# pc_control

### Cell outlines without signal wires, pc_control

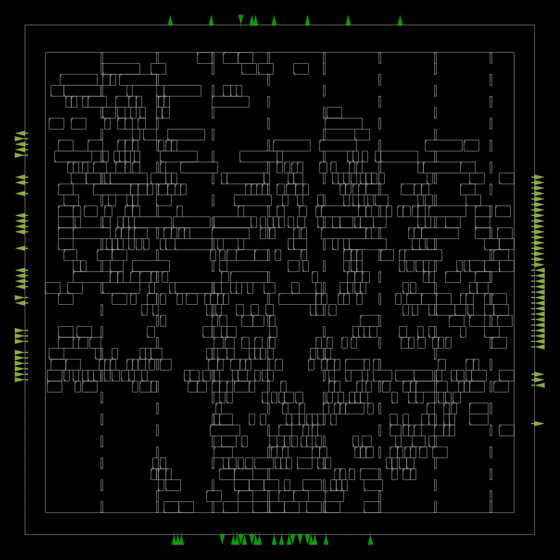

### src/rtl/wisc_pkg.sv
// ----------------------------------------------------------------------------
// wisc_pkg
// Shared definitions for the WISC single-cycle datapath control blocks:
// control-flow opcodes, branch condition codes and the PC-owner FSM states.
// ----------------------------------------------------------------------------
package wisc_pkg;

  // Control-flow opcodes (instr[15:12]); every other opcode is non-control.
  localparam logic [3:0] OP_B   = 4'hC;
  localparam logic [3:0] OP_BR  = 4'hD;
  localparam logic [3:0] OP_PCS = 4'hE;
  localparam logic [3:0] OP_HLT = 4'hF;

  // Branch condition codes (instr[11:9]).
  localparam logic [2:0] CC_NE     = 3'b000;
  localparam logic [2:0] CC_EQ     = 3'b001;
  localparam logic [2:0] CC_GT     = 3'b010;
  localparam logic [2:0] CC_LT     = 3'b011;
  localparam logic [2:0] CC_GTE    = 3'b100;
  localparam logic [2:0] CC_LTE    = 3'b101;
  localparam logic [2:0] CC_OV     = 3'b110;
  localparam logic [2:0] CC_UNCOND = 3'b111;

  typedef enum logic {
    ST_RUN  = 1'b0,
    ST_HALT = 1'b1
  } state_e;

endpackage : wisc_pkg

### src/rtl/branch_cond_eval.sv
// ----------------------------------------------------------------------------
// branch_cond_eval
// Combinational branch condition evaluator. Flags arriving here are already
// the effective (bypassed) values.
//   ccc_i   condition code from instr[11:9]
//   z_i     effective zero flag
//   v_i     effective overflow flag
//   n_i     effective negative flag
//   taken_o condition holds
// ----------------------------------------------------------------------------
module branch_cond_eval
  import wisc_pkg::*;
(
  input  logic [2:0] ccc_i,
  input  logic       z_i,
  input  logic       v_i,
  input  logic       n_i,
  output logic       taken_o
);

  // NOTE: every output of an always_comb gets a default assignment first so
  // no path through the block can leave it unassigned and infer a latch.
  always_comb begin
    taken_o = 1'b0;
    case (ccc_i)
      CC_NE:     taken_o = ~z_i;
      CC_EQ:     taken_o = z_i;
      CC_GT:     taken_o = ~z_i & ~n_i;
      CC_LT:     taken_o = n_i;
      CC_GTE:    taken_o = z_i | (~z_i & ~n_i);
      CC_LTE:    taken_o = n_i | z_i;
      CC_OV:     taken_o = v_i;
      CC_UNCOND: taken_o = 1'b1;
      default:   taken_o = 1'b0;
    endcase
  end

endmodule : branch_cond_eval

### src/rtl/pc_control.sv
// ----------------------------------------------------------------------------
// pc_control
// Program counter owner and flag consumer for the single-cycle WISC datapath.
// Resolves B/BR in the same cycle using flags bypassed from any flag write in
// flight, selects the next PC, handles HLT and counts taken branches with a
// saturating counter.
//   clk, rst_n            clock (rising edge), async active-low reset
//   stall                 hold PC, FSM and counter this cycle
//   instr                 instruction at the current pc
//   rs_data               BR target register value
//   Z, V, N               registered flags
//   {Z,V,N}_en/_set       flag writes issued this cycle (bypass source)
//   pc, pc_plus2          current PC and PC+2 (PCS write-back value)
//   branch_taken          B/BR taken this cycle (combinational)
//   halted                processor halted (registered)
//   taken_cnt             saturating taken-branch count
// ----------------------------------------------------------------------------
module pc_control
  import wisc_pkg::*;
#(
  parameter int              PC_W     = 16,
  parameter logic [PC_W-1:0] RESET_PC = '0,
  parameter int              CNT_W    = 16
) (
  input  logic             clk,
  input  logic             rst_n,
  input  logic             stall,
  input  logic [15:0]      instr,
  input  logic [15:0]      rs_data,
  input  logic             Z,
  input  logic             V,
  input  logic             N,
  input  logic             Z_en,
  input  logic             Z_set,
  input  logic             V_en,
  input  logic             V_set,
  input  logic             N_en,
  input  logic             N_set,
  output logic [PC_W-1:0]  pc,
  output logic [PC_W-1:0]  pc_plus2,
  output logic             branch_taken,
  output logic             halted,
  output logic [CNT_W-1:0] taken_cnt
);

  logic [PC_W-1:0]  pc_q, pc_d;
  state_e           state_q, state_d;
  logic [CNT_W-1:0] cnt_q, cnt_d;

  logic [3:0]      opcode;
  logic            is_branch;
  logic            cond_taken;
  logic            z_eff, v_eff, n_eff;
  logic [PC_W-1:0] b_offset;
  logic [PC_W-1:0] b_target;
  logic [PC_W-1:0] br_target;

  assign opcode    = instr[15:12];
  assign is_branch = (opcode == OP_B) || (opcode == OP_BR);

  // Zero-latency bypass: a flag being written this cycle overrides the
  // registered copy, individually per flag.
  assign z_eff = Z_en ? Z_set : Z;
  assign v_eff = V_en ? V_set : V;
  assign n_eff = N_en ? N_set : N;

  branch_cond_eval u_cond (
    .ccc_i   (instr[11:9]),
    .z_i     (z_eff),
    .v_i     (v_eff),
    .n_i     (n_eff),
    .taken_o (cond_taken)
  );

  assign pc_plus2  = pc_q + PC_W'(2);
  // Word offset: sign-extend the 9-bit immediate, then scale to bytes.
  assign b_offset  = {{(PC_W-9){instr[8]}}, instr[8:0]} << 1;
  assign b_target  = pc_plus2 + b_offset;
  assign br_target = PC_W'(rs_data);

  // rst_n is included so the strobe is low for the whole reset window, not
  // just after the registers have cleared.
  assign branch_taken = rst_n && (state_q == ST_RUN) && !stall &&
                        is_branch && cond_taken;

  always_comb begin
    pc_d    = pc_q;
    state_d = state_q;
    cnt_d   = cnt_q;

    if (state_q == ST_RUN && !stall) begin
      case (opcode)
        OP_HLT:  state_d = ST_HALT;            // pc stays on the HLT address
        OP_B:    pc_d    = cond_taken ? b_target  : pc_plus2;
        OP_BR:   pc_d    = cond_taken ? br_target : pc_plus2;
        OP_PCS:  pc_d    = pc_plus2;           // pc_plus2 is the write-back value
        default: pc_d    = pc_plus2;
      endcase
    end

    if (branch_taken && (cnt_q != '1)) begin
      cnt_d = cnt_q + CNT_W'(1);
    end
  end

  // NOTE: sequential state uses non-blocking assignments so every flop
  // samples pre-edge values regardless of statement order.
  always_ff @(posedge clk or negedge rst_n) begin
    if (!rst_n) begin
      pc_q    <= RESET_PC;
      state_q <= ST_RUN;
      cnt_q   <= '0;
    end else begin
      pc_q    <= pc_d;
      state_q <= state_d;
      cnt_q   <= cnt_d;
    end
  end

  assign pc        = pc_q;
  assign halted    = (state_q == ST_HALT);
  assign taken_cnt = cnt_q;

endmodule : pc_control

### config.mk
export PLATFORM = sky130hd
export DESIGN_NAME = pc_control
export DESIGN_NICKNAME = d
export VERILOG_FILES = /design/src/rtl/wisc_pkg.sv /design/src/rtl/branch_cond_eval.sv /design/src/rtl/pc_control.sv
export SDC_FILE = /design/constraint.sdc
export NUM_CORES = 1
export LEC_CHECK = 0
export ABC_AREA = 1
export CORE_MARGIN = 5
export CORE_UTILIZATION = 25
export CTS_CLUSTER_SIZE = 16
export DETAILED_ROUTE_END_ITERATION = 8
export PLACE_DENSITY = 0.52
export RECOVER_POWER = 100
export SETUP_SLACK_MARGIN = 0.5
export SYNTH_ARGS = -nofsm -noshare
export SYNTH_HDL_FRONTEND = slang
export SYNTH_SLANG_ARGS = --single-unit
### constraint.sdc
create_clock -name clk -period 4.15 [get_ports clk]
set_input_delay 0.6225 -clock clk [delete_from_list [all_inputs] [get_ports clk]]
set_output_delay 0.6225 -clock clk [all_outputs]
set_load 0.01 [all_outputs]
# serial_adder

**src/rtl/serial_adder_pkg.sv**
```systemverilog
// Shared types and constants for the bit-serial adder.
package serial_adder_pkg;

  localparam int SA_WIDTH_DEF = 8;

  typedef enum logic [1:0] {
    IDLE  = 2'b00,
    SHIFT = 2'b01,
    DONE  = 2'b10
  } sa_state_t;

  // One extra bit so the counter can hold WIDTH-1 for any legal WIDTH.
  function automatic int sa_cnt_width(input int width);
    return $clog2(width) + 1;
  endfunction

endpackage

```
**src/rtl/serial_adder_full_adder.sv**
```systemverilog
// Single-bit full adder cell used for the per-bit arithmetic of serial_adder.
module full_adder (
  input  logic a,
  input  logic b,
  input  logic c,
  output logic sum,
  output logic carry
);

  assign sum   = a ^ b ^ c;
  assign carry = (a & b) | (c & (a ^ b));

endmodule

```
**src/rtl/serial_adder.sv**
```systemverilog
// Bit-serial adder: one bit per clock through a full_adder cell, LSB first.
// Optional signed-overflow output enabled by defining SERIAL_ADDER_OVF_EN.
module serial_adder
  import serial_adder_pkg::*;
#(
  parameter int WIDTH = SA_WIDTH_DEF
) (
  input  logic             clk,
  input  logic             rst_n,
  input  logic             start,
  input  logic [WIDTH-1:0] a_in,
  input  logic [WIDTH-1:0] b_in,
  input  logic             cin,
  output logic             busy,
  output logic             done,
  output logic [WIDTH-1:0] sum_out,
`ifdef SERIAL_ADDER_OVF_EN
  output logic             ovf,
`endif
  output logic             cout
);

  localparam int             CW   = sa_cnt_width(WIDTH);
  localparam logic [CW-1:0]  LAST = CW'(WIDTH - 1);

  sa_state_t        r_state;
  sa_state_t        w_next;
  logic [WIDTH-1:0] r_a_sr;
  logic [WIDTH-1:0] r_b_sr;
  logic [WIDTH-1:0] r_sum_sr;
  logic             r_carry_q;
  logic [CW-1:0]    r_cnt;
  logic             r_done;
  logic [WIDTH-1:0] r_sum_out;
  logic             r_cout;
  logic             w_sum_bit;
  logic             w_carry_bit;

  full_adder u_fa (
    .a     (r_a_sr[0]),
    .b     (r_b_sr[0]),
    .c     (r_carry_q),
    .sum   (w_sum_bit),
    .carry (w_carry_bit)
  );

  always_ff @(posedge clk or negedge rst_n) begin
    if (!rst_n) r_state <= IDLE;
    else        r_state <= w_next;
  end

  always_comb begin
    w_next = r_state;
    case (r_state)
      IDLE:    if (start) w_next = SHIFT;
      SHIFT:   if (r_cnt == LAST) w_next = DONE;
      DONE:    w_next = IDLE;
      default: w_next = IDLE;
    endcase
  end

  always_ff @(posedge clk or negedge rst_n) begin
    if (!rst_n) begin
      r_a_sr    <= '0;
      r_b_sr    <= '0;
      r_sum_sr  <= '0;
      r_carry_q <= 1'b0;
      r_cnt     <= '0;
      r_done    <= 1'b0;
      r_sum_out <= '0;
      r_cout    <= 1'b0;
    end else begin
      r_done <= (r_state == DONE);
      case (r_state)
        IDLE: begin
          if (start) begin
            r_a_sr    <= a_in;
            r_b_sr    <= b_in;
            r_carry_q <= cin;
            r_cnt     <= '0;
          end
        end
        SHIFT: begin
          // Sum bits enter at the MSB so the LSB lands at bit 0 after WIDTH shifts.
          r_sum_sr  <= {w_sum_bit, r_sum_sr[WIDTH-1:1]};
          r_carry_q <= w_carry_bit;
          r_a_sr    <= r_a_sr >> 1;
          r_b_sr    <= r_b_sr >> 1;
          r_cnt     <= r_cnt + CW'(1);
        end
        DONE: begin
          r_sum_out <= r_sum_sr;
          r_cout    <= r_carry_q;
        end
        default: ;
      endcase
    end
  end

`ifdef SERIAL_ADDER_OVF_EN
  logic r_carry_msb;
  logic r_ovf;

  // Carry into the MSB is the carry register while the last bit is processed.
  always_ff @(posedge clk or negedge rst_n) begin
    if (!rst_n) begin
      r_carry_msb <= 1'b0;
      r_ovf       <= 1'b0;
    end else begin
      if (r_state == SHIFT && r_cnt == LAST) r_carry_msb <= r_carry_q;
      if (r_state == DONE) r_ovf <= r_carry_msb ^ r_carry_q;
    end
  end

  assign ovf = r_ovf;
`endif

  assign busy    = (r_state == SHIFT);
  assign done    = r_done;
  assign sum_out = r_sum_out;
  assign cout    = r_cout;

endmodule

```
**config.mk**
```make
export PLATFORM = sky130hd
export DESIGN_NAME = serial_adder
export DESIGN_NICKNAME = d
export VERILOG_FILES = /design/src/rtl/serial_adder_pkg.sv /design/src/rtl/serial_adder_full_adder.sv /design/src/rtl/serial_adder.sv
export SDC_FILE = /design/constraint.sdc
export NUM_CORES = 1
export LEC_CHECK = 0
export ABC_AREA = 0
export CORE_ASPECT_RATIO = 0.6
export CORE_MARGIN = 3
export CORE_UTILIZATION = 45
export CTS_CLUSTER_SIZE = 40
export DETAILED_ROUTE_END_ITERATION = 6
export PLACE_DENSITY = 0.65
export SYNTH_ARGS = -nofsm -noshare
export SYNTH_HDL_FRONTEND = slang
export SYNTH_SLANG_ARGS = --single-unit
```
**constraint.sdc**
```tcl
create_clock -name clk -period 3.55 [get_ports clk]
set_input_delay 0.71 -clock clk [delete_from_list [all_inputs] [get_ports clk]]
set_output_delay 0.71 -clock clk [all_outputs]
set_load 0.01 [all_outputs]
```
# ripple_count_sampler

File: src/rtl/ripple_count_sampler.sv
// Brings an asynchronous ripple counter into the clk domain, waits for it to settle,
// and publishes each new value with its modular increment and a wrap flag.
module ripple_count_sampler #(
   parameter int WIDTH         = 4,
   parameter int SYNC_STAGES   = 2,
   parameter int STABLE_CYCLES = 3
) (
   input  logic             clk,
   input  logic             rst,
   input  logic             enable,
   input  logic [WIDTH-1:0] ripple_q,
   output logic [WIDTH-1:0] count_out,
   output logic             count_valid,
   output logic [WIDTH-1:0] delta,
   output logic             wrap,
   output logic             busy
);

   localparam int CW = $clog2(STABLE_CYCLES + 1);
   localparam logic [CW-1:0] STAB_MAX  = CW'(STABLE_CYCLES);
   localparam logic [CW-1:0] STAB_LAST = CW'(STABLE_CYCLES - 1);

   typedef enum logic [1:0] {
      IDLE    = 2'd0,
      SETTLE  = 2'd1,
      PUBLISH = 2'd2
   } state_t;

   state_t                          state_q, state_d;
   logic [SYNC_STAGES-1:0][WIDTH-1:0] sync_q, sync_d;
   logic [WIDTH-1:0]                prev_q, prev_d;
   logic [CW-1:0]                   stab_cnt_q, stab_cnt_d;
   logic [WIDTH-1:0]                last_pub_q, last_pub_d;
   logic [WIDTH-1:0]                count_out_q, count_out_d;
   logic [WIDTH-1:0]                delta_q, delta_d;
   logic                            count_valid_q, count_valid_d;
   logic                            wrap_q, wrap_d;

   logic [WIDTH-1:0] sync_val;
   logic             stable;

   assign sync_val = sync_q[SYNC_STAGES-1];
   assign stable   = (stab_cnt_q == STAB_LAST) && (sync_val == prev_q);

   // Synchronizer shifts every cycle, independent of enable
   always_comb begin
      sync_d = {sync_q[SYNC_STAGES-2:0], ripple_q};
      prev_d = sync_val;
   end

   always_comb begin
      state_d       = state_q;
      stab_cnt_d    = stab_cnt_q;
      last_pub_d    = last_pub_q;
      count_out_d   = count_out_q;
      delta_d       = delta_q;
      count_valid_d = 1'b0;
      wrap_d        = 1'b0;
      case (state_q)
         IDLE: begin
            stab_cnt_d = '0;
            if (enable) state_d = SETTLE;
         end
         SETTLE: begin
            if (!enable) begin
               state_d    = IDLE;
               stab_cnt_d = '0;
            end else begin
               if (sync_val != prev_q)       stab_cnt_d = '0;
               else if (stab_cnt_q < STAB_MAX) stab_cnt_d = stab_cnt_q + CW'(1);
               // A settled value equal to the last publish is not news
               if (stable && (sync_val != last_pub_q)) begin
                  state_d       = PUBLISH;
                  count_out_d   = sync_val;
                  delta_d       = sync_val - last_pub_q;
                  wrap_d        = (sync_val < last_pub_q);
                  count_valid_d = 1'b1;
                  last_pub_d    = sync_val;
               end
            end
         end
         PUBLISH: begin
            stab_cnt_d = '0;
            state_d    = enable ? SETTLE : IDLE;
         end
         default: begin
            state_d    = IDLE;
            stab_cnt_d = '0;
         end
      endcase
   end

   always_ff @(posedge clk or posedge rst) begin
      if (rst) begin
         state_q       <= IDLE;
         sync_q        <= '0;
         prev_q        <= '0;
         stab_cnt_q    <= '0;
         last_pub_q    <= '0;
         count_out_q   <= '0;
         delta_q       <= '0;
         count_valid_q <= 1'b0;
         wrap_q        <= 1'b0;
      end else begin
         state_q       <= state_d;
         sync_q        <= sync_d;
         prev_q        <= prev_d;
         stab_cnt_q    <= stab_cnt_d;
         last_pub_q    <= last_pub_d;
         count_out_q   <= count_out_d;
         delta_q       <= delta_d;
         count_valid_q <= count_valid_d;
         wrap_q        <= wrap_d;
      end
   end

   assign count_out   = count_out_q;
   assign delta       = delta_q;
   assign count_valid = count_valid_q;
   assign wrap        = wrap_q;
   assign busy        = (state_q == SETTLE);

endmodule
File: config.mk
export PLATFORM = sky130hd
export DESIGN_NAME = ripple_count_sampler
export DESIGN_NICKNAME = d
export VERILOG_FILES = /design/src/rtl/ripple_count_sampler.sv
export SDC_FILE = /design/constraint.sdc
export NUM_CORES = 1
export LEC_CHECK = 0
export CAP_MARGIN = 20
export CORE_MARGIN = 1.5
export CORE_UTILIZATION = 45
export CTS_CLUSTER_SIZE = 30
export DETAILED_ROUTE_END_ITERATION = 16
export PLACE_DENSITY = 0.72
export SYNTH_ARGS = -nofsm -noshare
export SYNTH_HDL_FRONTEND = slang
export SYNTH_SLANG_ARGS = --single-unit
File: constraint.sdc
create_clock -name clk -period 1.75 [get_ports clk]
set_clock_uncertainty 0.2 [all_clocks]
set_input_delay 0.2625 -clock clk [delete_from_list [all_inputs] [get_ports clk]]
set_output_delay 0.2625 -clock clk [all_outputs]
set_load 0.05 [all_outputs]
# tile_job_scheduler

===== config.mk =====
export PLATFORM = sky130hd
export DESIGN_NAME = tile_job_scheduler
export DESIGN_NICKNAME = d
export VERILOG_FILES = /design/src/rtl/tile_job_scheduler.sv
export SDC_FILE = /design/constraint.sdc
export NUM_CORES = 1
export LEC_CHECK = 0
export ABC_AREA = 1
export CORE_MARGIN = 8
export CORE_UTILIZATION = 45
export DETAILED_ROUTE_END_ITERATION = 10
export PLACE_DENSITY = 0.69
export SETUP_SLACK_MARGIN = 0.02
export SLEW_MARGIN = 40
export SYNTH_ARGS = -nofsm -noshare
export SYNTH_HDL_FRONTEND = slang
export SYNTH_SLANG_ARGS = --single-unit

===== constraint.sdc =====
create_clock -name i_clk -period 1.8 [get_ports i_clk]
set_input_delay 0.27 -clock i_clk [delete_from_list [all_inputs] [get_ports i_clk]]
set_output_delay 0.27 -clock i_clk [all_outputs]
set_load 0.05 [all_outputs]

===== src/rtl/tile_job_scheduler.sv =====
// ---------------------------------------------------------------------------
// tile_job_scheduler
//   Frame-level scheduler for the graphics cores. A host start pulse latches
//   a tile count and interrupt number. Tile indices are then handed to free
//   cores in round-robin order, at most one per cycle. A one-cycle
//   frame_done is raised once every dispatched tile has reported completion.
//
// Ports
//   i_clk            rising-edge clock
//   i_rst_n          synchronous active-low reset
//   i_frame_start    host start pulse, honoured only in IDLE
//   i_tile_count     tiles in the frame (latched with start)
//   i_int_vec        interrupt number for the cores (latched with start)
//   i_core_done      per-core one-cycle completion pulse
//   o_dispatch_valid one-hot, one cycle: start a tile on that core
//   o_dispatch_tile  tile index qualified by o_dispatch_valid
//   o_dispatch_int   latched interrupt number
//   o_busy           high while the FSM is in DISPATCH, DRAIN or DONE
//   o_frame_done     one-cycle frame completion pulse
//   o_timeout_err    sticky per-core watchdog flags
//
// Build option
//   TILE_SCHED_WATCHDOG_EN : per-core busy watchdog. When undefined,
//   o_timeout_err is tied low, and a core that never reports done stalls
//   the frame in DRAIN.
// ---------------------------------------------------------------------------
module tile_job_scheduler #(
  parameter int CORE_NUM    = 4,
  parameter int TILE_W      = 8,
  parameter int INT_NUM     = 3,
  parameter int WDOG_CYCLES = 1024
) (
  input  logic                i_clk,
  input  logic                i_rst_n,
  input  logic                i_frame_start,
  input  logic [TILE_W-1:0]   i_tile_count,
  input  logic [INT_NUM-1:0]  i_int_vec,
  input  logic [CORE_NUM-1:0] i_core_done,
  output logic [CORE_NUM-1:0] o_dispatch_valid,
  output logic [TILE_W-1:0]   o_dispatch_tile,
  output logic [INT_NUM-1:0]  o_dispatch_int,
  output logic                o_busy,
  output logic                o_frame_done,
  output logic [CORE_NUM-1:0] o_timeout_err
);

  localparam int PTR_W = (CORE_NUM > 1) ? $clog2(CORE_NUM) : 1;

  if (WDOG_CYCLES < 1) begin : g_bad_wdog
    $error("WDOG_CYCLES must be at least 1");
  end

  typedef enum logic [1:0] {S_IDLE, S_DISPATCH, S_DRAIN, S_DONE} state_t;

  state_t              r_state, w_state_nxt;
  logic [CORE_NUM-1:0] r_core_busy;
  logic [TILE_W-1:0]   r_next_tile, r_total, r_disp_tile;
  logic [PTR_W-1:0]    r_rr_ptr;
  logic [INT_NUM-1:0]  r_int;
  logic [CORE_NUM-1:0] r_disp_valid;
  logic                r_busy, r_frame_done;

  logic                w_found, w_grant;
  logic [PTR_W-1:0]    w_grant_idx, w_cand;
  logic [CORE_NUM-1:0] w_set, w_busy_clr, w_wdog_exp;

  // First free core at or above rr_ptr, wrapping.
  always_comb begin : p_rr
    w_found     = 1'b0;
    w_grant_idx = '0;
    w_cand      = '0;
    for (int k = 0; k < CORE_NUM; k++) begin
      w_cand = PTR_W'((int'(r_rr_ptr) + k) % CORE_NUM);
      if (!w_found && !r_core_busy[w_cand]) begin
        w_found     = 1'b1;
        w_grant_idx = w_cand;
      end
    end
  end

  assign w_grant = (r_state == S_DISPATCH) && w_found && (r_next_tile < r_total);
  assign w_set   = w_grant ? (CORE_NUM'(1) << w_grant_idx) : '0;
  // Done on a non-busy core clears an already-clear bit, so it is a no-op.
  assign w_busy_clr = r_core_busy & ~i_core_done & ~w_wdog_exp;

  always_comb begin : p_fsm
    w_state_nxt = r_state;
    unique case (r_state)
      S_IDLE:
        if (i_frame_start)
          w_state_nxt = (i_tile_count != '0) ? S_DISPATCH : S_DONE;
      S_DISPATCH:
        if (w_grant && ((r_next_tile + TILE_W'(1)) == r_total))
          w_state_nxt = S_DRAIN;
      // Look at the post-clear mask, so that the last done pulse moves the
      // FSM to DONE on the same edge that clears it.
      S_DRAIN:
        if (w_busy_clr == '0) w_state_nxt = S_DONE;
      S_DONE:  w_state_nxt = S_IDLE;
      default: w_state_nxt = S_IDLE;
    endcase
  end

  always_ff @(posedge i_clk) begin
    if (!i_rst_n) begin
      r_state      <= S_IDLE;
      r_core_busy  <= '0;
      r_next_tile  <= '0;
      r_total      <= '0;
      r_rr_ptr     <= '0;
      r_int        <= '0;
      r_disp_valid <= '0;
      r_disp_tile  <= '0;
      r_busy       <= 1'b0;
      r_frame_done <= 1'b0;
    end else begin
      r_state     <= w_state_nxt;
      r_core_busy <= w_busy_clr | w_set;
      if (r_state == S_IDLE && i_frame_start && i_tile_count != '0) begin
        r_total     <= i_tile_count;
        r_int       <= i_int_vec;
        r_next_tile <= '0;
      end
      if (w_grant) begin
        r_next_tile <= r_next_tile + TILE_W'(1);
        r_rr_ptr    <= (int'(w_grant_idx) == CORE_NUM - 1) ? '0 : w_grant_idx + PTR_W'(1);
      end
      r_disp_valid <= w_set;
      r_disp_tile  <= w_grant ? r_next_tile : '0;
      r_busy       <= (w_state_nxt != S_IDLE);
      // frame_done trails the DONE state by one cycle.
      r_frame_done <= (r_state == S_DONE);
    end
  end

`ifdef TILE_SCHED_WATCHDOG_EN
  localparam int WD_W = $clog2(WDOG_CYCLES + 1);

  logic [CORE_NUM-1:0][WD_W-1:0] r_wdog;
  logic [CORE_NUM-1:0]           r_timeout;

  for (genvar i = 0; i < CORE_NUM; i++) begin : g_wdog
    // Expire on the WDOG_CYCLES-th busy cycle; the counter is cleared on grant.
    assign w_wdog_exp[i] = r_core_busy[i] && !i_core_done[i] &&
                           (r_wdog[i] == WD_W'(WDOG_CYCLES - 1));

    always_ff @(posedge i_clk) begin
      if (!i_rst_n)           r_wdog[i] <= '0;
      else if (w_set[i])      r_wdog[i] <= '0;
      else if (r_core_busy[i]) r_wdog[i] <= r_wdog[i] + WD_W'(1);
    end
  end

  always_ff @(posedge i_clk) begin
    if (!i_rst_n)                                r_timeout <= '0;
    else if (r_state == S_IDLE && i_frame_start) r_timeout <= '0;
    else                                         r_timeout <= r_timeout | w_wdog_exp;
  end

  assign o_timeout_err = r_timeout;
`else
  assign w_wdog_exp    = '0;
  assign o_timeout_err = '0;
`endif

  assign o_dispatch_valid = r_disp_valid;
  assign o_dispatch_tile  = r_disp_tile;
  assign o_dispatch_int   = r_int;
  assign o_busy           = r_busy;
  assign o_frame_done     = r_frame_done;

endmodule


# p4_ingress_arbiter

[src/rtl/p4_ingress_arbiter.sv]
// Packet-granular round-robin arbiter merging NUM_PORTS AXI4-Stream sources onto the
// single VNP4 ingress; tags each packet with its port index and counts packets per port.

module p4_ingress_arbiter_cnt (
  input  logic        clk,
  input  logic        rst_n,
  input  logic        inc,
  output logic [31:0] cnt
);
  logic [31:0] count_q;

  // Free-running wrap at 2^32; the control plane handles rollover.
  always_ff @(posedge clk or negedge rst_n) begin
    if (!rst_n)   count_q <= '0;
    else if (inc) count_q <= count_q + 32'd1;
  end

  assign cnt = count_q;
endmodule

module p4_ingress_arbiter #(
  parameter  int NUM_PORTS     = 4,
  parameter  int DATA_BYTES    = 8,
  parameter  int METADATA_BITS = 19,
  localparam int PORT_BITS     = $clog2(NUM_PORTS)
) (
  input  logic                                    clk,
  input  logic                                    rst_n,
  input  logic [NUM_PORTS-1:0]                    port_enable,
  input  logic [NUM_PORTS-1:0][DATA_BYTES*8-1:0]  data_in_tdata,
  input  logic [NUM_PORTS-1:0][DATA_BYTES-1:0]    data_in_tkeep,
  input  logic [NUM_PORTS-1:0]                    data_in_tlast,
  input  logic [NUM_PORTS-1:0]                    data_in_tvalid,
  output logic [NUM_PORTS-1:0]                    data_in_tready,
  output logic [DATA_BYTES*8-1:0]                 data_out_tdata,
  output logic [DATA_BYTES-1:0]                   data_out_tkeep,
  output logic                                    data_out_tlast,
  output logic                                    data_out_tvalid,
  input  logic                                    data_out_tready,
  output logic [METADATA_BITS-1:0]                user_metadata,
  output logic                                    user_metadata_valid,
  output logic [NUM_PORTS-1:0][31:0]              pkt_count,
  output logic                                    busy
);

  typedef enum logic {IDLE, PASS} state_t;

  state_t               state_q, state_d;
  logic [PORT_BITS-1:0] grant_q, last_q;
  logic [NUM_PORTS-1:0] req;
  logic [PORT_BITS-1:0] pick, idx;
  logic                 found;
  logic                 pass, pkt_done;

  assign req  = data_in_tvalid & port_enable;
  assign pass = (state_q == PASS);

  // Search upward from the port after the last winner, wrapping once.
  always_comb begin
    found = 1'b0;
    pick  = '0;
    idx   = '0;
    for (int k = 1; k <= NUM_PORTS; k++) begin
      idx = PORT_BITS'((int'(last_q) + k) % NUM_PORTS);
      if (!found && req[idx]) begin
        found = 1'b1;
        pick  = idx;
      end
    end
  end

  always_comb begin
    state_d             = state_q;
    data_in_tready      = '0;
    data_out_tvalid     = 1'b0;
    data_out_tdata      = '0;
    data_out_tkeep      = '0;
    data_out_tlast      = 1'b0;
    user_metadata       = '0;
    user_metadata_valid = 1'b0;
    pkt_done            = 1'b0;
    case (state_q)
      IDLE: if (found) state_d = PASS;
      PASS: begin
        data_out_tvalid         = data_in_tvalid[grant_q];
        data_out_tdata          = data_in_tdata[grant_q];
        data_out_tkeep          = data_in_tkeep[grant_q];
        data_out_tlast          = data_in_tlast[grant_q];
        data_in_tready[grant_q] = data_out_tready;
        user_metadata           = METADATA_BITS'(grant_q);
        user_metadata_valid     = data_out_tvalid & data_out_tlast;
        pkt_done                = data_out_tvalid & data_out_tready & data_out_tlast;
        if (pkt_done) state_d = IDLE;
      end
    endcase
  end

  // last_q resets to the top port so port 0 wins the first arbitration.
  always_ff @(posedge clk or negedge rst_n) begin
    if (!rst_n) begin
      state_q <= IDLE;
      grant_q <= '0;
      last_q  <= PORT_BITS'(NUM_PORTS - 1);
    end else begin
      state_q <= state_d;
      if (state_q == IDLE && found) grant_q <= pick;
      if (pkt_done)                 last_q  <= grant_q;
    end
  end

  assign busy = pass;

  for (genvar i = 0; i < NUM_PORTS; i++) begin : g_lane
    p4_ingress_arbiter_cnt u_cnt (
      .clk   (clk),
      .rst_n (rst_n),
      .inc   (pkt_done && (grant_q == PORT_BITS'(i))),
      .cnt   (pkt_count[i])
    );
  end

endmodule

[config.mk]
export PLATFORM = sky130hd
export DESIGN_NAME = p4_ingress_arbiter
export DESIGN_NICKNAME = d
export VERILOG_FILES = /design/src/rtl/p4_ingress_arbiter.sv
export SDC_FILE = /design/constraint.sdc
export NUM_CORES = 1
export LEC_CHECK = 0
export CAP_MARGIN = 20
export CORE_AREA = 2 2 209 211
export DETAILED_ROUTE_END_ITERATION = 8
export DIE_AREA = 0 0 211 213
export PLACE_DENSITY_LB_ADDON = 0.25
export SETUP_SLACK_MARGIN = 0.05
export SLEW_MARGIN = 20
export SYNTH_ARGS = -nofsm -noshare
export SYNTH_HDL_FRONTEND = slang
export SYNTH_SLANG_ARGS = --single-unit
[constraint.sdc]
create_clock -name clk -period 4.3 [get_ports clk]
set_clock_uncertainty 0.1 [all_clocks]
set_input_delay 0.86 -clock clk [delete_from_list [all_inputs] [get_ports clk]]
set_output_delay 0.86 -clock clk [all_outputs]
set_load 0.005 [all_outputs]

==> layout pictures side by side <==
Cell outlines without signal wires.
shot_01.png
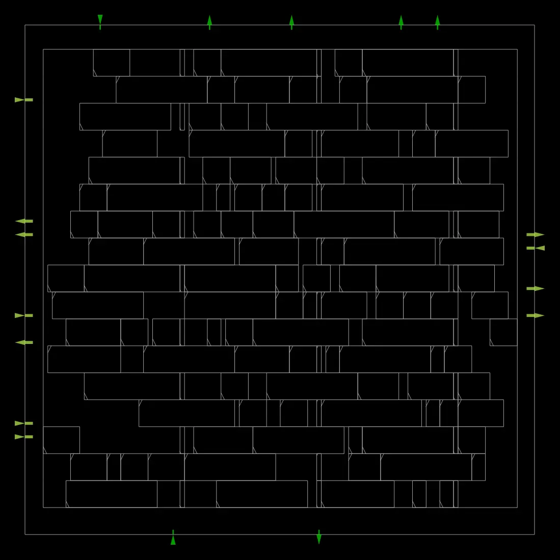
shot_02.png
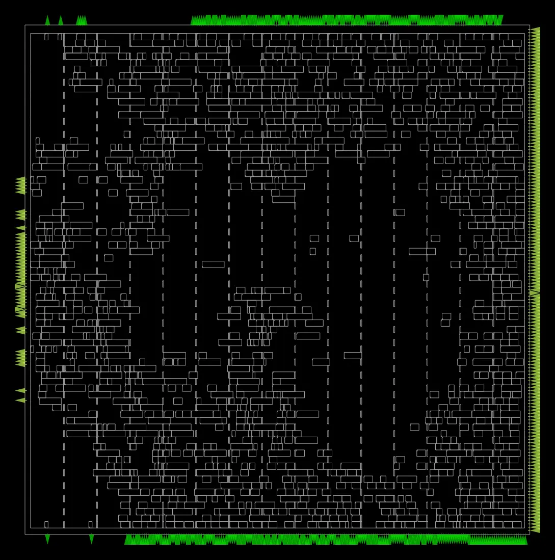
shot_03.png
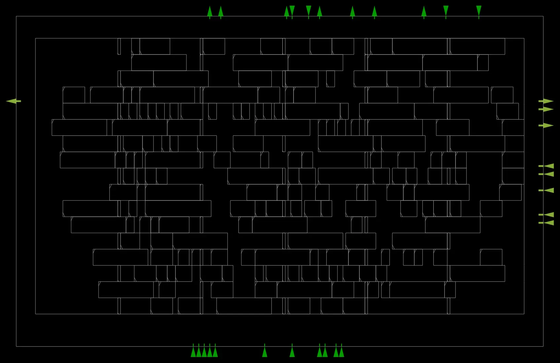
shot_04.png
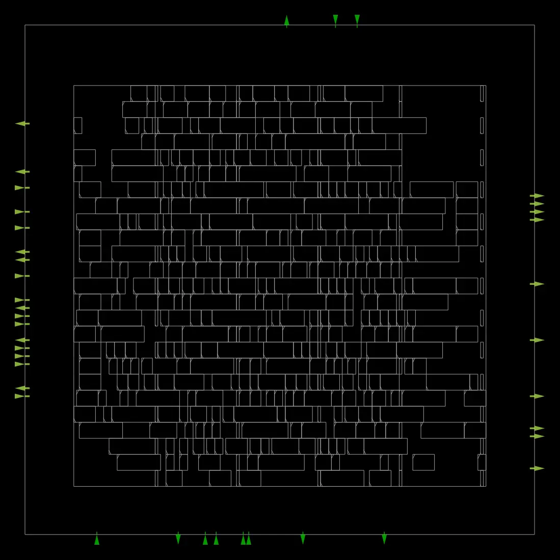
The one with the most cells is shot_02.png.
shot_02.png comes from p4_ingress_arbiter.
shot_03.png comes from serial_adder.
shot_01.png comes from ripple_count_sampler.
shot_04.png comes from tile_job_scheduler.

### Pin map, p4_ingress_arbiter

Scale: 2 px per um. Pins as bars across the die edge, other pins in grey.
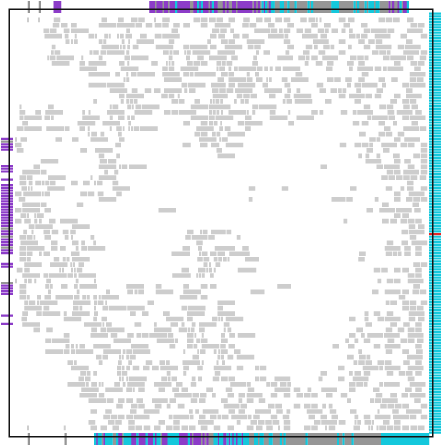
legend:
  cyan:
    port: data_in_tdata
    pins: 256
    direction: input
    edge: 154 right, 74 bottom, 28 top
  red:
    port: busy
    pins: 1
    direction: output
    edge: right
  purple:
    port: pkt_count
    pins: 128
    direction: output
    edge: 52 top, 39 left, 37 bottom

### Drive-strength map, p4_ingress_arbiter

Scale: 2 px per um.
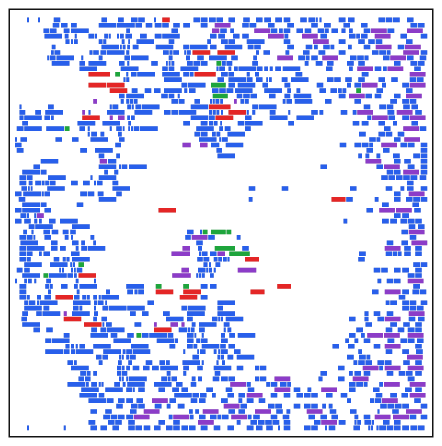
legend:
  purple:
    size: _2 cells
    cells: 94
  green:
    size: _3 and _4 cells
    cells: 16
  red:
    size: _6 and larger
    cells: 25
  blue:
    size: _0 and _1 cells
    cells: 1120

==> reports/metrics.yaml, p4_ingress_arbiter <==
run_status:
  status: "finished clean"
final_timing:
  rsz0062_at_grt: "false"
  finalHoldViolCount: 0
  setup_viol_count_final: 0
  tightest_slew_ps: 811.9
cts:
  clock-sinks: 133
setup_path:
  path_depth: 4
  path_cells: "clkdlybuf4s50_1 -> mux4_2 -> and3_1 -> clkdlybuf4s50_1"
  r2r_start: "grant_q[0]"
  reg2reg_slack_ps: 1440
  worst_setup_path_end_kind: "output port"
  crit_family: "buffers and inverters"
routing:
  drt_iter0_drc: 459
  routed_via_density: 4.441
  top_layer: "met5"
floorplan:
  die_h_um: 213
  io_pins: 530
  die_area_um2: 44940
finish:
  clk_share: 0.03985
  design_area_um2: 14820
  n_clock_buffer: 18
  layout-drive-gt1-share: 0.1076
  nets: 1549
  seq_cell_count: 133
  buffer_area_frac: 0.3544
  final_util: 0.3471
  lay_top_count: "clkdlybuf4s50_1"
pwr:
  power_leader: "combinational logic"
  power_mw: 6.406
  p_comb_mw: 3.36
  p_sw_mw: 2.080
logic_synthesis:
  syn_area_um2: 8477
  async_flop_share: 1.000
  synthDistinctLibCells: 42
  postSynthCellCount: 738
global_route:
  met1_usage: 0.2064
  top_usage_layer: "met2"
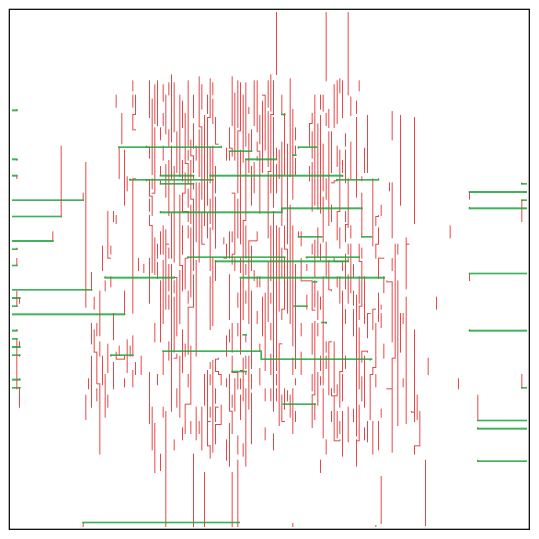
*Signal wires by layer, tile_job_scheduler*
Scale: 6 px per um. Only two layers are drawn.
legend:
  green:
    layer: metal 3
    wire_length: 415 um
  red:
    layer: metal 2
    wire_length: 2880 um

==> reports/metrics.yaml, tile_job_scheduler <==
final_timing:
  setup_viol_count_final: 29
  layout_setup_ws_ps: -161.9
  fin_skew_ps: 4.468
routing:
  wl_per_cell_um: 13.95
  top_layer: "met4"
finish:
  buffer_area_frac: 0.2169
  clk_share: 0.02567
  sh_seq_area: 0.2485
  layout.cells.most_common_list: "nand2_1 (49), nor2_1 (42), inv_1 (34), clkdlybuf4s50_1 (34), buf_4 (32)"
  comb_cells: 220
global_route:
  grt_pass1_vias: 2128
  antenna_found_initial: 0
  met1_usage: 0.1939
  grt.met3_usage: 0.03214
  top_usage_layer: "met2"
setup_path:
  cp.arrival_ps: 2150
  crit_family: "AND-OR/OR-AND gates"
placed_design:
  gp_congestion: 0.8131
  pre_cts_ws_ps: -131.2
job:
  timing.max_cap.violations: 0
cts:
  ctsHtreeMaxLevel: 2
logic_synthesis:
  synth_flops: 41
  post-synth-top-count-cell: "nand2_1"
  syn_area_per_cell_um2: 7.154
hold_path:
  hold_depth: 2
floorplan:
  row_count: 25
run_status:
  violations: "negative setup slack"
  status: "finished with violations"
pwr:
  power_leader: "combinational logic"
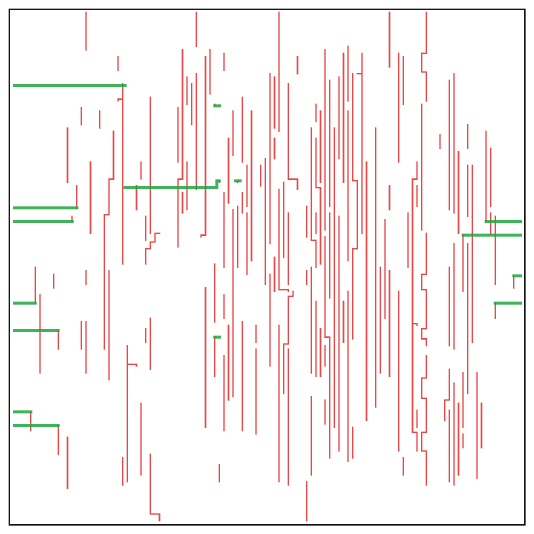
*Signal wires by layer, ripple_count_sampler*
Scale: 10 px per um. Only two layers are drawn.
legend:
  green:
    layer: metal 3
    wire_length: 58.6 um
  red:
    layer: metal 2
    wire_length: 1240 um

### Wires at chosen ports, followed through buffers, ripple_count_sampler

Scale: 6 px per um.
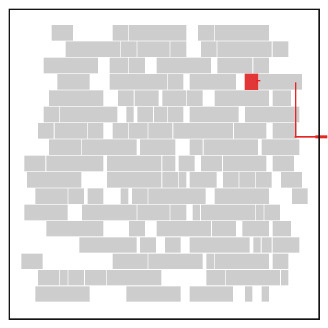
legend:
  red:
    port: busy
    bits: 1
    direction: output
    edge: right
    end_cells: 1
    wire: 13.3 um

==> reports/metrics.yaml, ripple_count_sampler <==
final_timing:
  fin_crit_ps: 1843
  tightest_slew_ps: 329.1
  layout_setup_ws_ps: -92.64
  relSlewSlack: 0.7806
  setup_viol_count_final: 8
  finalHoldViolCount: 0
floorplan:
  die_area_um2: 2644
finish:
  design_area_um2: 1682
  lay_top_count: "buf_4"
pwr:
  pg_seq_uw: 631
global_route:
  antenna_found_initial: 0
  grt_overflow: 0
setup_path:
  worst_path_max_delay_cell: "dfrtp_2"
  rr_endpoint: "delta[1]"
  r2r_start: "prev_d[2]"
routing:
  dr.pass1.iters: 2
  routed_via_density: 4.898
  top_layer: "met4"
  drt_iter0_drc: 5
  drt_wl_total_um: 2227
logic_synthesis:
  ys.flop_type: "dfrtp_1"
  largest_area_cell: "dfrtp_1"
  syn_area_per_cell_um2: 14.06
  ys_sh_mux: 0.07473
  xor_area_frac: 0.05813
cts:
  post-cts-setup-buffers: 7
  clk_latency_ps: 310
  ctsHtreeMaxLevel: 1
  cts_resized: 20
run_status:
  violations: "negative setup slack"
  status: "finished with violations"
placed_design:
  portBuffers: 17
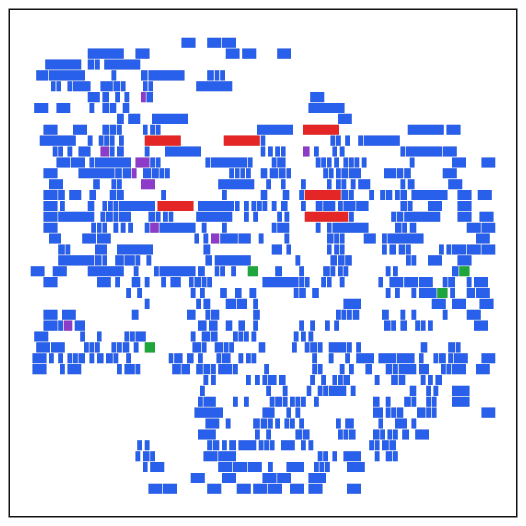
*Drive-strength map, pc_control*
Scale: 4 px per um.
legend:
  blue:
    size: _0 and _1 cells
    cells: 639
  purple:
    size: _2 cells
    cells: 9
  red:
    size: _6 and larger
    cells: 6
  green:
    size: _3 and _4 cells
    cells: 4

About 'Cell outlines without signal wires' of pc_control:
Core Util, Final: 0.3504
sequential share of cell area: 0.1773
Filler cells: 1479
# rows: 42
core area: 13300 um^2

==> reports/metrics.yaml, pc_control <==
run_status:
  status: "finished with violations"
  violations: "max-capacitance violations, max-slew violations"
final_timing:
  fin_crit_ps: 3511
  relSlewSlack: -0.2921
  fin_skew_ps: 4.539
  final_max_slew_viol_count: 34
  fin_setup_tns_ps: 0
pwr:
  p_sw_mw: 1.418
  power.share.clock: 0.146
setup_path:
  path_cells: "clkdlybuf4s50_1 -> nand2_1 -> inv_1 -> nor2_1 -> nand3b_1 -> nand3_1 -> clkbuf_1 -> nand2_1 -> a21oi_1 -> nand2_1 -> nand2_1 -> inv_1"
  cp.arrival_ps: 3680
  cp-endpoint: "pc[11]"
  critPathBufInv: 4
  worst_path_max_delay_cell: "clkbuf_1"
placed_design:
  pre_cts_ws_ps: 860.7
  placed_area_um2: 4517
finish:
  largest_class: "combinational gates"
  diodes: 0
logic_synthesis:
  simple_gate_share: 0.4233
  syn_area_um2: 3393
  synth_nets: 629
cts:
  ctsHtreeMaxLevel: 2
routing:
  route.detailed.drc: 0
  drt_wl_total_um: 11970
global_route:
  grt.met3_usage: 0.03111
job:
  timing.max_cap.violations: 1
### Wires at chosen ports, followed through buffers, serial_adder

Scale: 3 px per um.
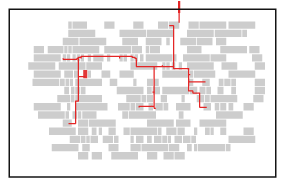
legend:
  red:
    port: busy
    bits: 1
    direction: output
    edge: top
    end_cells: 1
    wire: 140 um

==> reports/metrics.yaml, serial_adder <==
cts:
  cts_max_path_buffers: 2
pwr:
  pg_clk_uw: 385
  p_sw_uw: 612.5
  swShare: 0.3430
  power.share.clock: 0.216
logic_synthesis:
  simple_gate_share: 0.1347
  synth.logic.top_family: "AND-OR/OR-AND gates"
  syn_area_per_cell_um2: 11.02
  synth_seq_share: 0.5609
routing:
  routed_via_density: 5.266
run_status:
  status: "finished clean"
finish:
  comb_cells: 112
  final_util: 0.5869
final_timing:
  hold_ws_ps: 486.8
  layout_worst_path_cycle_share: 0.8196
setup_path:
  path_depth: 3
placed_design:
  pre_cts_ws_ps: 960.5

# alu_uart_ctrl_flat

===== src/rtl/alu_uart_ctrl_pkg.sv =====
// Shared definitions for the UART-to-ALU frame controller: ALU opcodes,
// controller states and elaboration-time parameter checks.
package alu_uart_ctrl_pkg;

    localparam logic [5:0] OP_SLL  = 6'h00;
    localparam logic [5:0] OP_SRL  = 6'h02;
    localparam logic [5:0] OP_SRA  = 6'h03;
    localparam logic [5:0] OP_ADD  = 6'h20;
    localparam logic [5:0] OP_SUB  = 6'h22;
    localparam logic [5:0] OP_AND  = 6'h24;
    localparam logic [5:0] OP_OR   = 6'h25;
    localparam logic [5:0] OP_XOR  = 6'h26;
    localparam logic [5:0] OP_NOR  = 6'h27;
    localparam logic [5:0] OP_SLT  = 6'h2A;
    // Parked opcode driven while no valid frame is held
    localparam logic [5:0] IDLE_OP = 6'h3F;

    localparam int unsigned SHAMT_W = 5;

    typedef enum logic [2:0] {
        StIdle,
        StGetA,
        StGetB,
        StGetSh,
        StCapture,
        StSend,
        StWaitTx
    } state_e;

    function automatic bit nb_data_ok(input int unsigned nb_data);
        return (nb_data != 0) && (nb_data % 8 == 0);
    endfunction

    function automatic int unsigned bytes_per_word(input int unsigned nb_data);
        return nb_data / 8;
    endfunction

endpackage


===== src/rtl/alu_uart_ctrl_if.sv =====
// Bundle of UART byte handshakes and ALU operand/result lines seen by the controller.
interface alu_uart_ctrl_if #(
    parameter int unsigned NB_OP   = 6,
    parameter int unsigned NB_DATA = 8
);
    logic               i_rx_done;
    logic [7:0]         i_rx_data;
    logic               i_tx_done;
    logic               o_tx_start;
    logic [7:0]         o_tx_data;
    logic [NB_OP-1:0]   o_alu_op;
    logic [NB_DATA-1:0] o_alu_data_A;
    logic [NB_DATA-1:0] o_alu_data_B;
    logic [4:0]         o_alu_shamt;
    logic [NB_DATA-1:0] i_alu_result;
    logic               o_busy;
    logic               o_error;

    // Controller side
    modport master (
        input  i_rx_done, i_rx_data, i_tx_done, i_alu_result,
        output o_tx_start, o_tx_data, o_alu_op, o_alu_data_A, o_alu_data_B, o_alu_shamt,
        output o_busy, o_error
    );

    // UART/ALU side
    modport slave (
        output i_rx_done, i_rx_data, i_tx_done, i_alu_result,
        input  o_tx_start, o_tx_data, o_alu_op, o_alu_data_A, o_alu_data_B, o_alu_shamt,
        input  o_busy, o_error
    );

endinterface


===== src/rtl/alu_uart_ctrl_byte_timeout.sv =====
// Inter-byte watchdog: counts enabled cycles since the last clear and flags
// expiry once TIMEOUT_TICKS cycles have elapsed.
module alu_uart_ctrl_byte_timeout #(
    parameter int unsigned TIMEOUT_TICKS = 1_000_000
) (
    input  logic i_clk,
    input  logic i_reset,
    input  logic i_enable,
    input  logic i_clear,
    output logic o_expired
);

    localparam int unsigned CNT_W = $clog2(TIMEOUT_TICKS + 1);

    logic [CNT_W-1:0] cnt_q, cnt_d;

    assign o_expired = (cnt_q == CNT_W'(TIMEOUT_TICKS));

    // Saturates at expiry so the flag stays up until cleared
    always_comb begin
        cnt_d = cnt_q;
        if (i_clear) begin
            cnt_d = '0;
        end else if (i_enable && !o_expired) begin
            cnt_d = cnt_q + 1'b1;
        end
    end

    always_ff @(posedge i_clk) begin
        if (i_reset) begin
            cnt_q <= '0;
        end else begin
            cnt_q <= cnt_d;
        end
    end

endmodule


===== src/rtl/alu_uart_ctrl.sv =====
// Frame controller: assembles OP/A/B/SHAMT from UART bytes, drives the ALU from
// holding registers, then returns the captured result LSB first over UART TX.
module alu_uart_ctrl
    import alu_uart_ctrl_pkg::*;
#(
    parameter int unsigned NB_OP         = 6,
    parameter int unsigned NB_DATA       = 8,
    parameter int unsigned TIMEOUT_TICKS = 1_000_000
) (
    input  logic            i_clk,
    input  logic            i_reset,
    alu_uart_ctrl_if.master bus
);

    if (!nb_data_ok(NB_DATA)) begin : g_bad_nb_data
        $fatal(1, "alu_uart_ctrl: NB_DATA must be a non-zero multiple of 8");
    end

    localparam int unsigned      BPW      = bytes_per_word(NB_DATA);
    localparam int unsigned      IDX_W    = $clog2(BPW) + 1;
    localparam logic [IDX_W-1:0] LAST_IDX = IDX_W'(BPW - 1);
    localparam logic [IDX_W-1:0] ALL_SENT = IDX_W'(BPW);
    localparam logic [NB_OP-1:0] IDLE_OP_W = NB_OP'(IDLE_OP);

    state_e             state_q, state_d;
    logic [IDX_W-1:0]   byte_idx_q, byte_idx_d;
    logic [IDX_W-1:0]   tx_idx_q, tx_idx_d;
    logic [NB_OP-1:0]   op_q;
    logic [NB_DATA-1:0] a_q, b_q, result_q;
    logic [4:0]         sh_q;
    logic [7:0]         tx_data_q, tx_byte;

    logic in_get, expired;
    logic ld_op, ld_a, ld_b, ld_sh, ld_res, ld_tx, clr_op;
    logic tx_start, busy, error;

    assign in_get = (state_q == StGetA) || (state_q == StGetB) || (state_q == StGetSh);

    alu_uart_ctrl_byte_timeout #(
        .TIMEOUT_TICKS (TIMEOUT_TICKS)
    ) u_byte_timeout (
        .i_clk     (i_clk),
        .i_reset   (i_reset),
        .i_enable  (in_get),
        .i_clear   (bus.i_rx_done || !in_get),
        .o_expired (expired)
    );

    always_comb begin
        state_d  = state_q;
        tx_idx_d = tx_idx_q;
        tx_byte  = tx_data_q;
        ld_op    = 1'b0;
        ld_a     = 1'b0;
        ld_b     = 1'b0;
        ld_sh    = 1'b0;
        ld_res   = 1'b0;
        ld_tx    = 1'b0;
        clr_op   = 1'b0;
        tx_start = 1'b0;
        error    = 1'b0;
        busy     = (state_q != StIdle);

        unique case (state_q)
            StIdle: begin
                if (bus.i_rx_done) begin
                    ld_op   = 1'b1;
                    state_d = StGetA;
                end
            end
            StGetA: begin
                if (bus.i_rx_done) begin
                    ld_a = 1'b1;
                    if (byte_idx_q == LAST_IDX) state_d = StGetB;
                end else if (expired) begin
                    error   = 1'b1;
                    clr_op  = 1'b1;
                    state_d = StIdle;
                end
            end
            StGetB: begin
                if (bus.i_rx_done) begin
                    ld_b = 1'b1;
                    if (byte_idx_q == LAST_IDX) state_d = StGetSh;
                end else if (expired) begin
                    error   = 1'b1;
                    clr_op  = 1'b1;
                    state_d = StIdle;
                end
            end
            StGetSh: begin
                if (bus.i_rx_done) begin
                    ld_sh   = 1'b1;
                    state_d = StCapture;
                end else if (expired) begin
                    error   = 1'b1;
                    clr_op  = 1'b1;
                    state_d = StIdle;
                end
            end
            StCapture: begin
                // Preload the first byte so o_tx_data is valid alongside the start pulse
                ld_res   = 1'b1;
                ld_tx    = 1'b1;
                tx_byte  = bus.i_alu_result[7:0];
                tx_idx_d = '0;
                state_d  = StSend;
            end
            StSend: begin
                tx_start = 1'b1;
                tx_idx_d = tx_idx_q + 1'b1;
                state_d  = StWaitTx;
            end
            StWaitTx: begin
                if (bus.i_tx_done) begin
                    if (tx_idx_q == ALL_SENT) begin
                        state_d = StIdle;
                    end else begin
                        ld_tx   = 1'b1;
                        tx_byte = result_q[8*tx_idx_q +: 8];
                        state_d = StSend;
                    end
                end
            end
            default: state_d = StIdle;
        endcase

        if (state_d != state_q) begin
            byte_idx_d = '0;
        end else if (ld_a || ld_b) begin
            byte_idx_d = byte_idx_q + 1'b1;
        end else begin
            byte_idx_d = byte_idx_q;
        end
    end

    always_ff @(posedge i_clk) begin
        if (i_reset) begin
            state_q    <= StIdle;
            byte_idx_q <= '0;
            tx_idx_q   <= '0;
            op_q       <= IDLE_OP_W;
            a_q        <= '0;
            b_q        <= '0;
            sh_q       <= '0;
            result_q   <= '0;
            tx_data_q  <= '0;
        end else begin
            state_q    <= state_d;
            byte_idx_q <= byte_idx_d;
            tx_idx_q   <= tx_idx_d;
            if (ld_op) begin
                op_q <= bus.i_rx_data[NB_OP-1:0];
            end else if (clr_op) begin
                op_q <= IDLE_OP_W;
            end
            if (ld_a)   a_q[8*byte_idx_q +: 8] <= bus.i_rx_data;
            if (ld_b)   b_q[8*byte_idx_q +: 8] <= bus.i_rx_data;
            if (ld_sh)  sh_q      <= bus.i_rx_data[4:0];
            if (ld_res) result_q  <= bus.i_alu_result;
            if (ld_tx)  tx_data_q <= tx_byte;
        end
    end

    assign bus.o_tx_start   = tx_start;
    assign bus.o_tx_data    = tx_data_q;
    assign bus.o_alu_op     = op_q;
    assign bus.o_alu_data_A = a_q;
    assign bus.o_alu_data_B = b_q;
    assign bus.o_alu_shamt  = sh_q;
    assign bus.o_busy       = busy;
    assign bus.o_error      = error;

endmodule

===== src/flat_wrapper.sv =====
// flat-port wrapper written by rule: the top's interface ports become plain ports
module alu_uart_ctrl_flat import alu_uart_ctrl_pkg::*;
#(
    parameter int unsigned NB_OP         = 6,
    parameter int unsigned NB_DATA       = 8,
    parameter int unsigned TIMEOUT_TICKS = 1_000_000
)
  (i_clk, i_reset, bus_i_rx_done, bus_i_rx_data, bus_i_tx_done, bus_i_alu_result, bus_o_tx_start, bus_o_tx_data, bus_o_alu_op, bus_o_alu_data_A, bus_o_alu_data_B, bus_o_alu_shamt, bus_o_busy, bus_o_error);
  alu_uart_ctrl_if #(.NB_OP(NB_OP), .NB_DATA(NB_DATA)) bus_i ();
  input  logic i_clk;
  input  logic i_reset;
  input wire logic [$bits(bus_i.i_rx_done)-1:0] bus_i_rx_done;
  input wire logic [$bits(bus_i.i_rx_data)-1:0] bus_i_rx_data;
  input wire logic [$bits(bus_i.i_tx_done)-1:0] bus_i_tx_done;
  input wire logic [$bits(bus_i.i_alu_result)-1:0] bus_i_alu_result;
  output wire logic [$bits(bus_i.o_tx_start)-1:0] bus_o_tx_start;
  output wire logic [$bits(bus_i.o_tx_data)-1:0] bus_o_tx_data;
  output wire logic [$bits(bus_i.o_alu_op)-1:0] bus_o_alu_op;
  output wire logic [$bits(bus_i.o_alu_data_A)-1:0] bus_o_alu_data_A;
  output wire logic [$bits(bus_i.o_alu_data_B)-1:0] bus_o_alu_data_B;
  output wire logic [$bits(bus_i.o_alu_shamt)-1:0] bus_o_alu_shamt;
  output wire logic [$bits(bus_i.o_busy)-1:0] bus_o_busy;
  output wire logic [$bits(bus_i.o_error)-1:0] bus_o_error;
  assign bus_i.i_rx_done = bus_i_rx_done;
  assign bus_i.i_rx_data = bus_i_rx_data;
  assign bus_i.i_tx_done = bus_i_tx_done;
  assign bus_i.i_alu_result = bus_i_alu_result;
  assign bus_o_tx_start = bus_i.o_tx_start;
  assign bus_o_tx_data = bus_i.o_tx_data;
  assign bus_o_alu_op = bus_i.o_alu_op;
  assign bus_o_alu_data_A = bus_i.o_alu_data_A;
  assign bus_o_alu_data_B = bus_i.o_alu_data_B;
  assign bus_o_alu_shamt = bus_i.o_alu_shamt;
  assign bus_o_busy = bus_i.o_busy;
  assign bus_o_error = bus_i.o_error;
  alu_uart_ctrl #(.NB_OP(NB_OP), .NB_DATA(NB_DATA), .TIMEOUT_TICKS(TIMEOUT_TICKS)) u_core (.i_clk(i_clk), .i_reset(i_reset), .bus(bus_i));
endmodule

===== config.mk =====
export PLATFORM = sky130hd
export DESIGN_NAME = alu_uart_ctrl_flat
export DESIGN_NICKNAME = d
export VERILOG_FILES = /design/src/rtl/alu_uart_ctrl_pkg.sv /design/src/rtl/alu_uart_ctrl_if.sv /design/src/rtl/alu_uart_ctrl_byte_timeout.sv /design/src/rtl/alu_uart_ctrl.sv /design/src/flat_wrapper.sv
export SDC_FILE = /design/constraint.sdc
export NUM_CORES = 1
export LEC_CHECK = 0
export CORE_ASPECT_RATIO = 0.6
export CORE_MARGIN = 2
export CORE_UTILIZATION = 26
export DETAILED_ROUTE_END_ITERATION = 8
export MAX_ROUTING_LAYER = met4
export PLACE_DENSITY_LB_ADDON = 0.2
export SLEW_MARGIN = 10
export SYNTH_ARGS = -nofsm -noshare
export SYNTH_HDL_FRONTEND = slang
export SYNTH_SLANG_ARGS = --single-unit

===== constraint.sdc =====
create_clock -name i_clk -period 2.4 [get_ports i_clk]
set_input_delay 0.24 -clock i_clk [delete_from_list [all_inputs] [get_ports i_clk]]
set_output_delay 0.24 -clock i_clk [all_outputs]
set_load 0.05 [all_outputs]

# fifo_addr_ctrl_flat

$ cat config.mk
export PLATFORM = sky130hd
export DESIGN_NAME = fifo_addr_ctrl_flat
export DESIGN_NICKNAME = d
export VERILOG_FILES = /design/src/rtl/fifo_addr_ctrl_if.sv /design/src/rtl/fifo_addr_ctrl.sv /design/src/flat_wrapper.sv
export SDC_FILE = /design/constraint.sdc
export NUM_CORES = 1
export LEC_CHECK = 0
export CAP_MARGIN = 40
export CORE_ASPECT_RATIO = 0.7
export CORE_MARGIN = 1
export CORE_UTILIZATION = 50
export CTS_CLUSTER_DIAMETER = 50
export DETAILED_ROUTE_END_ITERATION = 8
export PLACE_DENSITY = 0.83
export RECOVER_POWER = 100
export SLEW_MARGIN = 20
export SYNTH_ARGS = -nofsm -noshare
export SYNTH_HDL_FRONTEND = slang
export SYNTH_SLANG_ARGS = --single-unit
$ cat constraint.sdc
create_clock -name clk -period 7.45 [get_ports clk]
set_input_delay 0.745 -clock clk [delete_from_list [all_inputs] [get_ports clk]]
set_output_delay 0.745 -clock clk [all_outputs]
set_load 0.05 [all_outputs]
$ cat src/rtl/fifo_addr_ctrl_if.sv
// Request/grant and status bundle between a requester and fifo_addr_ctrl.
// master: requester drives en/flush/we/re/clr_err; slave: controller drives grants, pointers and flags.
interface fifo_addr_ctrl_if #(
    parameter int AW = 32,
    parameter int CW = 5
);
    logic          en;
    logic          flush;
    logic          we;
    logic          re;
    logic          clr_err;
    logic          we_g;
    logic          re_g;
    logic [AW-1:0] wr_addr;
    logic [AW-1:0] rd_addr;
    logic [CW-1:0] count;
    logic          empty;
    logic          full;
    logic          almost_empty;
    logic          almost_full;
    logic          ovf;
    logic          udf;

    modport master (
        output en, flush, we, re, clr_err,
        input  we_g, re_g, wr_addr, rd_addr, count,
        input  empty, full, almost_empty, almost_full, ovf, udf
    );

    modport slave (
        input  en, flush, we, re, clr_err,
        output we_g, re_g, wr_addr, rd_addr, count,
        output empty, full, almost_empty, almost_full, ovf, udf
    );
endinterface

$ cat src/rtl/fifo_addr_ctrl.sv
// Read/write address and occupancy controller for a circular buffer of any depth.
// Ports: clk, rst (async active-low), bus (slave: requests in; grants, pointers, count, flags out).
module fifo_addr_ctrl #(
    parameter int AW     = 32,
    parameter int DEPTH  = 16,
    parameter int CW     = $clog2(DEPTH + 1),
    parameter int AF_LVL = DEPTH - 2,
    parameter int AE_LVL = 2
) (
    input  logic clk,
    input  logic rst,
    fifo_addr_ctrl_if.slave bus
);
    localparam logic [AW-1:0] LAST  = AW'(DEPTH - 1);
    localparam logic [CW-1:0] FULLC = CW'(DEPTH);
    localparam logic [CW-1:0] AFC   = CW'(AF_LVL);
    localparam logic [CW-1:0] AEC   = CW'(AE_LVL);

    logic [AW-1:0] wr_q;
    logic [AW-1:0] rd_q;
    logic [CW-1:0] cnt_q;
    logic          ovf_q;
    logic          udf_q;
    logic          act;
    logic          we_g;
    logic          re_g;
    logic          empty;
    logic          full;

    function automatic logic [AW-1:0] nxt(input logic [AW-1:0] p);
        return (p == LAST) ? '0 : p + 1'b1;
    endfunction

    assign empty = (cnt_q == '0);
    assign full  = (cnt_q == FULLC);
    assign act   = bus.en & ~bus.flush;
    assign re_g  = act & bus.re & ~empty;
    // a read in the same cycle frees the slot, so a full buffer still takes the write
    assign we_g  = act & bus.we & (~full | re_g);

    always_ff @(posedge clk or negedge rst) begin
        if (!rst) begin
            wr_q  <= '0;
            rd_q  <= '0;
            cnt_q <= '0;
            ovf_q <= 1'b0;
            udf_q <= 1'b0;
        end else if (bus.en) begin
            if (bus.flush) begin
                wr_q  <= '0;
                rd_q  <= '0;
                cnt_q <= '0;
            end else begin
                if (we_g) wr_q <= nxt(wr_q);
                if (re_g) rd_q <= nxt(rd_q);
                unique case (1'b1)
                    we_g & ~re_g: cnt_q <= cnt_q + 1'b1;
                    re_g & ~we_g: cnt_q <= cnt_q - 1'b1;
                    default:      cnt_q <= cnt_q;
                endcase
            end
            // clear first so a same-cycle refusal wins
            if (bus.clr_err) begin
                ovf_q <= 1'b0;
                udf_q <= 1'b0;
            end
            if (!bus.flush && bus.we && !we_g) ovf_q <= 1'b1;
            if (!bus.flush && bus.re && !re_g) udf_q <= 1'b1;
        end
    end

    assign bus.we_g         = we_g;
    assign bus.re_g         = re_g;
    assign bus.wr_addr      = wr_q;
    assign bus.rd_addr      = rd_q;
    assign bus.count        = cnt_q;
    assign bus.empty        = empty;
    assign bus.full         = full;
    assign bus.almost_empty = (cnt_q <= AEC);
    assign bus.almost_full  = (cnt_q >= AFC);
    assign bus.ovf          = ovf_q;
    assign bus.udf          = udf_q;
endmodule
$ cat src/flat_wrapper.sv
// flat-port wrapper written by rule: the top's interface ports become plain ports
module fifo_addr_ctrl_flat 
#(
    parameter int AW     = 32,
    parameter int DEPTH  = 16,
    parameter int CW     = $clog2(DEPTH + 1),
    parameter int AF_LVL = DEPTH - 2,
    parameter int AE_LVL = 2
)
  (clk, rst, bus_en, bus_flush, bus_we, bus_re, bus_clr_err, bus_we_g, bus_re_g, bus_wr_addr, bus_rd_addr, bus_count, bus_empty, bus_full, bus_almost_empty, bus_almost_full, bus_ovf, bus_udf);
  fifo_addr_ctrl_if #(.AW(AW), .CW(CW)) bus_i ();
  input  logic clk;
  input  logic rst;
  input wire logic [$bits(bus_i.en)-1:0] bus_en;
  input wire logic [$bits(bus_i.flush)-1:0] bus_flush;
  input wire logic [$bits(bus_i.we)-1:0] bus_we;
  input wire logic [$bits(bus_i.re)-1:0] bus_re;
  input wire logic [$bits(bus_i.clr_err)-1:0] bus_clr_err;
  output wire logic [$bits(bus_i.we_g)-1:0] bus_we_g;
  output wire logic [$bits(bus_i.re_g)-1:0] bus_re_g;
  output wire logic [$bits(bus_i.wr_addr)-1:0] bus_wr_addr;
  output wire logic [$bits(bus_i.rd_addr)-1:0] bus_rd_addr;
  output wire logic [$bits(bus_i.count)-1:0] bus_count;
  output wire logic [$bits(bus_i.empty)-1:0] bus_empty;
  output wire logic [$bits(bus_i.full)-1:0] bus_full;
  output wire logic [$bits(bus_i.almost_empty)-1:0] bus_almost_empty;
  output wire logic [$bits(bus_i.almost_full)-1:0] bus_almost_full;
  output wire logic [$bits(bus_i.ovf)-1:0] bus_ovf;
  output wire logic [$bits(bus_i.udf)-1:0] bus_udf;
  assign bus_i.en = bus_en;
  assign bus_i.flush = bus_flush;
  assign bus_i.we = bus_we;
  assign bus_i.re = bus_re;
  assign bus_i.clr_err = bus_clr_err;
  assign bus_we_g = bus_i.we_g;
  assign bus_re_g = bus_i.re_g;
  assign bus_wr_addr = bus_i.wr_addr;
  assign bus_rd_addr = bus_i.rd_addr;
  assign bus_count = bus_i.count;
  assign bus_empty = bus_i.empty;
  assign bus_full = bus_i.full;
  assign bus_almost_empty = bus_i.almost_empty;
  assign bus_almost_full = bus_i.almost_full;
  assign bus_ovf = bus_i.ovf;
  assign bus_udf = bus_i.udf;
  fifo_addr_ctrl #(.AW(AW), .DEPTH(DEPTH), .CW(CW), .AF_LVL(AF_LVL), .AE_LVL(AE_LVL)) u_core (.clk(clk), .rst(rst), .bus(bus_i));
endmodule
### Pin map, alu_uart_ctrl_flat

Scale: 4 px per um. Pins as bars across the die edge, other pins in grey.
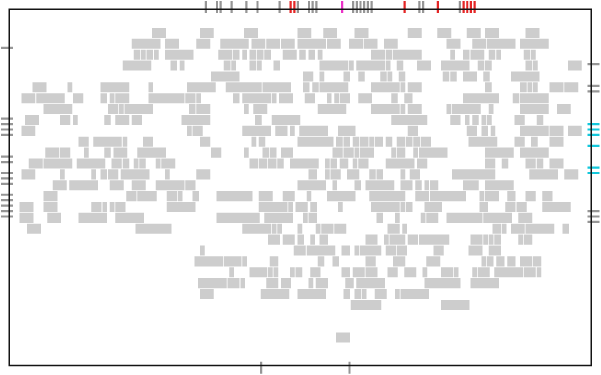
legend:
  cyan:
    port: bus_o_alu_op
    pins: 6
    direction: output
    edge: right
  red:
    port: bus_i_rx_data
    pins: 8
    direction: input
    edge: top
  magenta:
    port: bus_o_tx_start
    pins: 1
    direction: output
    edge: top
all pins by edge: 29 top, 15 left, 12 right, 2 bottom

### Drive-strength map, alu_uart_ctrl_flat

Scale: 4 px per um.
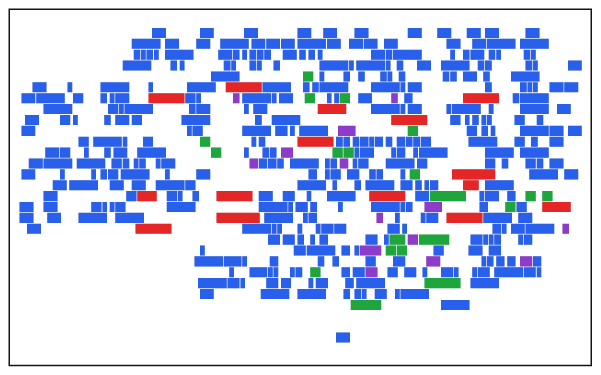
legend:
  purple:
    size: _2 cells
    cells: 14
  blue:
    size: _0 and _1 cells
    cells: 387
  green:
    size: _3 and _4 cells
    cells: 20
  red:
    size: _6 and larger
    cells: 15

==> reports/metrics.yaml, alu_uart_ctrl_flat <==
pwr:
  intPower_mw: 2.203
  p_leak_nw: 1.529
finish:
  largest_reg_flops: 20
  clk_share: 0.07386
  largest_register: "u_core.u_byte_timeout.cnt_q"
setup_path:
  crit_type: "reg -> out"
  reg2reg_slack_ps: 290
global_route:
  met1_usage: 0.2087
  top_usage_layer: "met1"
  met2_usage: 0.1818
  grt_pass1_vias: 2584
logic_synthesis:
  synth-edff-count: 0
  synth_seq_share: 0.4380
  ys_sh_mux: 0.05153
cts:
  root_buffer: "clkbuf_16"
  cts_tree: "yes"
floorplan:
  io_pins: 58
  row_count: 30
placed_design:
  pre_cts_ws_ps: 321.6
routing:
  drt_wl_total_um: 8719
run_status:
  status: "finished clean"
### Pin map, fifo_addr_ctrl_flat

Scale: 4 px per um. Pins as bars across the die edge, other pins in grey.
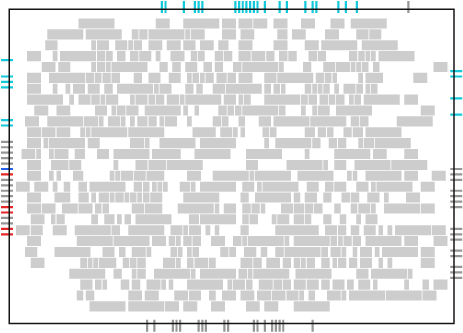
legend:
  blue:
    port: bus_empty
    pins: 1
    direction: output
    edge: left
  red:
    port: bus_count
    pins: 5
    direction: output
    edge: left
  cyan:
    port: bus_wr_addr
    pins: 32
    direction: output
    edge: 22 top, 6 left, 4 right
all pins by edge: 24 left, 23 top, 19 right, 18 bottom

==> reports/metrics.yaml, fifo_addr_ctrl_flat <==
pwr:
  pg_clk_uw: 426
logic_synthesis:
  synth_top_area_share: 0.4287
  synthDistinctLibCells: 61
  synth_flops: 71
  xor_area_frac: 0.08031
global_route:
  grt_pass1_wl_um: 18440
  met2_usage: 0.4012
setup_path:
  path_depth: 6
  cp.arrival_ps: 4920
finish:
  seq_cell_count: 71
  final_util: 0.6605
job:
  timing.max_cap.violations: 2
final_timing:
  fin_skew_ps: 7.404
  final_max_slew_viol_count: 84
run_status:
  status: "finished with violations"
  violations: "max-capacitance violations, max-slew violations"
floorplan:
  row_count: 27
routing:
  dr.pass1.iters: 5

# seg7_scan_driver_flat

## src/rtl/seg7_scan_driver_if.sv

```systemverilog
// Display-value bus between the CPU-side producer and the seven-segment scan driver.
// The producer drives the value, brightness and blank request; the driver returns the pin pattern.
interface seg7_scan_driver_if #(
  parameter int PWM_WIDTH = 4
);
  logic [7:0]           din;
  logic [PWM_WIDTH-1:0] brightness;
  logic                 blank;
  logic [7:0]           dout;

  modport master (output din, brightness, blank, input dout);
  modport slave  (input din, brightness, blank, output dout);
endinterface

```

## src/rtl/seg7_scan_driver.sv

```systemverilog
// Two-digit multiplexed hex display driver: frame-synchronous input latch, brightness PWM,
// leading-zero blanking and dead time at the start of every digit slot.
module seg7_scan_driver #(
  parameter int DIV_WIDTH = 10,
  parameter int PWM_WIDTH = 4,
  parameter int DEAD      = 4,
  parameter bit BLANK_LZ  = 1'b1
) (
  input logic               CLK,
  input logic               rst,
  seg7_scan_driver_if.slave bus
);

  if (DIV_WIDTH < PWM_WIDTH + 3) begin : g_bad_div
    $error("DIV_WIDTH must be at least PWM_WIDTH+3");
  end
  if (DEAD >= (1 << (DIV_WIDTH - PWM_WIDTH))) begin : g_bad_dead
    $error("DEAD must be shorter than one PWM step");
  end

  localparam logic [DIV_WIDTH-1:0] DEAD_CNT = DIV_WIDTH'(DEAD);

  logic [DIV_WIDTH-1:0] div_cnt;
  logic                 digit_sel;
  logic [7:0]           shadow_val;
  logic [PWM_WIDTH-1:0] shadow_bri;
  logic                 shadow_blank;

  logic                 slot_end;
  logic                 frame_end;
  logic [3:0]           nibble;
  logic [6:0]           seg_hi;
  logic                 seg_en;

  function automatic logic [6:0] hex_to_seg(input logic [3:0] n);
    case (n)
      4'h0:    return 7'h3F;
      4'h1:    return 7'h06;
      4'h2:    return 7'h5B;
      4'h3:    return 7'h4F;
      4'h4:    return 7'h66;
      4'h5:    return 7'h6D;
      4'h6:    return 7'h7D;
      4'h7:    return 7'h07;
      4'h8:    return 7'h7F;
      4'h9:    return 7'h6F;
      4'hA:    return 7'h77;
      4'hB:    return 7'h7C;
      4'hC:    return 7'h39;
      4'hD:    return 7'h5E;
      4'hE:    return 7'h79;
      default: return 7'h71;
    endcase
  endfunction

  assign slot_end  = (div_cnt == '1);
  assign frame_end = slot_end && digit_sel;

  // NOTE: every variable assigned in always_comb gets a default first, so no path leaves it
  // holding a stale value and no latch is inferred.
  always_comb begin
    nibble = shadow_val[3:0];
    seg_en = 1'b1;
    if (digit_sel) nibble = shadow_val[7:4];
    seg_hi = hex_to_seg(nibble);
    if (div_cnt < DEAD_CNT)                              seg_en = 1'b0;
    if (div_cnt[DIV_WIDTH-1 -: PWM_WIDTH] > shadow_bri)  seg_en = 1'b0;
    if (shadow_blank)                                    seg_en = 1'b0;
    if (BLANK_LZ && digit_sel && shadow_val[7:4] == 4'h0) seg_en = 1'b0;
  end

  // NOTE: sequential state uses non-blocking assignments so every register samples the
  // pre-edge values of the others, matching real flip-flop behaviour.
  always_ff @(posedge CLK or posedge rst) begin
    if (rst) begin
      div_cnt   <= '0;
      digit_sel <= 1'b0;
    end else begin
      div_cnt <= div_cnt + 1'b1;
      if (slot_end) digit_sel <= ~digit_sel;
    end
  end

  // Shadows only move on the last clock of slot 1, so a frame never mixes two input values.
  always_ff @(posedge CLK or posedge rst) begin
    if (rst) begin
      shadow_val   <= 8'h00;
      shadow_bri   <= '0;
      shadow_blank <= 1'b1;
    end else if (frame_end) begin
      shadow_val   <= bus.din;
      shadow_bri   <= bus.brightness;
      shadow_blank <= bus.blank;
    end
  end

  always_ff @(posedge CLK or posedge rst) begin
    if (rst) bus.dout <= 8'h7F;
    else     bus.dout <= {digit_sel, seg_en ? ~seg_hi : 7'h7F};
  end

endmodule
```

## src/flat_wrapper.sv

```systemverilog
// flat-port wrapper written by rule: the top's interface ports become plain ports
module seg7_scan_driver_flat 
#(
  parameter int DIV_WIDTH = 10,
  parameter int PWM_WIDTH = 4,
  parameter int DEAD      = 4,
  parameter bit BLANK_LZ  = 1'b1
)
  (CLK, rst, bus_din, bus_brightness, bus_blank, bus_dout);
  seg7_scan_driver_if #(.PWM_WIDTH(PWM_WIDTH)) bus_i ();
  input logic CLK;
  input logic rst;
  input wire logic [$bits(bus_i.din)-1:0] bus_din;
  input wire logic [$bits(bus_i.brightness)-1:0] bus_brightness;
  input wire logic [$bits(bus_i.blank)-1:0] bus_blank;
  output wire logic [$bits(bus_i.dout)-1:0] bus_dout;
  assign bus_i.din = bus_din;
  assign bus_i.brightness = bus_brightness;
  assign bus_i.blank = bus_blank;
  assign bus_dout = bus_i.dout;
  seg7_scan_driver #(.DIV_WIDTH(DIV_WIDTH), .PWM_WIDTH(PWM_WIDTH), .DEAD(DEAD), .BLANK_LZ(BLANK_LZ)) u_core (.CLK(CLK), .rst(rst), .bus(bus_i));
endmodule
```

## config.mk

```make
export PLATFORM = sky130hd
export DESIGN_NAME = seg7_scan_driver_flat
export DESIGN_NICKNAME = d
export VERILOG_FILES = /design/src/rtl/seg7_scan_driver_if.sv /design/src/rtl/seg7_scan_driver.sv /design/src/flat_wrapper.sv
export SDC_FILE = /design/constraint.sdc
export NUM_CORES = 1
export LEC_CHECK = 0
export CAP_MARGIN = 5
export CORE_ASPECT_RATIO = 2
export CORE_UTILIZATION = 25
export DETAILED_ROUTE_END_ITERATION = 8
export GPL_TIMING_DRIVEN = 1
export PLACE_DENSITY = 0.54
export SLEW_MARGIN = 20
export SYNTH_ARGS = -nofsm -noshare
export SYNTH_HDL_FRONTEND = slang
export SYNTH_SLANG_ARGS = --single-unit
```

## constraint.sdc

```tcl
create_clock -name CLK -period 1.8 [get_ports CLK]
set_input_delay 0.18 -clock CLK [delete_from_list [all_inputs] [get_ports CLK]]
set_output_delay 0.18 -clock CLK [all_outputs]
set_load 0.02 [all_outputs]
```

# serial_add_ctrl

### config.mk
export PLATFORM = sky130hd
export DESIGN_NAME = serial_add_ctrl
export DESIGN_NICKNAME = d
export VERILOG_FILES = /design/src/rtl/serial_add_ctrl.sv
export SDC_FILE = /design/constraint.sdc
export NUM_CORES = 1
export LEC_CHECK = 0
export CAP_MARGIN = 10
export CORE_ASPECT_RATIO = 1.75
export CORE_MARGIN = 1
export CORE_UTILIZATION = 50
export CTS_BUF_LIST = sky130_fd_sc_hd__clkbuf_4 sky130_fd_sc_hd__clkbuf_8 sky130_fd_sc_hd__clkbuf_16
export DETAILED_ROUTE_END_ITERATION = 8
export PLACE_DENSITY = 0.78
export SLEW_MARGIN = 20
export SYNTH_ARGS = -nofsm -noshare
export SYNTH_HDL_FRONTEND = slang
export SYNTH_SLANG_ARGS = --single-unit
### constraint.sdc
create_clock -name ck -period 2.2 [get_ports ck]
set_clock_uncertainty 0.15 [all_clocks]
set_input_delay 0.55 -clock ck [delete_from_list [all_inputs] [get_ports ck]]
set_output_delay 0.55 -clock ck [all_outputs]
set_load 0.1 [all_outputs]
### src/rtl/serial_add_ctrl.sv
// Bit-serial adder controller: walks WIDTH operand bits LSB first through an external registered full adder.
// Latency WIDTH+1 edges from accepted start to done; start is ignored while busy, so there is no backpressure.
module serial_add_ctrl #(
  parameter int WIDTH = 8
) (
  input  logic             ck,
  input  logic             rst,
  input  logic             start,
  input  logic [WIDTH-1:0] op_a,
  input  logic [WIDTH-1:0] op_b,
  input  logic             cin,
  output logic             busy,
  output logic             done,
  output logic [WIDTH-1:0] result,
  output logic             cout,
  output logic             fa_a,
  output logic             fa_b,
  output logic             fa_ci,
  input  logic             fa_s,
  input  logic             fa_co
);

  localparam int KW = (WIDTH > 2) ? $clog2(WIDTH) : 1;
  localparam logic [KW-1:0] K_LAST = KW'(WIDTH - 1);

  localparam logic [1:0] IDLE  = 2'd0;
  localparam logic [1:0] RUN   = 2'd1;
  localparam logic [1:0] DRAIN = 2'd2;
  localparam logic [1:0] DONE  = 2'd3;

  logic [1:0]       state_q, state_d;
  logic [KW-1:0]    k_q, k_d;
  logic [WIDTH-1:0] a_q, a_d;
  logic [WIDTH-1:0] b_q, b_d;
  logic             cin_q, cin_d;
  logic [WIDTH-2:0] sh_q, sh_d;
  logic [WIDTH-1:0] result_q, result_d;
  logic             cout_q, cout_d;

  always_comb begin
    state_d  = state_q;
    k_d      = k_q;
    a_d      = a_q;
    b_d      = b_q;
    cin_d    = cin_q;
    sh_d     = sh_q;
    result_d = result_q;
    cout_d   = cout_q;
    case (state_q)
      IDLE, DONE: begin
        if (start) begin
          state_d = RUN;
          k_d     = '0;
          a_d     = op_a;
          b_d     = op_b;
          cin_d   = cin;
        end else begin
          state_d = IDLE;
        end
      end
      RUN: begin
        // fa_s at k reflects bit k-1, so nothing valid returns until k=1
        if (k_q != '0) begin
          sh_d = (WIDTH-1)'({fa_s, sh_q} >> 1);
        end
        k_d = k_q + KW'(1);
        if (k_q == K_LAST) begin
          state_d = DRAIN;
        end
      end
      DRAIN: begin
        result_d = {fa_s, sh_q};
        cout_d   = fa_co;
        state_d  = DONE;
      end
      default: state_d = IDLE;
    endcase
  end

  always_ff @(posedge ck or negedge rst) begin
    if (!rst) begin
      state_q  <= IDLE;
      k_q      <= '0;
      a_q      <= '0;
      b_q      <= '0;
      cin_q    <= 1'b0;
      sh_q     <= '0;
      result_q <= '0;
      cout_q   <= 1'b0;
    end else begin
      state_q  <= state_d;
      k_q      <= k_d;
      a_q      <= a_d;
      b_q      <= b_d;
      cin_q    <= cin_d;
      sh_q     <= sh_d;
      result_q <= result_d;
      cout_q   <= cout_d;
    end
  end

  // Adder inputs are decoded from state only, so reset silences them at once
  always_comb begin
    fa_a  = 1'b0;
    fa_b  = 1'b0;
    fa_ci = 1'b0;
    if (state_q == RUN) begin
      fa_a  = a_q[k_q];
      fa_b  = b_q[k_q];
      fa_ci = (k_q == '0) ? cin_q : fa_co;
    end
  end

  assign busy   = (state_q == RUN) || (state_q == DRAIN);
  assign done   = (state_q == DONE);
  assign result = result_q;
  assign cout   = cout_q;

endmodule
# mdu_writeback

## src/rtl/mdu_writeback.sv

```systemverilog
//==============================================================================
// Module   : mdu_writeback
// Function : Iterative unsigned multiply/divide unit. It accepts
//            MUL/MULHU/DIVU/REMU, computes one result bit per cycle and holds
//            the result until the shared register-file write port is granted.
// Options  : MDU_EARLY_OUT_EN - a multiply finishes as soon as no multiplier
//            bits remain set.
// Revision : 1.0 - initial release
//==============================================================================
`default_nettype none

module mdu_writeback #(
    parameter int BIT_WIDTH = 32
) (
    input  logic                 clk,
    input  logic                 rst,
    input  logic                 start,
    input  logic [1:0]           op,
    input  logic [BIT_WIDTH-1:0] src_a,
    input  logic [BIT_WIDTH-1:0] src_b,
    input  logic [3:0]           dst_in,
    input  logic                 wb_grant,
    output logic                 busy,
    output logic                 result_valid,
    output logic                 wrt_en,
    output logic [3:0]           dst,
    output logic [BIT_WIDTH-1:0] dst_data
);

    localparam int CNT_W = (BIT_WIDTH > 1) ? $clog2(BIT_WIDTH) : 1;
    localparam logic [CNT_W-1:0] CNT_LAST = CNT_W'(BIT_WIDTH - 1);

    typedef enum logic [1:0] {
        S_IDLE = 2'd0,
        S_RUN  = 2'd1,
        S_WB   = 2'd2
    } state_t;

    state_t                   state_q, state_d;
    logic [1:0]               op_q, op_d;
    logic [3:0]               dst_q, dst_d;
    logic [CNT_W-1:0]         cnt_q, cnt_d;
    // a_q: multiplicand, shifted left each multiply cycle
    logic [2*BIT_WIDTH-1:0]   a_q, a_d;
    // b_q: multiplier (shifted right) or divisor (held)
    logic [BIT_WIDTH-1:0]     b_q, b_d;
    // acc_q: product for multiply, {remainder, quotient/dividend} for divide
    logic [2*BIT_WIDTH-1:0]   acc_q, acc_d;

    // One restoring-division step: bring in the next dividend bit and trial-subtract.
    logic [BIT_WIDTH:0]       div_shift;
    logic [BIT_WIDTH+1:0]     div_diff;
    logic                     div_ok;
    logic [BIT_WIDTH-1:0]     div_rem;
    logic [2*BIT_WIDTH-1:0]   mul_sum;
    logic [BIT_WIDTH-1:0]     b_shr;

    assign div_shift = {acc_q[2*BIT_WIDTH-1:BIT_WIDTH], acc_q[BIT_WIDTH-1]};
    assign div_diff  = {1'b0, div_shift} - {2'b00, b_q};
    assign div_ok    = ~div_diff[BIT_WIDTH+1];
    assign div_rem   = div_ok ? div_diff[BIT_WIDTH-1:0] : div_shift[BIT_WIDTH-1:0];
    assign mul_sum   = acc_q + (b_q[0] ? a_q : '0);
    assign b_shr     = b_q >> 1;

    // State and datapath registers; reset discards any in-flight operation.
    always_ff @(posedge clk or posedge rst) begin
        if (rst) begin
            state_q <= S_IDLE;
            op_q    <= '0;
            dst_q   <= '0;
            cnt_q   <= '0;
            a_q     <= '0;
            b_q     <= '0;
            acc_q   <= '0;
        end else begin
            state_q <= state_d;
            op_q    <= op_d;
            dst_q   <= dst_d;
            cnt_q   <= cnt_d;
            a_q     <= a_d;
            b_q     <= b_d;
            acc_q   <= acc_d;
        end
    end

    // Next-state and datapath update for launch, iteration and writeback.
    always_comb begin
        state_d = state_q;
        op_d    = op_q;
        dst_d   = dst_q;
        cnt_d   = cnt_q;
        a_d     = a_q;
        b_d     = b_q;
        acc_d   = acc_q;

        case (state_q)
            S_IDLE: begin
                if (start) begin
                    op_d  = op;
                    dst_d = dst_in;
                    a_d   = {{BIT_WIDTH{1'b0}}, src_a};
                    b_d   = src_b;
                    cnt_d = '0;
                    if (op[1]) begin
                        // Dividend sits in the low half and shifts out MSB first.
                        acc_d   = {{BIT_WIDTH{1'b0}}, src_a};
                        state_d = S_RUN;
                        if (src_b == '0) begin
                            // Divide by zero: quotient all ones, remainder = dividend.
                            acc_d   = {src_a, {BIT_WIDTH{1'b1}}};
                            state_d = S_WB;
                        end
                    end else begin
                        acc_d   = '0;
                        state_d = S_RUN;
`ifdef MDU_EARLY_OUT_EN
                        if (src_b == '0) begin
                            state_d = S_WB;
                        end
`endif
                    end
                end
            end

            S_RUN: begin
                cnt_d = cnt_q + 1'b1;
                if (op_q[1]) begin
                    acc_d = {div_rem, acc_q[BIT_WIDTH-2:0], div_ok};
                end else begin
                    acc_d = mul_sum;
                    a_d   = a_q << 1;
                    b_d   = b_shr;
                end
                if (cnt_q == CNT_LAST) begin
                    state_d = S_WB;
                end
`ifdef MDU_EARLY_OUT_EN
                if (!op_q[1] && (b_shr == '0)) begin
                    state_d = S_WB;
                end
`endif
            end

            S_WB: begin
                if (wb_grant) begin
                    state_d = S_IDLE;
                end
            end

            default: begin
                state_d = S_IDLE;
            end
        endcase
    end

    // Odd opcodes (MULHU, REMU) take the upper half of the accumulator.
    assign busy         = (state_q != S_IDLE);
    assign result_valid = (state_q == S_WB);
    assign wrt_en       = result_valid & wb_grant;
    assign dst          = dst_q;
    assign dst_data     = result_valid ?
                          (op_q[0] ? acc_q[2*BIT_WIDTH-1:BIT_WIDTH] : acc_q[BIT_WIDTH-1:0]) :
                          '0;

endmodule

`default_nettype wire

```

## config.mk

```make
export PLATFORM = sky130hd
export DESIGN_NAME = mdu_writeback
export DESIGN_NICKNAME = d
export VERILOG_FILES = /design/src/rtl/mdu_writeback.sv
export SDC_FILE = /design/constraint.sdc
export NUM_CORES = 1
export LEC_CHECK = 0
export CAP_MARGIN = 20
export CORE_MARGIN = 2
export CORE_UTILIZATION = 40
export CTS_BUF_LIST = sky130_fd_sc_hd__clkbuf_8 sky130_fd_sc_hd__clkbuf_16
export CTS_CLUSTER_SIZE = 16
export DETAILED_ROUTE_END_ITERATION = 12
export MAX_ROUTING_LAYER = met4
export SYNTH_ARGS = -nofsm -noshare
export SYNTH_HDL_FRONTEND = slang
export SYNTH_SLANG_ARGS = --single-unit
```

## constraint.sdc

```tcl
create_clock -name clk -period 7.9 [get_ports clk]
set_input_delay 1.58 -clock clk [delete_from_list [all_inputs] [get_ports clk]]
set_output_delay 1.58 -clock clk [all_outputs]
set_load 0.01 [all_outputs]
```

# alarm_controller

===== config.mk =====
export PLATFORM = sky130hd
export DESIGN_NAME = alarm_controller
export DESIGN_NICKNAME = d
export VERILOG_FILES = /design/src/rtl/alarm_controller.sv
export SDC_FILE = /design/constraint.sdc
export NUM_CORES = 1
export LEC_CHECK = 0
export CORE_MARGIN = 2
export CORE_UTILIZATION = 39
export CTS_CLUSTER_DIAMETER = 80
export DETAILED_ROUTE_END_ITERATION = 10
export GPL_TIMING_DRIVEN = 0
export SETUP_SLACK_MARGIN = 0.02
export SYNTH_ARGS = -nofsm -noshare
export SYNTH_HDL_FRONTEND = slang
export SYNTH_SLANG_ARGS = --single-unit

===== constraint.sdc =====
create_clock -name clk_in -period 2.74 [get_ports clk_in]
set_clock_uncertainty 0.05 [all_clocks]
set_input_delay 0.548 -clock clk_in [delete_from_list [all_inputs] [get_ports clk_in]]
set_output_delay 0.548 -clock clk_in [all_outputs]
set_load 0.01 [all_outputs]

===== src/rtl/alarm_controller.sv =====
// Alarm clock: one-second prescaler, hh:mm:ss timekeeping, alarm setpoint and an
// IDLE/ARMED/RINGING/SNOOZE controller with snooze and automatic ring timeout.
module alarm_controller #(
    parameter int TICK_DIV   = 50000000,
    parameter int SNOOZE_MIN = 5,
    parameter int RING_MAX_S = 60
) (
    input  logic       clk_in,
    input  logic       rst,
    input  logic       set_time,
    input  logic       set_alarm,
    input  logic [4:0] load_hh,
    input  logic [5:0] load_mm,
    input  logic       alarm_en,
    input  logic       snooze,
    input  logic       stop,
    output logic [4:0] hh,
    output logic [5:0] mm,
    output logic [5:0] ss,
    output logic       tick_out,
    output logic [1:0] state,
    output logic       ringing
);

    typedef enum logic [1:0] {
        IDLE    = 2'd0,
        ARMED   = 2'd1,
        RINGING = 2'd2,
        SNOOZE  = 2'd3
    } state_t;

    localparam int            PW          = (TICK_DIV > 1) ? $clog2(TICK_DIV) : 1;
    localparam logic [PW-1:0] PRESC_LAST  = PW'(TICK_DIV - 1);
    localparam logic [15:0]   RING_LAST   = 16'(RING_MAX_S - 1);
    localparam logic [15:0]   SNOOZE_LAST = 16'(SNOOZE_MIN * 60 - 1);

    logic [PW-1:0] presc;
    logic          tick;
    logic          load_ok;
    logic          load_time;
    logic          load_alarm;
    logic          alarm_hit;
    logic          enter_timed;
    logic [4:0]    hh_inc;
    logic [5:0]    mm_inc;
    logic [5:0]    ss_inc;
    logic [4:0]    alarm_hh;
    logic [5:0]    alarm_mm;
    logic [15:0]   tick_cnt;
    state_t        cur_state;
    state_t        nxt_state;

    assign tick       = (presc == PRESC_LAST);
    assign tick_out   = tick;
    assign load_ok    = (load_hh <= 5'd23) && (load_mm <= 6'd59);
    assign load_time  = set_time && load_ok;
    assign load_alarm = set_alarm && load_ok;
    assign state      = cur_state;

    always_ff @(posedge clk_in or posedge rst) begin
        if (rst) begin
            presc <= '0;
        end else if (load_time || tick) begin
            presc <= '0;
        end else begin
            presc <= presc + PW'(1);
        end
    end

    always_comb begin
        ss_inc = ss + 6'd1;
        mm_inc = mm;
        hh_inc = hh;
        if (ss == 6'd59) begin
            ss_inc = 6'd0;
            mm_inc = mm + 6'd1;
            if (mm == 6'd59) begin
                mm_inc = 6'd0;
                hh_inc = (hh == 5'd23) ? 5'd0 : hh + 5'd1;
            end
        end
    end

    // A set_time wins over a coincident tick, so only a genuine tick can hit the alarm.
    assign alarm_hit = tick && !load_time && (ss_inc == 6'd0) &&
                       (mm_inc == alarm_mm) && (hh_inc == alarm_hh);

    always_ff @(posedge clk_in or posedge rst) begin
        if (rst) begin
            hh <= '0;
            mm <= '0;
            ss <= '0;
        end else if (load_time) begin
            hh <= load_hh;
            mm <= load_mm;
            ss <= '0;
        end else if (tick) begin
            hh <= hh_inc;
            mm <= mm_inc;
            ss <= ss_inc;
        end
    end

    always_ff @(posedge clk_in or posedge rst) begin
        if (rst) begin
            alarm_hh <= '0;
            alarm_mm <= '0;
        end else if (load_alarm) begin
            alarm_hh <= load_hh;
            alarm_mm <= load_mm;
        end
    end

    always_ff @(posedge clk_in or posedge rst) begin
        if (rst) begin
            cur_state <= IDLE;
            ringing   <= 1'b0;
        end else begin
            cur_state <= nxt_state;
            ringing   <= (nxt_state == RINGING);
        end
    end

    always_comb begin
        nxt_state = cur_state;
        if (!alarm_en) begin
            nxt_state = IDLE;
        end else begin
            case (cur_state)
                IDLE:    nxt_state = ARMED;
                ARMED:   if (alarm_hit) nxt_state = RINGING;
                RINGING: begin
                    if (stop)
                        nxt_state = ARMED;
                    else if (snooze)
                        nxt_state = SNOOZE;
                    else if (tick && tick_cnt == RING_LAST)
                        nxt_state = ARMED;
                end
                SNOOZE: begin
                    if (stop)
                        nxt_state = ARMED;
                    else if (tick && tick_cnt == SNOOZE_LAST)
                        nxt_state = RINGING;
                end
                default: nxt_state = IDLE;
            endcase
        end
    end

    // One shared counter times both the ring window and the snooze interval.
    assign enter_timed = (nxt_state != cur_state) &&
                         ((nxt_state == RINGING) || (nxt_state == SNOOZE));

    always_ff @(posedge clk_in or posedge rst) begin
        if (rst) begin
            tick_cnt <= '0;
        end else if (enter_timed) begin
            tick_cnt <= '0;
        end else if (tick && ((cur_state == RINGING) || (cur_state == SNOOZE))) begin
            tick_cnt <= tick_cnt + 16'd1;
        end
    end

endmodule


# matmul_controller

--- config.mk ---
export PLATFORM = sky130hd
export DESIGN_NAME = matmul_controller
export DESIGN_NICKNAME = d
export VERILOG_FILES = /design/src/rtl/matmul_pkg.sv /design/src/rtl/mac_unit.sv /design/src/rtl/matmul_controller.sv
export SDC_FILE = /design/constraint.sdc
export NUM_CORES = 1
export LEC_CHECK = 0
export CORE_UTILIZATION = 40
export CTS_BUF_LIST = sky130_fd_sc_hd__clkbuf_16
export CTS_CLUSTER_SIZE = 30
export DETAILED_ROUTE_END_ITERATION = 10
export DONT_BUFFER_PORTS = 1
export PLACE_DENSITY = 0.62
export SYNTH_ARGS = -nofsm -noshare
export SYNTH_HDL_FRONTEND = slang
export SYNTH_SLANG_ARGS = --single-unit
--- constraint.sdc ---
create_clock -name clk -period 9 [get_ports clk]
set_clock_uncertainty 0.1 [all_clocks]
set_input_delay 1.8 -clock clk [delete_from_list [all_inputs] [get_ports clk]]
set_output_delay 1.8 -clock clk [all_outputs]
set_load 0.005 [all_outputs]
--- src/rtl/matmul_pkg.sv ---
// Shared types and helpers for the matrix-multiply controller slice.
package matmul_pkg;

    localparam int ADDR_W = 6;

    typedef enum logic [2:0] {
        IDLE,
        FETCH,
        MAC,
        WRITE,
        DONE
    } state_t;

    // Row-major element address: row*n + col, truncated to the memory address width.
    function automatic logic [ADDR_W-1:0] row_major(input int unsigned row,
                                                    input int unsigned col,
                                                    input int unsigned n);
        return ADDR_W'(row * n + col);
    endfunction

endpackage

--- src/rtl/mac_unit.sv ---
// Registered multiply-accumulate: acc <= acc + a*b (unsigned), with synchronous clear.
module mac_unit #(
    parameter int SIZE  = 8,
    parameter int ACC_W = 17
) (
    input  logic             clk,
    input  logic             rst,
    input  logic             clear,
    input  logic             enable,
    input  logic [SIZE-1:0]  a,
    input  logic [SIZE-1:0]  b,
    output logic [ACC_W-1:0] acc
);

    logic [2*SIZE-1:0] product;

    assign product = {{SIZE{1'b0}}, a} * {{SIZE{1'b0}}, b};

    // Clear wins over enable so a new element always starts from zero.
    always_ff @(posedge clk or negedge rst) begin
        if (!rst) begin
            acc <= '0;
        end else if (clear) begin
            acc <= '0;
        end else if (enable) begin
            acc <= acc + {{(ACC_W-2*SIZE){1'b0}}, product};
        end
    end

endmodule

--- src/rtl/matmul_controller.sv ---
// Sequences C = A x B over single-port memories: one FETCH/MAC pair per k, one WRITE per C element.
module matmul_controller
    import matmul_pkg::*;
#(
    parameter int N     = 2,
    parameter int SIZE  = 8,
    parameter int ACC_W = 2*SIZE + $clog2(N)
) (
    input  logic              clk,
    input  logic              rst,
    input  logic              start,
    output logic              busy,
    output logic              done,
    output logic              a_read,
    output logic [ADDR_W-1:0] a_read_address,
    input  logic [SIZE-1:0]   a_data,
    output logic              b_read,
    output logic [ADDR_W-1:0] b_read_address,
    input  logic [SIZE-1:0]   b_data,
    output logic              c_write,
    output logic [ADDR_W-1:0] c_write_address,
    output logic [ACC_W-1:0]  c_write_value
);

    localparam int IDX_W = (N > 1) ? $clog2(N) : 1;
    localparam logic [IDX_W-1:0] LAST = IDX_W'(N - 1);

    state_t            state;
    state_t            next_state;
    logic [IDX_W-1:0]  i;
    logic [IDX_W-1:0]  j;
    logic [IDX_W-1:0]  k;
    logic [ACC_W-1:0]  acc;
    logic              mac_clear;
    logic              mac_en;

    always_ff @(posedge clk or negedge rst) begin
        if (!rst) begin
            state <= IDLE;
        end else begin
            state <= next_state;
        end
    end

    always_comb begin
        next_state = state;
        case (state)
            IDLE:    next_state = start ? FETCH : IDLE;
            FETCH:   next_state = MAC;
            MAC:     next_state = (k == LAST) ? WRITE : FETCH;
            WRITE:   next_state = ((i == LAST) && (j == LAST)) ? DONE : FETCH;
            DONE:    next_state = IDLE;
            default: next_state = IDLE;
        endcase
    end

    // k walks the inner product; j then i advance once per written element.
    always_ff @(posedge clk or negedge rst) begin
        if (!rst) begin
            i <= '0;
            j <= '0;
            k <= '0;
        end else begin
            case (state)
                IDLE: begin
                    if (start) begin
                        i <= '0;
                        j <= '0;
                        k <= '0;
                    end
                end
                MAC: begin
                    if (k != LAST) begin
                        k <= k + 1'b1;
                    end
                end
                WRITE: begin
                    k <= '0;
                    if (j != LAST) begin
                        j <= j + 1'b1;
                    end else begin
                        j <= '0;
                        i <= i + 1'b1;
                    end
                end
                default: ;
            endcase
        end
    end

    assign mac_clear = ((state == IDLE) && start) || (state == WRITE);
    assign mac_en    = (state == MAC);

    mac_unit #(
        .SIZE  (SIZE),
        .ACC_W (ACC_W)
    ) u_mac (
        .clk    (clk),
        .rst    (rst),
        .clear  (mac_clear),
        .enable (mac_en),
        .a      (a_data),
        .b      (b_data),
        .acc    (acc)
    );

    // Outputs decode the registered state; addresses stay stable across FETCH and MAC.
    always_comb begin
        busy            = 1'b0;
        done            = 1'b0;
        a_read          = 1'b0;
        b_read          = 1'b0;
        c_write         = 1'b0;
        a_read_address  = '0;
        b_read_address  = '0;
        c_write_address = '0;
        c_write_value   = '0;
        case (state)
            FETCH: begin
                busy           = 1'b1;
                a_read         = 1'b1;
                b_read         = 1'b1;
                a_read_address = row_major(32'(i), 32'(k), N);
                b_read_address = row_major(32'(k), 32'(j), N);
            end
            MAC: begin
                busy           = 1'b1;
                a_read_address = row_major(32'(i), 32'(k), N);
                b_read_address = row_major(32'(k), 32'(j), N);
            end
            WRITE: begin
                busy            = 1'b1;
                c_write         = 1'b1;
                c_write_address = row_major(32'(i), 32'(j), N);
                c_write_value   = acc;
            end
            DONE: begin
                busy = 1'b1;
                done = 1'b1;
            end
            default: ;
        endcase
    end

endmodule

==> gallery <==
Signal wires by layer.
image #1
Scale: 4 px per um. Only two layers are drawn.
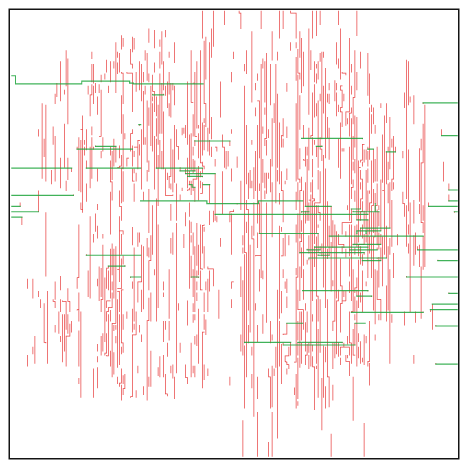
image #2
Scale: 2 px per um. Only two layers are drawn.
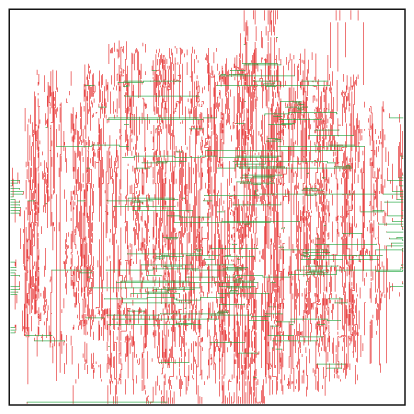
image #3
Scale: 4 px per um. Only two layers are drawn.
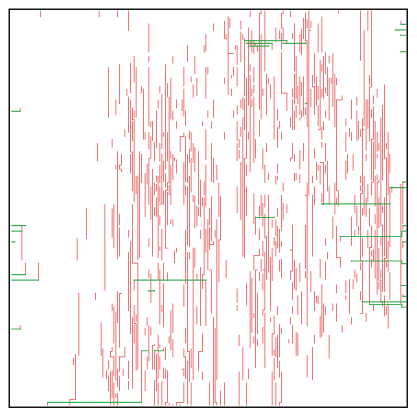
image #4
Scale: 8 px per um. Only two layers are drawn.
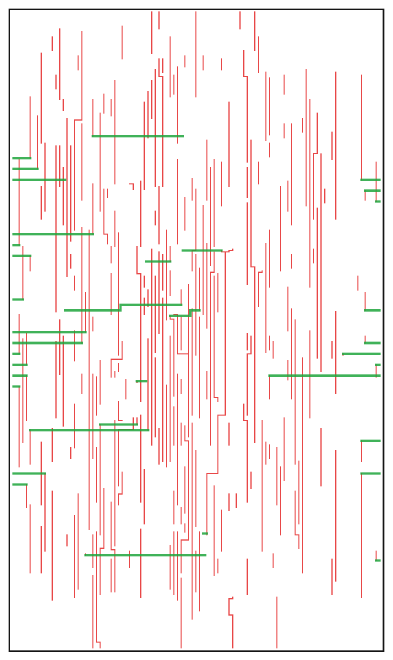
image #5
Scale: 6 px per um. Only two layers are drawn.
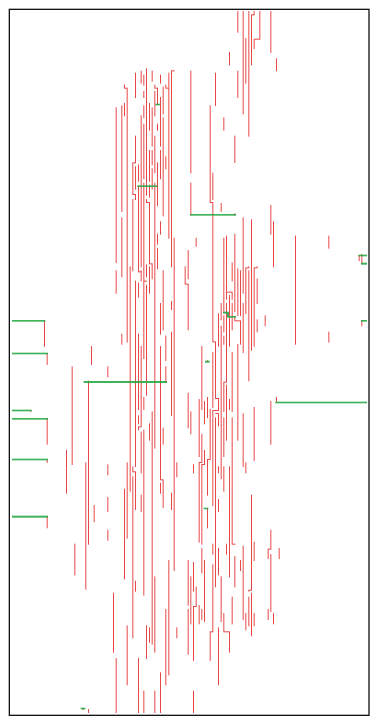
| picture | from |
|---|---|
| image #2 | mdu_writeback |
| image #3 | matmul_controller |
| image #4 | serial_add_ctrl |
| image #5 | seg7_scan_driver_flat |
| image #1 | alarm_controller |
- most wire: image #2
- smallest die: image #4

### Cell outlines without signal wires, matmul_controller

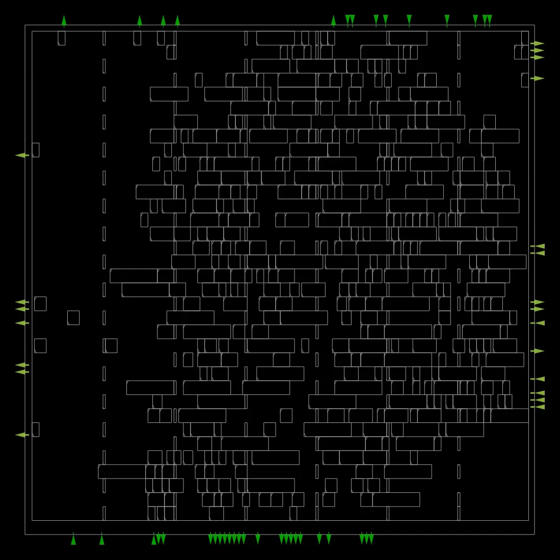
core area: 9196 um^2
Finished Layout Cells: 532

==> reports/metrics.yaml, matmul_controller <==
setup_path:
  required_ps: 9080
  path_cells: "and2_1 -> fa_1 -> fa_1 -> inv_1 -> fa_1 -> fa_1 -> inv_1 -> ha_1 -> a21o_1 -> a22oi_1 -> o2bb2ai_1 -> or3_1 -> and2_4 -> o211ai_2"
  worst_setup_path_end_kind: "flop"
finish:
  largest_reg_flops: 17
  n_clock_buffer: 3
  diodes: 0
run_status:
  status: "finished clean"
logic_synthesis:
  synth_top_area_share: 0.2653
  synth_flops: 23
  ys.flop_type: "dfrtp_1"
  syn_area_um2: 3774
  syn_area_per_cell_um2: 8.817
global_route:
  met2_usage: 0.3018
  antenna_found_initial: 0
cts:
  ctsHtreeMaxLevel: 1
  clk_pin_slew_ps: 60
  cts_resized: 0
hold_path:
  hold_depth: 1
final_timing:
  fin_setup_tns_ps: 0
### Drive-strength map, seg7_scan_driver_flat

Scale: 6 px per um.
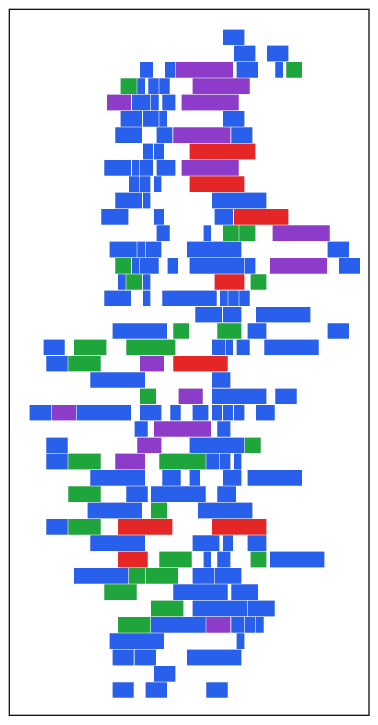
legend:
  red:
    size: _6 and larger
    cells: 8
  green:
    size: _3 and _4 cells
    cells: 26
  purple:
    size: _2 cells
    cells: 15
  blue:
    size: _0 and _1 cells
    cells: 127

==> reports/metrics.yaml, seg7_scan_driver_flat <==
placed_design:
  gp_congestion: 0.7208
  portBuffers: 22
  dp.cells: 254
final_timing:
  layout_setup_ws_ps: 141.5
  rsz0062_at_grt: "false"
  fin_setup_tns_ps: 0
  tightest_slew_ps: 408.8
logic_synthesis:
  xor_area_frac: 0.04733
  ys_sh_mux: 0.1683
  postSynthCellCount: 135
  synth_top_area_share: 0.3606
  syn_area_um2: 1665
  synth-edff-count: 0
  synth_flops: 32
setup_path:
  crit_type: "reg -> reg"
  r2r_start: "u_core.div_cnt[1]"
  cp-endpoint: "u_core.shadow_bri[1]"
  cp.arrival_ps: 1820
  critPathBufInv: 0
  worst-path-max-fanout: 13
  worst_setup_path_end_kind: "flop"
cts:
  cts_max_path_buffers: 2
finish:
  inv_count: 8
  seq_cell_count: 32
  n_clock_buffer: 7
  top_regs: "u_core.div_cnt x10, u_core.bus.dout x8, u_core.shadow_val x8"
  buffer_area_frac: 0.1407
  nets: 201
  fin_cells: 262
global_route:
  grt.met3_usage: 0.01764
  met1_usage: 0.1130
routing:
  met1_length_um: 1217
  dr.pass1.iters: 3
  vias: 1141
run_status:
  status: "finished clean"
floorplan:
  row_count: 41
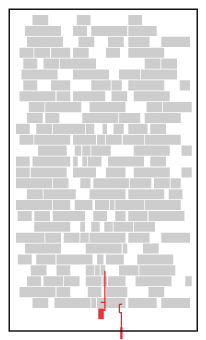
*Wires at chosen ports, followed through buffers, serial_add_ctrl*
Scale: 4 px per um.
legend:
  red:
    port: busy
    bits: 1
    direction: output
    edge: bottom
    end_cells: 1
    wire: 18.7 um

### Pin map, serial_add_ctrl

Scale: 8 px per um. Pins as bars across the die edge, other pins in grey.
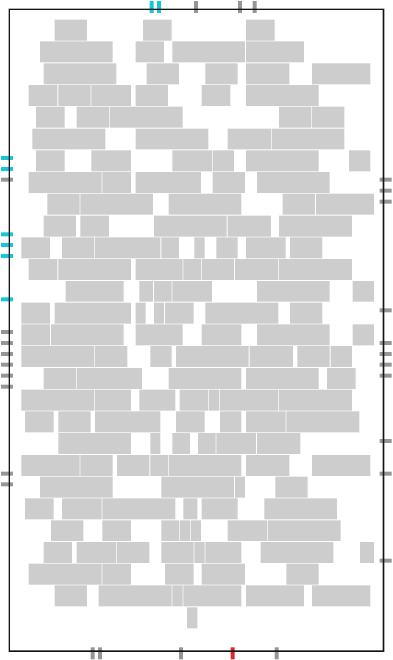
legend:
  red:
    port: busy
    pins: 1
    direction: output
    edge: bottom
  cyan:
    port: op_b
    pins: 8
    direction: input
    edge: 6 left, 2 top

==> reports/metrics.yaml, serial_add_ctrl <==
run_status:
  status: "finished with violations"
  violations: "negative setup slack"
global_route:
  grt_max_degree: 39
  top_usage_layer: "met2"
  met1_usage: 0.2000
  grt_pass1_wl_um: 5223
final_timing:
  setup_viol_count_final: 3
  fmaxAchievable_mhz: 420.7
  layout_setup_ws_ps: -177.0
routing:
  top_layer: "met4"
  route.detailed.drc: 0
setup_path:
  worst-path-max-fanout: 7
finish:
  sh_seq_area: 0.3995
logic_synthesis:
  synth_top_area_share: 0.5464
floorplan:
  die_h_um: 80.05
hold_path:
  hp-class: "in -> async"
cts:
  post-cts-setup-buffers: 1
### Pin map, mdu_writeback

Scale: 2 px per um. Pins as bars across the die edge, other pins in grey.
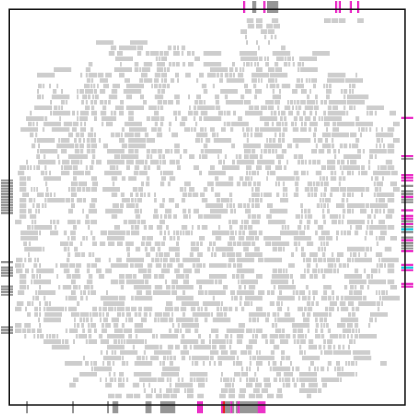
legend:
  red:
    port: busy
    pins: 1
    direction: output
    edge: bottom
  magenta:
    port: src_a
    pins: 32
    direction: input
    edge: 16 right, 10 bottom, 6 top
  cyan:
    port: op
    pins: 2
    direction: input
    edge: right
all pins by edge: 43 bottom, 31 right, 25 left, 14 top

==> reports/metrics.yaml, mdu_writeback <==
routing:
  dr_wl_met3_um: 3287
  drt_wl_total_um: 50450
finish:
  largest_class: "combinational gates"
  seqCellArea_um2: 4332
  sh_seq_area: 0.2567
  comb_cells: 1570
logic_synthesis:
  synth_seq_share: 0.2902
  synthTopCellsByArea: "dfrtp_1 (29%), ha_1 (8.1%), nand2_1 (7.3%)"
  async_flop_share: 1.000
  xor_area_frac: 0.05109
  ys_sh_mux: 0.03758
hold_path:
  hp-start: "dst[2]"
global_route:
  met1_usage: 0.3719
  grt_pass1_wl_um: 79870
cts:
  ctsHoldBuffers: 0
  post-cts-setup-buffers: 0
  root_buffer: "clkbuf_16"
final_timing:
  final_max_slew_viol_count: 0
  fin_setup_tns_ps: 0
run_status:
  status: "finished clean"
setup_path:
  required_ps: 8280
  reg2reg_slack_ps: 3380
### Pin map, alarm_controller

Scale: 4 px per um. Pins as bars across the die edge, other pins in grey.
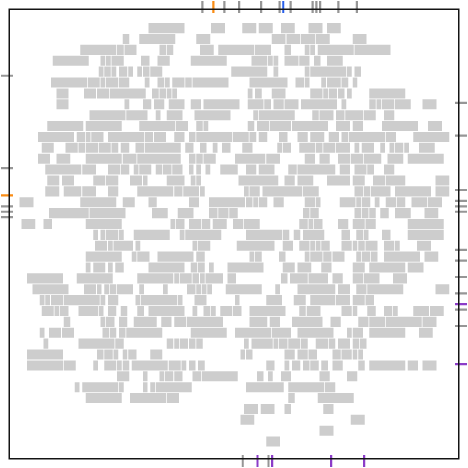
legend:
  purple:
    port: ss
    pins: 6
    direction: output
    edge: 4 bottom, 2 right
  orange:
    port: state
    pins: 2
    direction: output
    edge: 1 left, 1 top
  blue:
    port: set_time
    pins: 1
    direction: input
    edge: top
all pins by edge: 14 right, 13 top, 6 left, 6 bottom

==> reports/metrics.yaml, alarm_controller <==
run_status:
  status: "finished with violations"
  violations: "negative setup slack"
placed_design:
  portBuffers: 38
  placed_area_um2: 5177
global_route:
  grt_overflow: 0
  met1_usage: 0.2509
final_timing:
  finalHoldViolCount: 0
  setup_viol_count_final: 5
  layout_setup_ws_ps: -15.23
setup_path:
  crit_family: "simple AND/OR/NAND/NOR gates"
  cp_slowest_stage_delay_ps: 570
logic_synthesis:
  synth_nets: 516
routing:
  drt_wl_total_um: 11620
  drt_iter0_drc: 293
floorplan:
  row_count: 39

# time_set_cmd_parser_flat

File: src/rtl/time_set_cmd_parser_pkg.sv
// Shared definitions for the set-time command parser: ASCII codes, field limits, parser states.
// Kept in a package so the planned time-report transmitter can reuse the same constants.
package time_set_cmd_parser_pkg;

    localparam logic [7:0] AsciiT     = 8'h54;
    localparam logic [7:0] AsciiColon = 8'h3A;
    localparam logic [7:0] AsciiCr    = 8'h0D;
    localparam logic [7:0] AsciiZero  = 8'h30;
    localparam logic [7:0] AsciiK     = 8'h4B;
    localparam logic [7:0] AsciiE     = 8'h45;

    localparam int unsigned MaxHour = 23;
    localparam int unsigned MaxMin  = 59;
    localparam int unsigned MaxSec  = 59;

    typedef enum logic [3:0] {
        StIdle,
        StH1,
        StH0,
        StC1,
        StM1,
        StM0,
        StC2,
        StS1,
        StS0,
        StTerm
    } parse_state_e;

endpackage

File: src/rtl/time_set_cmd_parser_if.sv
// Byte-stream link between the UART and the command parser: RX strobe in, ack byte out.
interface time_set_cmd_parser_if;
    logic [7:0] rx_data;
    logic       rx_valid;
    logic [7:0] tx_data;
    logic       tx_valid;
    logic       tx_ready;

    // UART side
    modport master (
        output rx_data, rx_valid, tx_ready,
        input  tx_data, tx_valid
    );

    // Parser side
    modport slave (
        input  rx_data, rx_valid, tx_ready,
        output tx_data, tx_valid
    );
endinterface

File: src/rtl/time_set_cmd_parser_cmd_gap_timer.sv
// Inter-byte gap timer: counts while enabled, clears on request, pulses expire on the cycle the
// count would reach TIMEOUT_CYC.
module time_set_cmd_parser_cmd_gap_timer #(
    parameter int unsigned TIMEOUT_CYC = 5_000_000
) (
    input  logic clk,
    input  logic reset,
    input  logic clear,
    input  logic enable,
    output logic expire
);
    localparam int unsigned CntW = $clog2(TIMEOUT_CYC + 1);

    logic [CntW-1:0] count_q;

    // A clear in the same cycle suppresses expiry, so a byte arriving on time always wins.
    assign expire = enable && !clear && (count_q == CntW'(TIMEOUT_CYC - 1));

    always_ff @(posedge clk) begin
        if (reset || clear || expire) begin
            count_q <= '0;
        end else if (enable) begin
            count_q <= count_q + CntW'(1);
        end
    end

endmodule

File: src/rtl/time_set_cmd_parser.sv
// Parses "Thh:mm:ss<CR>" from the UART, pulses reconfig_en with the new time on success and
// returns a one-byte ack ('K' / 'E').
module time_set_cmd_parser
    import time_set_cmd_parser_pkg::*;
#(
    parameter int unsigned CLK_HZ     = 50_000_000,
    parameter int unsigned TIMEOUT_MS = 100
) (
    input  logic                        clk,
    input  logic                        reset,
    time_set_cmd_parser_if.slave        uart,
    output logic                        reconfig_en,
    output logic [4:0]                  set_hour,
    output logic [5:0]                  set_min,
    output logic [5:0]                  set_sec,
    output logic                        cmd_err
);
    localparam int unsigned TimeoutCyc = CLK_HZ / 1000 * TIMEOUT_MS;

    function automatic logic digit_ok(logic [7:0] b, logic [3:0] max_d);
        return (b >= AsciiZero) && (b <= AsciiZero + 8'(max_d));
    endfunction

    function automatic logic [3:0] digit_val(logic [7:0] b);
        return 4'(b - AsciiZero);
    endfunction

    parse_state_e state_q;
    logic [3:0]   tens_q;
    logic [4:0]   hour_q;
    logic [5:0]   min_q;
    logic [5:0]   sec_q;
    logic [7:0]   tx_data_q;
    logic         tx_valid_q;

    logic         byte_ok;
    logic         expire;
    logic         ack_req;
    logic [7:0]   ack_byte;
    logic [3:0]   digit;
    logic [6:0]   field_val;

    assign digit     = digit_val(uart.rx_data);
    assign field_val = 7'(tens_q) * 7'd10 + 7'(digit);

    always_comb begin
        byte_ok = 1'b0;
        case (state_q)
            StH1:       byte_ok = digit_ok(uart.rx_data, 4'(MaxHour / 10));
            // Hours 20..23: the units digit limit depends on the tens digit already taken.
            StH0:       byte_ok = digit_ok(uart.rx_data, (tens_q == 4'(MaxHour / 10)) ?
                                                         4'(MaxHour % 10) : 4'd9);
            StC1, StC2: byte_ok = (uart.rx_data == AsciiColon);
            StM1:       byte_ok = digit_ok(uart.rx_data, 4'(MaxMin / 10));
            StS1:       byte_ok = digit_ok(uart.rx_data, 4'(MaxSec / 10));
            StM0, StS0: byte_ok = digit_ok(uart.rx_data, 4'd9);
            StTerm:     byte_ok = (uart.rx_data == AsciiCr);
            default:    byte_ok = (uart.rx_data == AsciiT);
        endcase
    end

    always_comb begin
        ack_req  = 1'b0;
        ack_byte = AsciiE;
        if (uart.rx_valid) begin
            if (state_q != StIdle) begin
                if (!byte_ok) begin
                    ack_req = 1'b1;
                end else if (state_q == StTerm) begin
                    ack_req  = 1'b1;
                    ack_byte = AsciiK;
                end
            end
        end else if (expire) begin
            ack_req = 1'b1;
        end
    end

    time_set_cmd_parser_cmd_gap_timer #(
        .TIMEOUT_CYC (TimeoutCyc)
    ) u_gap_timer (
        .clk    (clk),
        .reset  (reset),
        .clear  (uart.rx_valid || (state_q == StIdle)),
        .enable (state_q != StIdle),
        .expire (expire)
    );

    always_ff @(posedge clk) begin
        if (reset) begin
            state_q     <= StIdle;
            tens_q      <= '0;
            hour_q      <= '0;
            min_q       <= '0;
            sec_q       <= '0;
            reconfig_en <= 1'b0;
            cmd_err     <= 1'b0;
            set_hour    <= '0;
            set_min     <= '0;
            set_sec     <= '0;
            tx_data_q   <= '0;
            tx_valid_q  <= 1'b0;
        end else begin
            reconfig_en <= 1'b0;
            cmd_err     <= 1'b0;

            if (uart.rx_valid) begin
                if (byte_ok) begin
                    case (state_q)
                        StIdle: state_q <= StH1;
                        StH1: begin
                            tens_q  <= digit;
                            state_q <= StH0;
                        end
                        StH0: begin
                            hour_q  <= 5'(field_val);
                            state_q <= StC1;
                        end
                        StC1: state_q <= StM1;
                        StM1: begin
                            tens_q  <= digit;
                            state_q <= StM0;
                        end
                        StM0: begin
                            min_q   <= 6'(field_val);
                            state_q <= StC2;
                        end
                        StC2: state_q <= StS1;
                        StS1: begin
                            tens_q  <= digit;
                            state_q <= StS0;
                        end
                        StS0: begin
                            sec_q   <= 6'(field_val);
                            state_q <= StTerm;
                        end
                        StTerm: begin
                            reconfig_en <= 1'b1;
                            set_hour    <= hour_q;
                            set_min     <= min_q;
                            set_sec     <= sec_q;
                            state_q     <= StIdle;
                        end
                        default: state_q <= StIdle;
                    endcase
                end else if (state_q != StIdle) begin
                    cmd_err <= 1'b1;
                    state_q <= (uart.rx_data == AsciiT) ? StH1 : StIdle;
                end
            end else if (expire) begin
                cmd_err <= 1'b1;
                state_q <= StIdle;
            end

            // A pending ack is never overwritten; a new one arriving meanwhile is dropped.
            if (tx_valid_q) begin
                if (uart.tx_ready) begin
                    tx_valid_q <= 1'b0;
                end
            end else if (ack_req) begin
                tx_valid_q <= 1'b1;
                tx_data_q  <= ack_byte;
            end
        end
    end

    assign uart.tx_data  = tx_data_q;
    assign uart.tx_valid = tx_valid_q;

endmodule

File: src/flat_wrapper.sv
// flat-port wrapper written by rule: the top's interface ports become plain ports
module time_set_cmd_parser_flat import time_set_cmd_parser_pkg::*;
#(
    parameter int unsigned CLK_HZ     = 50_000_000,
    parameter int unsigned TIMEOUT_MS = 100
)
  (clk, reset, reconfig_en, set_hour, set_min, set_sec, cmd_err, uart_rx_data, uart_rx_valid, uart_tx_ready, uart_tx_data, uart_tx_valid);
  time_set_cmd_parser_if uart_i ();
  input  logic clk;
  input  logic reset;
  output logic reconfig_en;
  output logic [4:0] set_hour;
  output logic [5:0] set_min;
  output logic [5:0] set_sec;
  output logic cmd_err;
  input wire logic [$bits(uart_i.rx_data)-1:0] uart_rx_data;
  input wire logic [$bits(uart_i.rx_valid)-1:0] uart_rx_valid;
  input wire logic [$bits(uart_i.tx_ready)-1:0] uart_tx_ready;
  output wire logic [$bits(uart_i.tx_data)-1:0] uart_tx_data;
  output wire logic [$bits(uart_i.tx_valid)-1:0] uart_tx_valid;
  assign uart_i.rx_data = uart_rx_data;
  assign uart_i.rx_valid = uart_rx_valid;
  assign uart_i.tx_ready = uart_tx_ready;
  assign uart_tx_data = uart_i.tx_data;
  assign uart_tx_valid = uart_i.tx_valid;
  time_set_cmd_parser #(.CLK_HZ(CLK_HZ), .TIMEOUT_MS(TIMEOUT_MS)) u_core (.clk(clk), .reset(reset), .uart(uart_i), .reconfig_en(reconfig_en), .set_hour(set_hour), .set_min(set_min), .set_sec(set_sec), .cmd_err(cmd_err));
endmodule
File: config.mk
export PLATFORM = sky130hd
export DESIGN_NAME = time_set_cmd_parser_flat
export DESIGN_NICKNAME = d
export VERILOG_FILES = /design/src/rtl/time_set_cmd_parser_pkg.sv /design/src/rtl/time_set_cmd_parser_if.sv /design/src/rtl/time_set_cmd_parser_cmd_gap_timer.sv /design/src/rtl/time_set_cmd_parser.sv /design/src/flat_wrapper.sv
export SDC_FILE = /design/constraint.sdc
export NUM_CORES = 1
export LEC_CHECK = 0
export CAP_MARGIN = 20
export CORE_ASPECT_RATIO = 0.5
export CORE_MARGIN = 1.5
export CORE_UTILIZATION = 60
export DETAILED_ROUTE_END_ITERATION = 6
export GPL_ROUTABILITY_DRIVEN = 0
export PLACE_DENSITY_LB_ADDON = 0.3
export SLEW_MARGIN = 20
export SYNTH_ARGS = -nofsm -noshare
export SYNTH_HDL_FRONTEND = slang
export SYNTH_SLANG_ARGS = --single-unit
File: constraint.sdc
create_clock -name clk -period 6.9 [get_ports clk]
set_clock_uncertainty 0.05 [all_clocks]
set_input_delay 1.725 -clock clk [delete_from_list [all_inputs] [get_ports clk]]
set_output_delay 1.725 -clock clk [all_outputs]
set_load 0.05 [all_outputs]
==> reports/metrics.yaml <==
run_status:
  status: "finished clean"
setup_path:
  worst_setup_path_end_kind: "flop"
  critPathLaunch: "uart_rx_data[2]"
  crit_type: "in -> reg"
global_route:
  grt_use_total: 0.2574
  grt.met3_usage: 0.08682
  met1_usage: 0.2933
logic_synthesis:
  synth_seq_share: 0.3917
  yosysWarnings: 0
  syn_area_um2: 3628
  synth_flops: 71
  top_cells_by_count: "dfxtp_1 (71), nand2b_1 (40), mux2i_1 (34), nor2_1 (33), xor2_1 (18)"
cts:
  cts_buffers: 9
  ctsHtreeMaxLevel: 3
finish:
  fin_cells: 486
  largest_register: "u_core.u_gap_timer.count_q"
  syn_to_final_growth_pct: 17.03
routing:
  route.detailed.drc: 0
  drt_wl_total_um: 7756
  drt_iter0_drc: 145
  ant_nets: 0
  vias: 2881
final_timing:
  rsz0062_at_grt: "false"
floorplan:
  io_pins: 40
pwr:
  power.share.clock: 0.466
  power_leader: "sequential cells"
### Pin map, time_set_cmd_parser_flat

Scale: 6 px per um. Pins as bars across the die edge, other pins in grey.
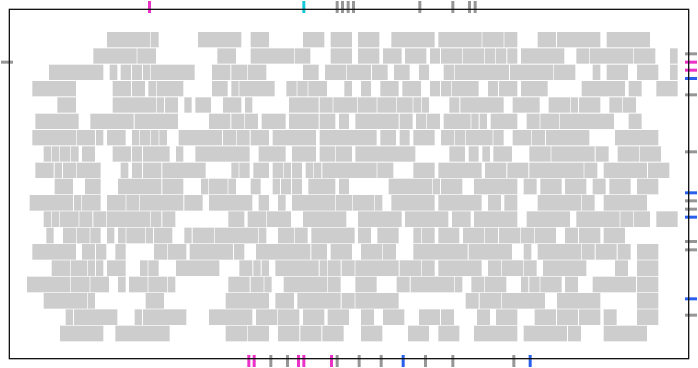
legend:
  blue:
    port: set_min
    pins: 6
    direction: output
    edge: 4 right, 2 bottom
  cyan:
    port: uart_rx_valid
    pins: 1
    direction: input
    edge: top
  magenta:
    port: uart_tx_data
    pins: 8
    direction: output
    edge: 5 bottom, 2 right, 1 top

### Signal wires by layer, time_set_cmd_parser_flat

Scale: 6 px per um. Only two layers are drawn.
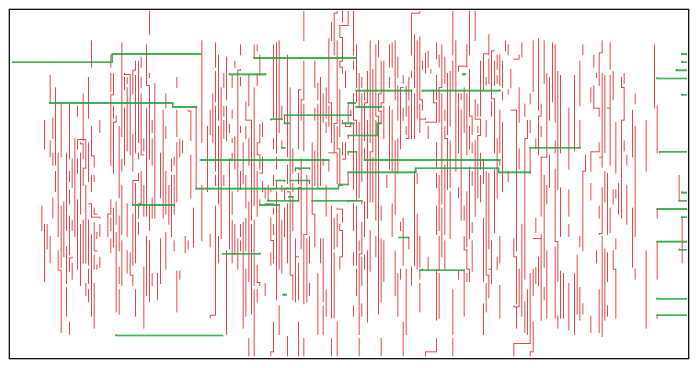
legend:
  green:
    layer: metal 3
    wire_length: 343 um
  red:
    layer: metal 2
    wire_length: 4000 um



==> gallery <==
Wires at chosen ports, followed through buffers.
picture 1
Scale: 2 px per um.
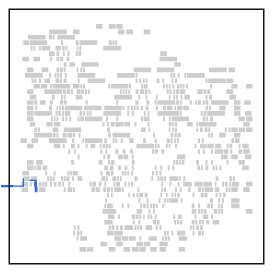
picture 2
Scale: 3 px per um.
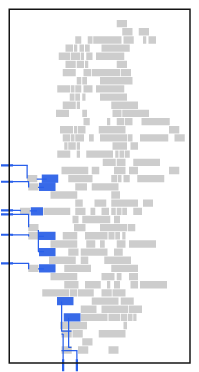
picture 3
Scale: 3 px per um.
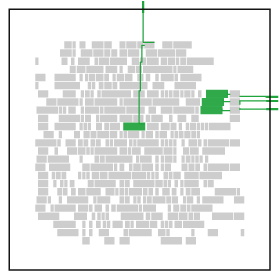
picture 4
Scale: 3 px per um.
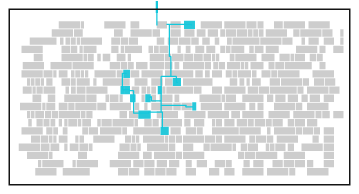
picture 5
Scale: 1.5 px per um.
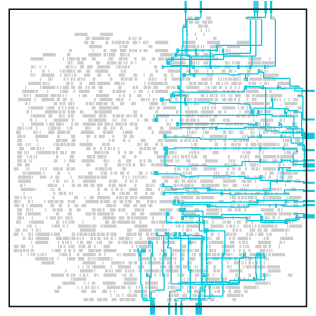
picture 6
Scale: 2 px per um.
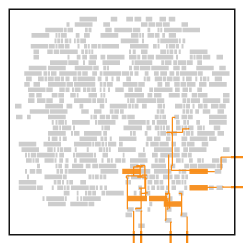
| from | picture |
|---|---|
| alarm_controller | picture 6 |
| time_set_cmd_parser_flat | picture 4 |
| pc_control | picture 1 |
| mdu_writeback | picture 5 |
| tile_job_scheduler | picture 3 |
| seg7_scan_driver_flat | picture 2 |


==> notes/layouts.md <==
Pictures saved along the way, in no particular order.

Pin map.
Plate I
Scale: 4 px per um. Pins as bars across the die edge, other pins in grey.
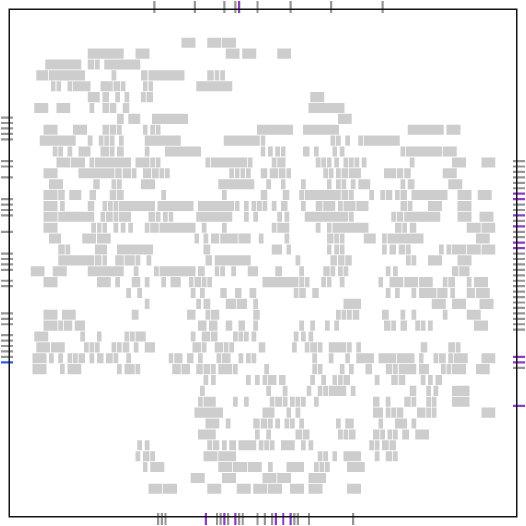
Plate II
Scale: 6 px per um. Pins as bars across the die edge, other pins in grey.
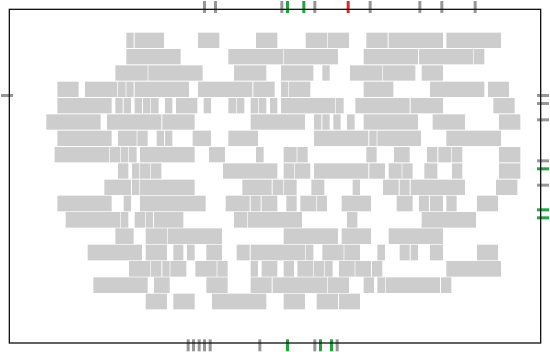
Plate III
Scale: 6 px per um. Pins as bars across the die edge, other pins in grey.
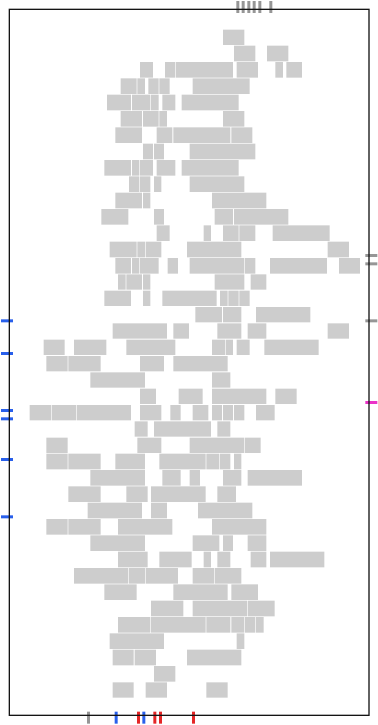
Plate IV
Scale: 6 px per um. Pins as bars across the die edge, other pins in grey.
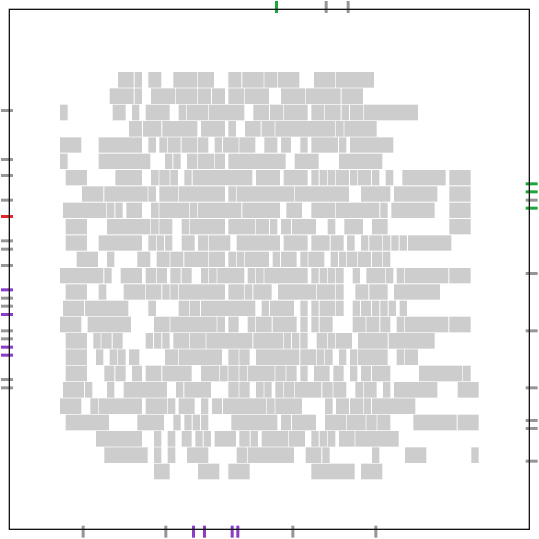
Plate V
Scale: 4 px per um. Pins as bars across the die edge, other pins in grey.
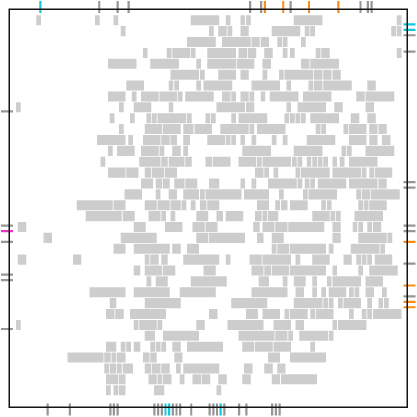
Plate VI
Scale: 10 px per um. Pins as bars across the die edge, other pins in grey.
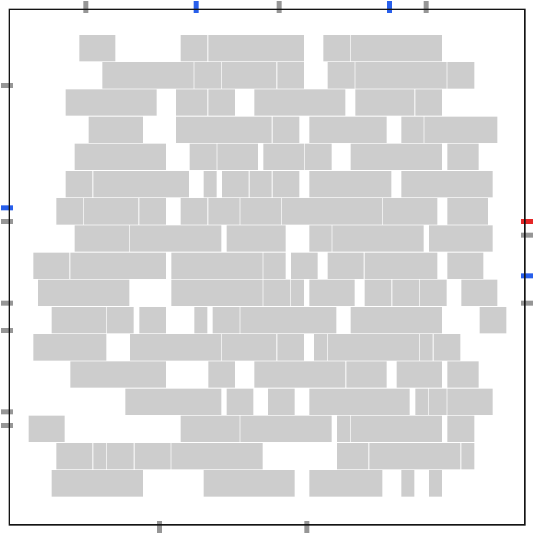
- fewest pins: Plate VI
- largest die: Plate I
- seg7_scan_driver_flat = Plate III
- serial_adder = Plate II
- pc_control = Plate I
- matmul_controller = Plate V
- tile_job_scheduler = Plate IV
- ripple_count_sampler = Plate VI

Power and IR drop assume default switching activity.
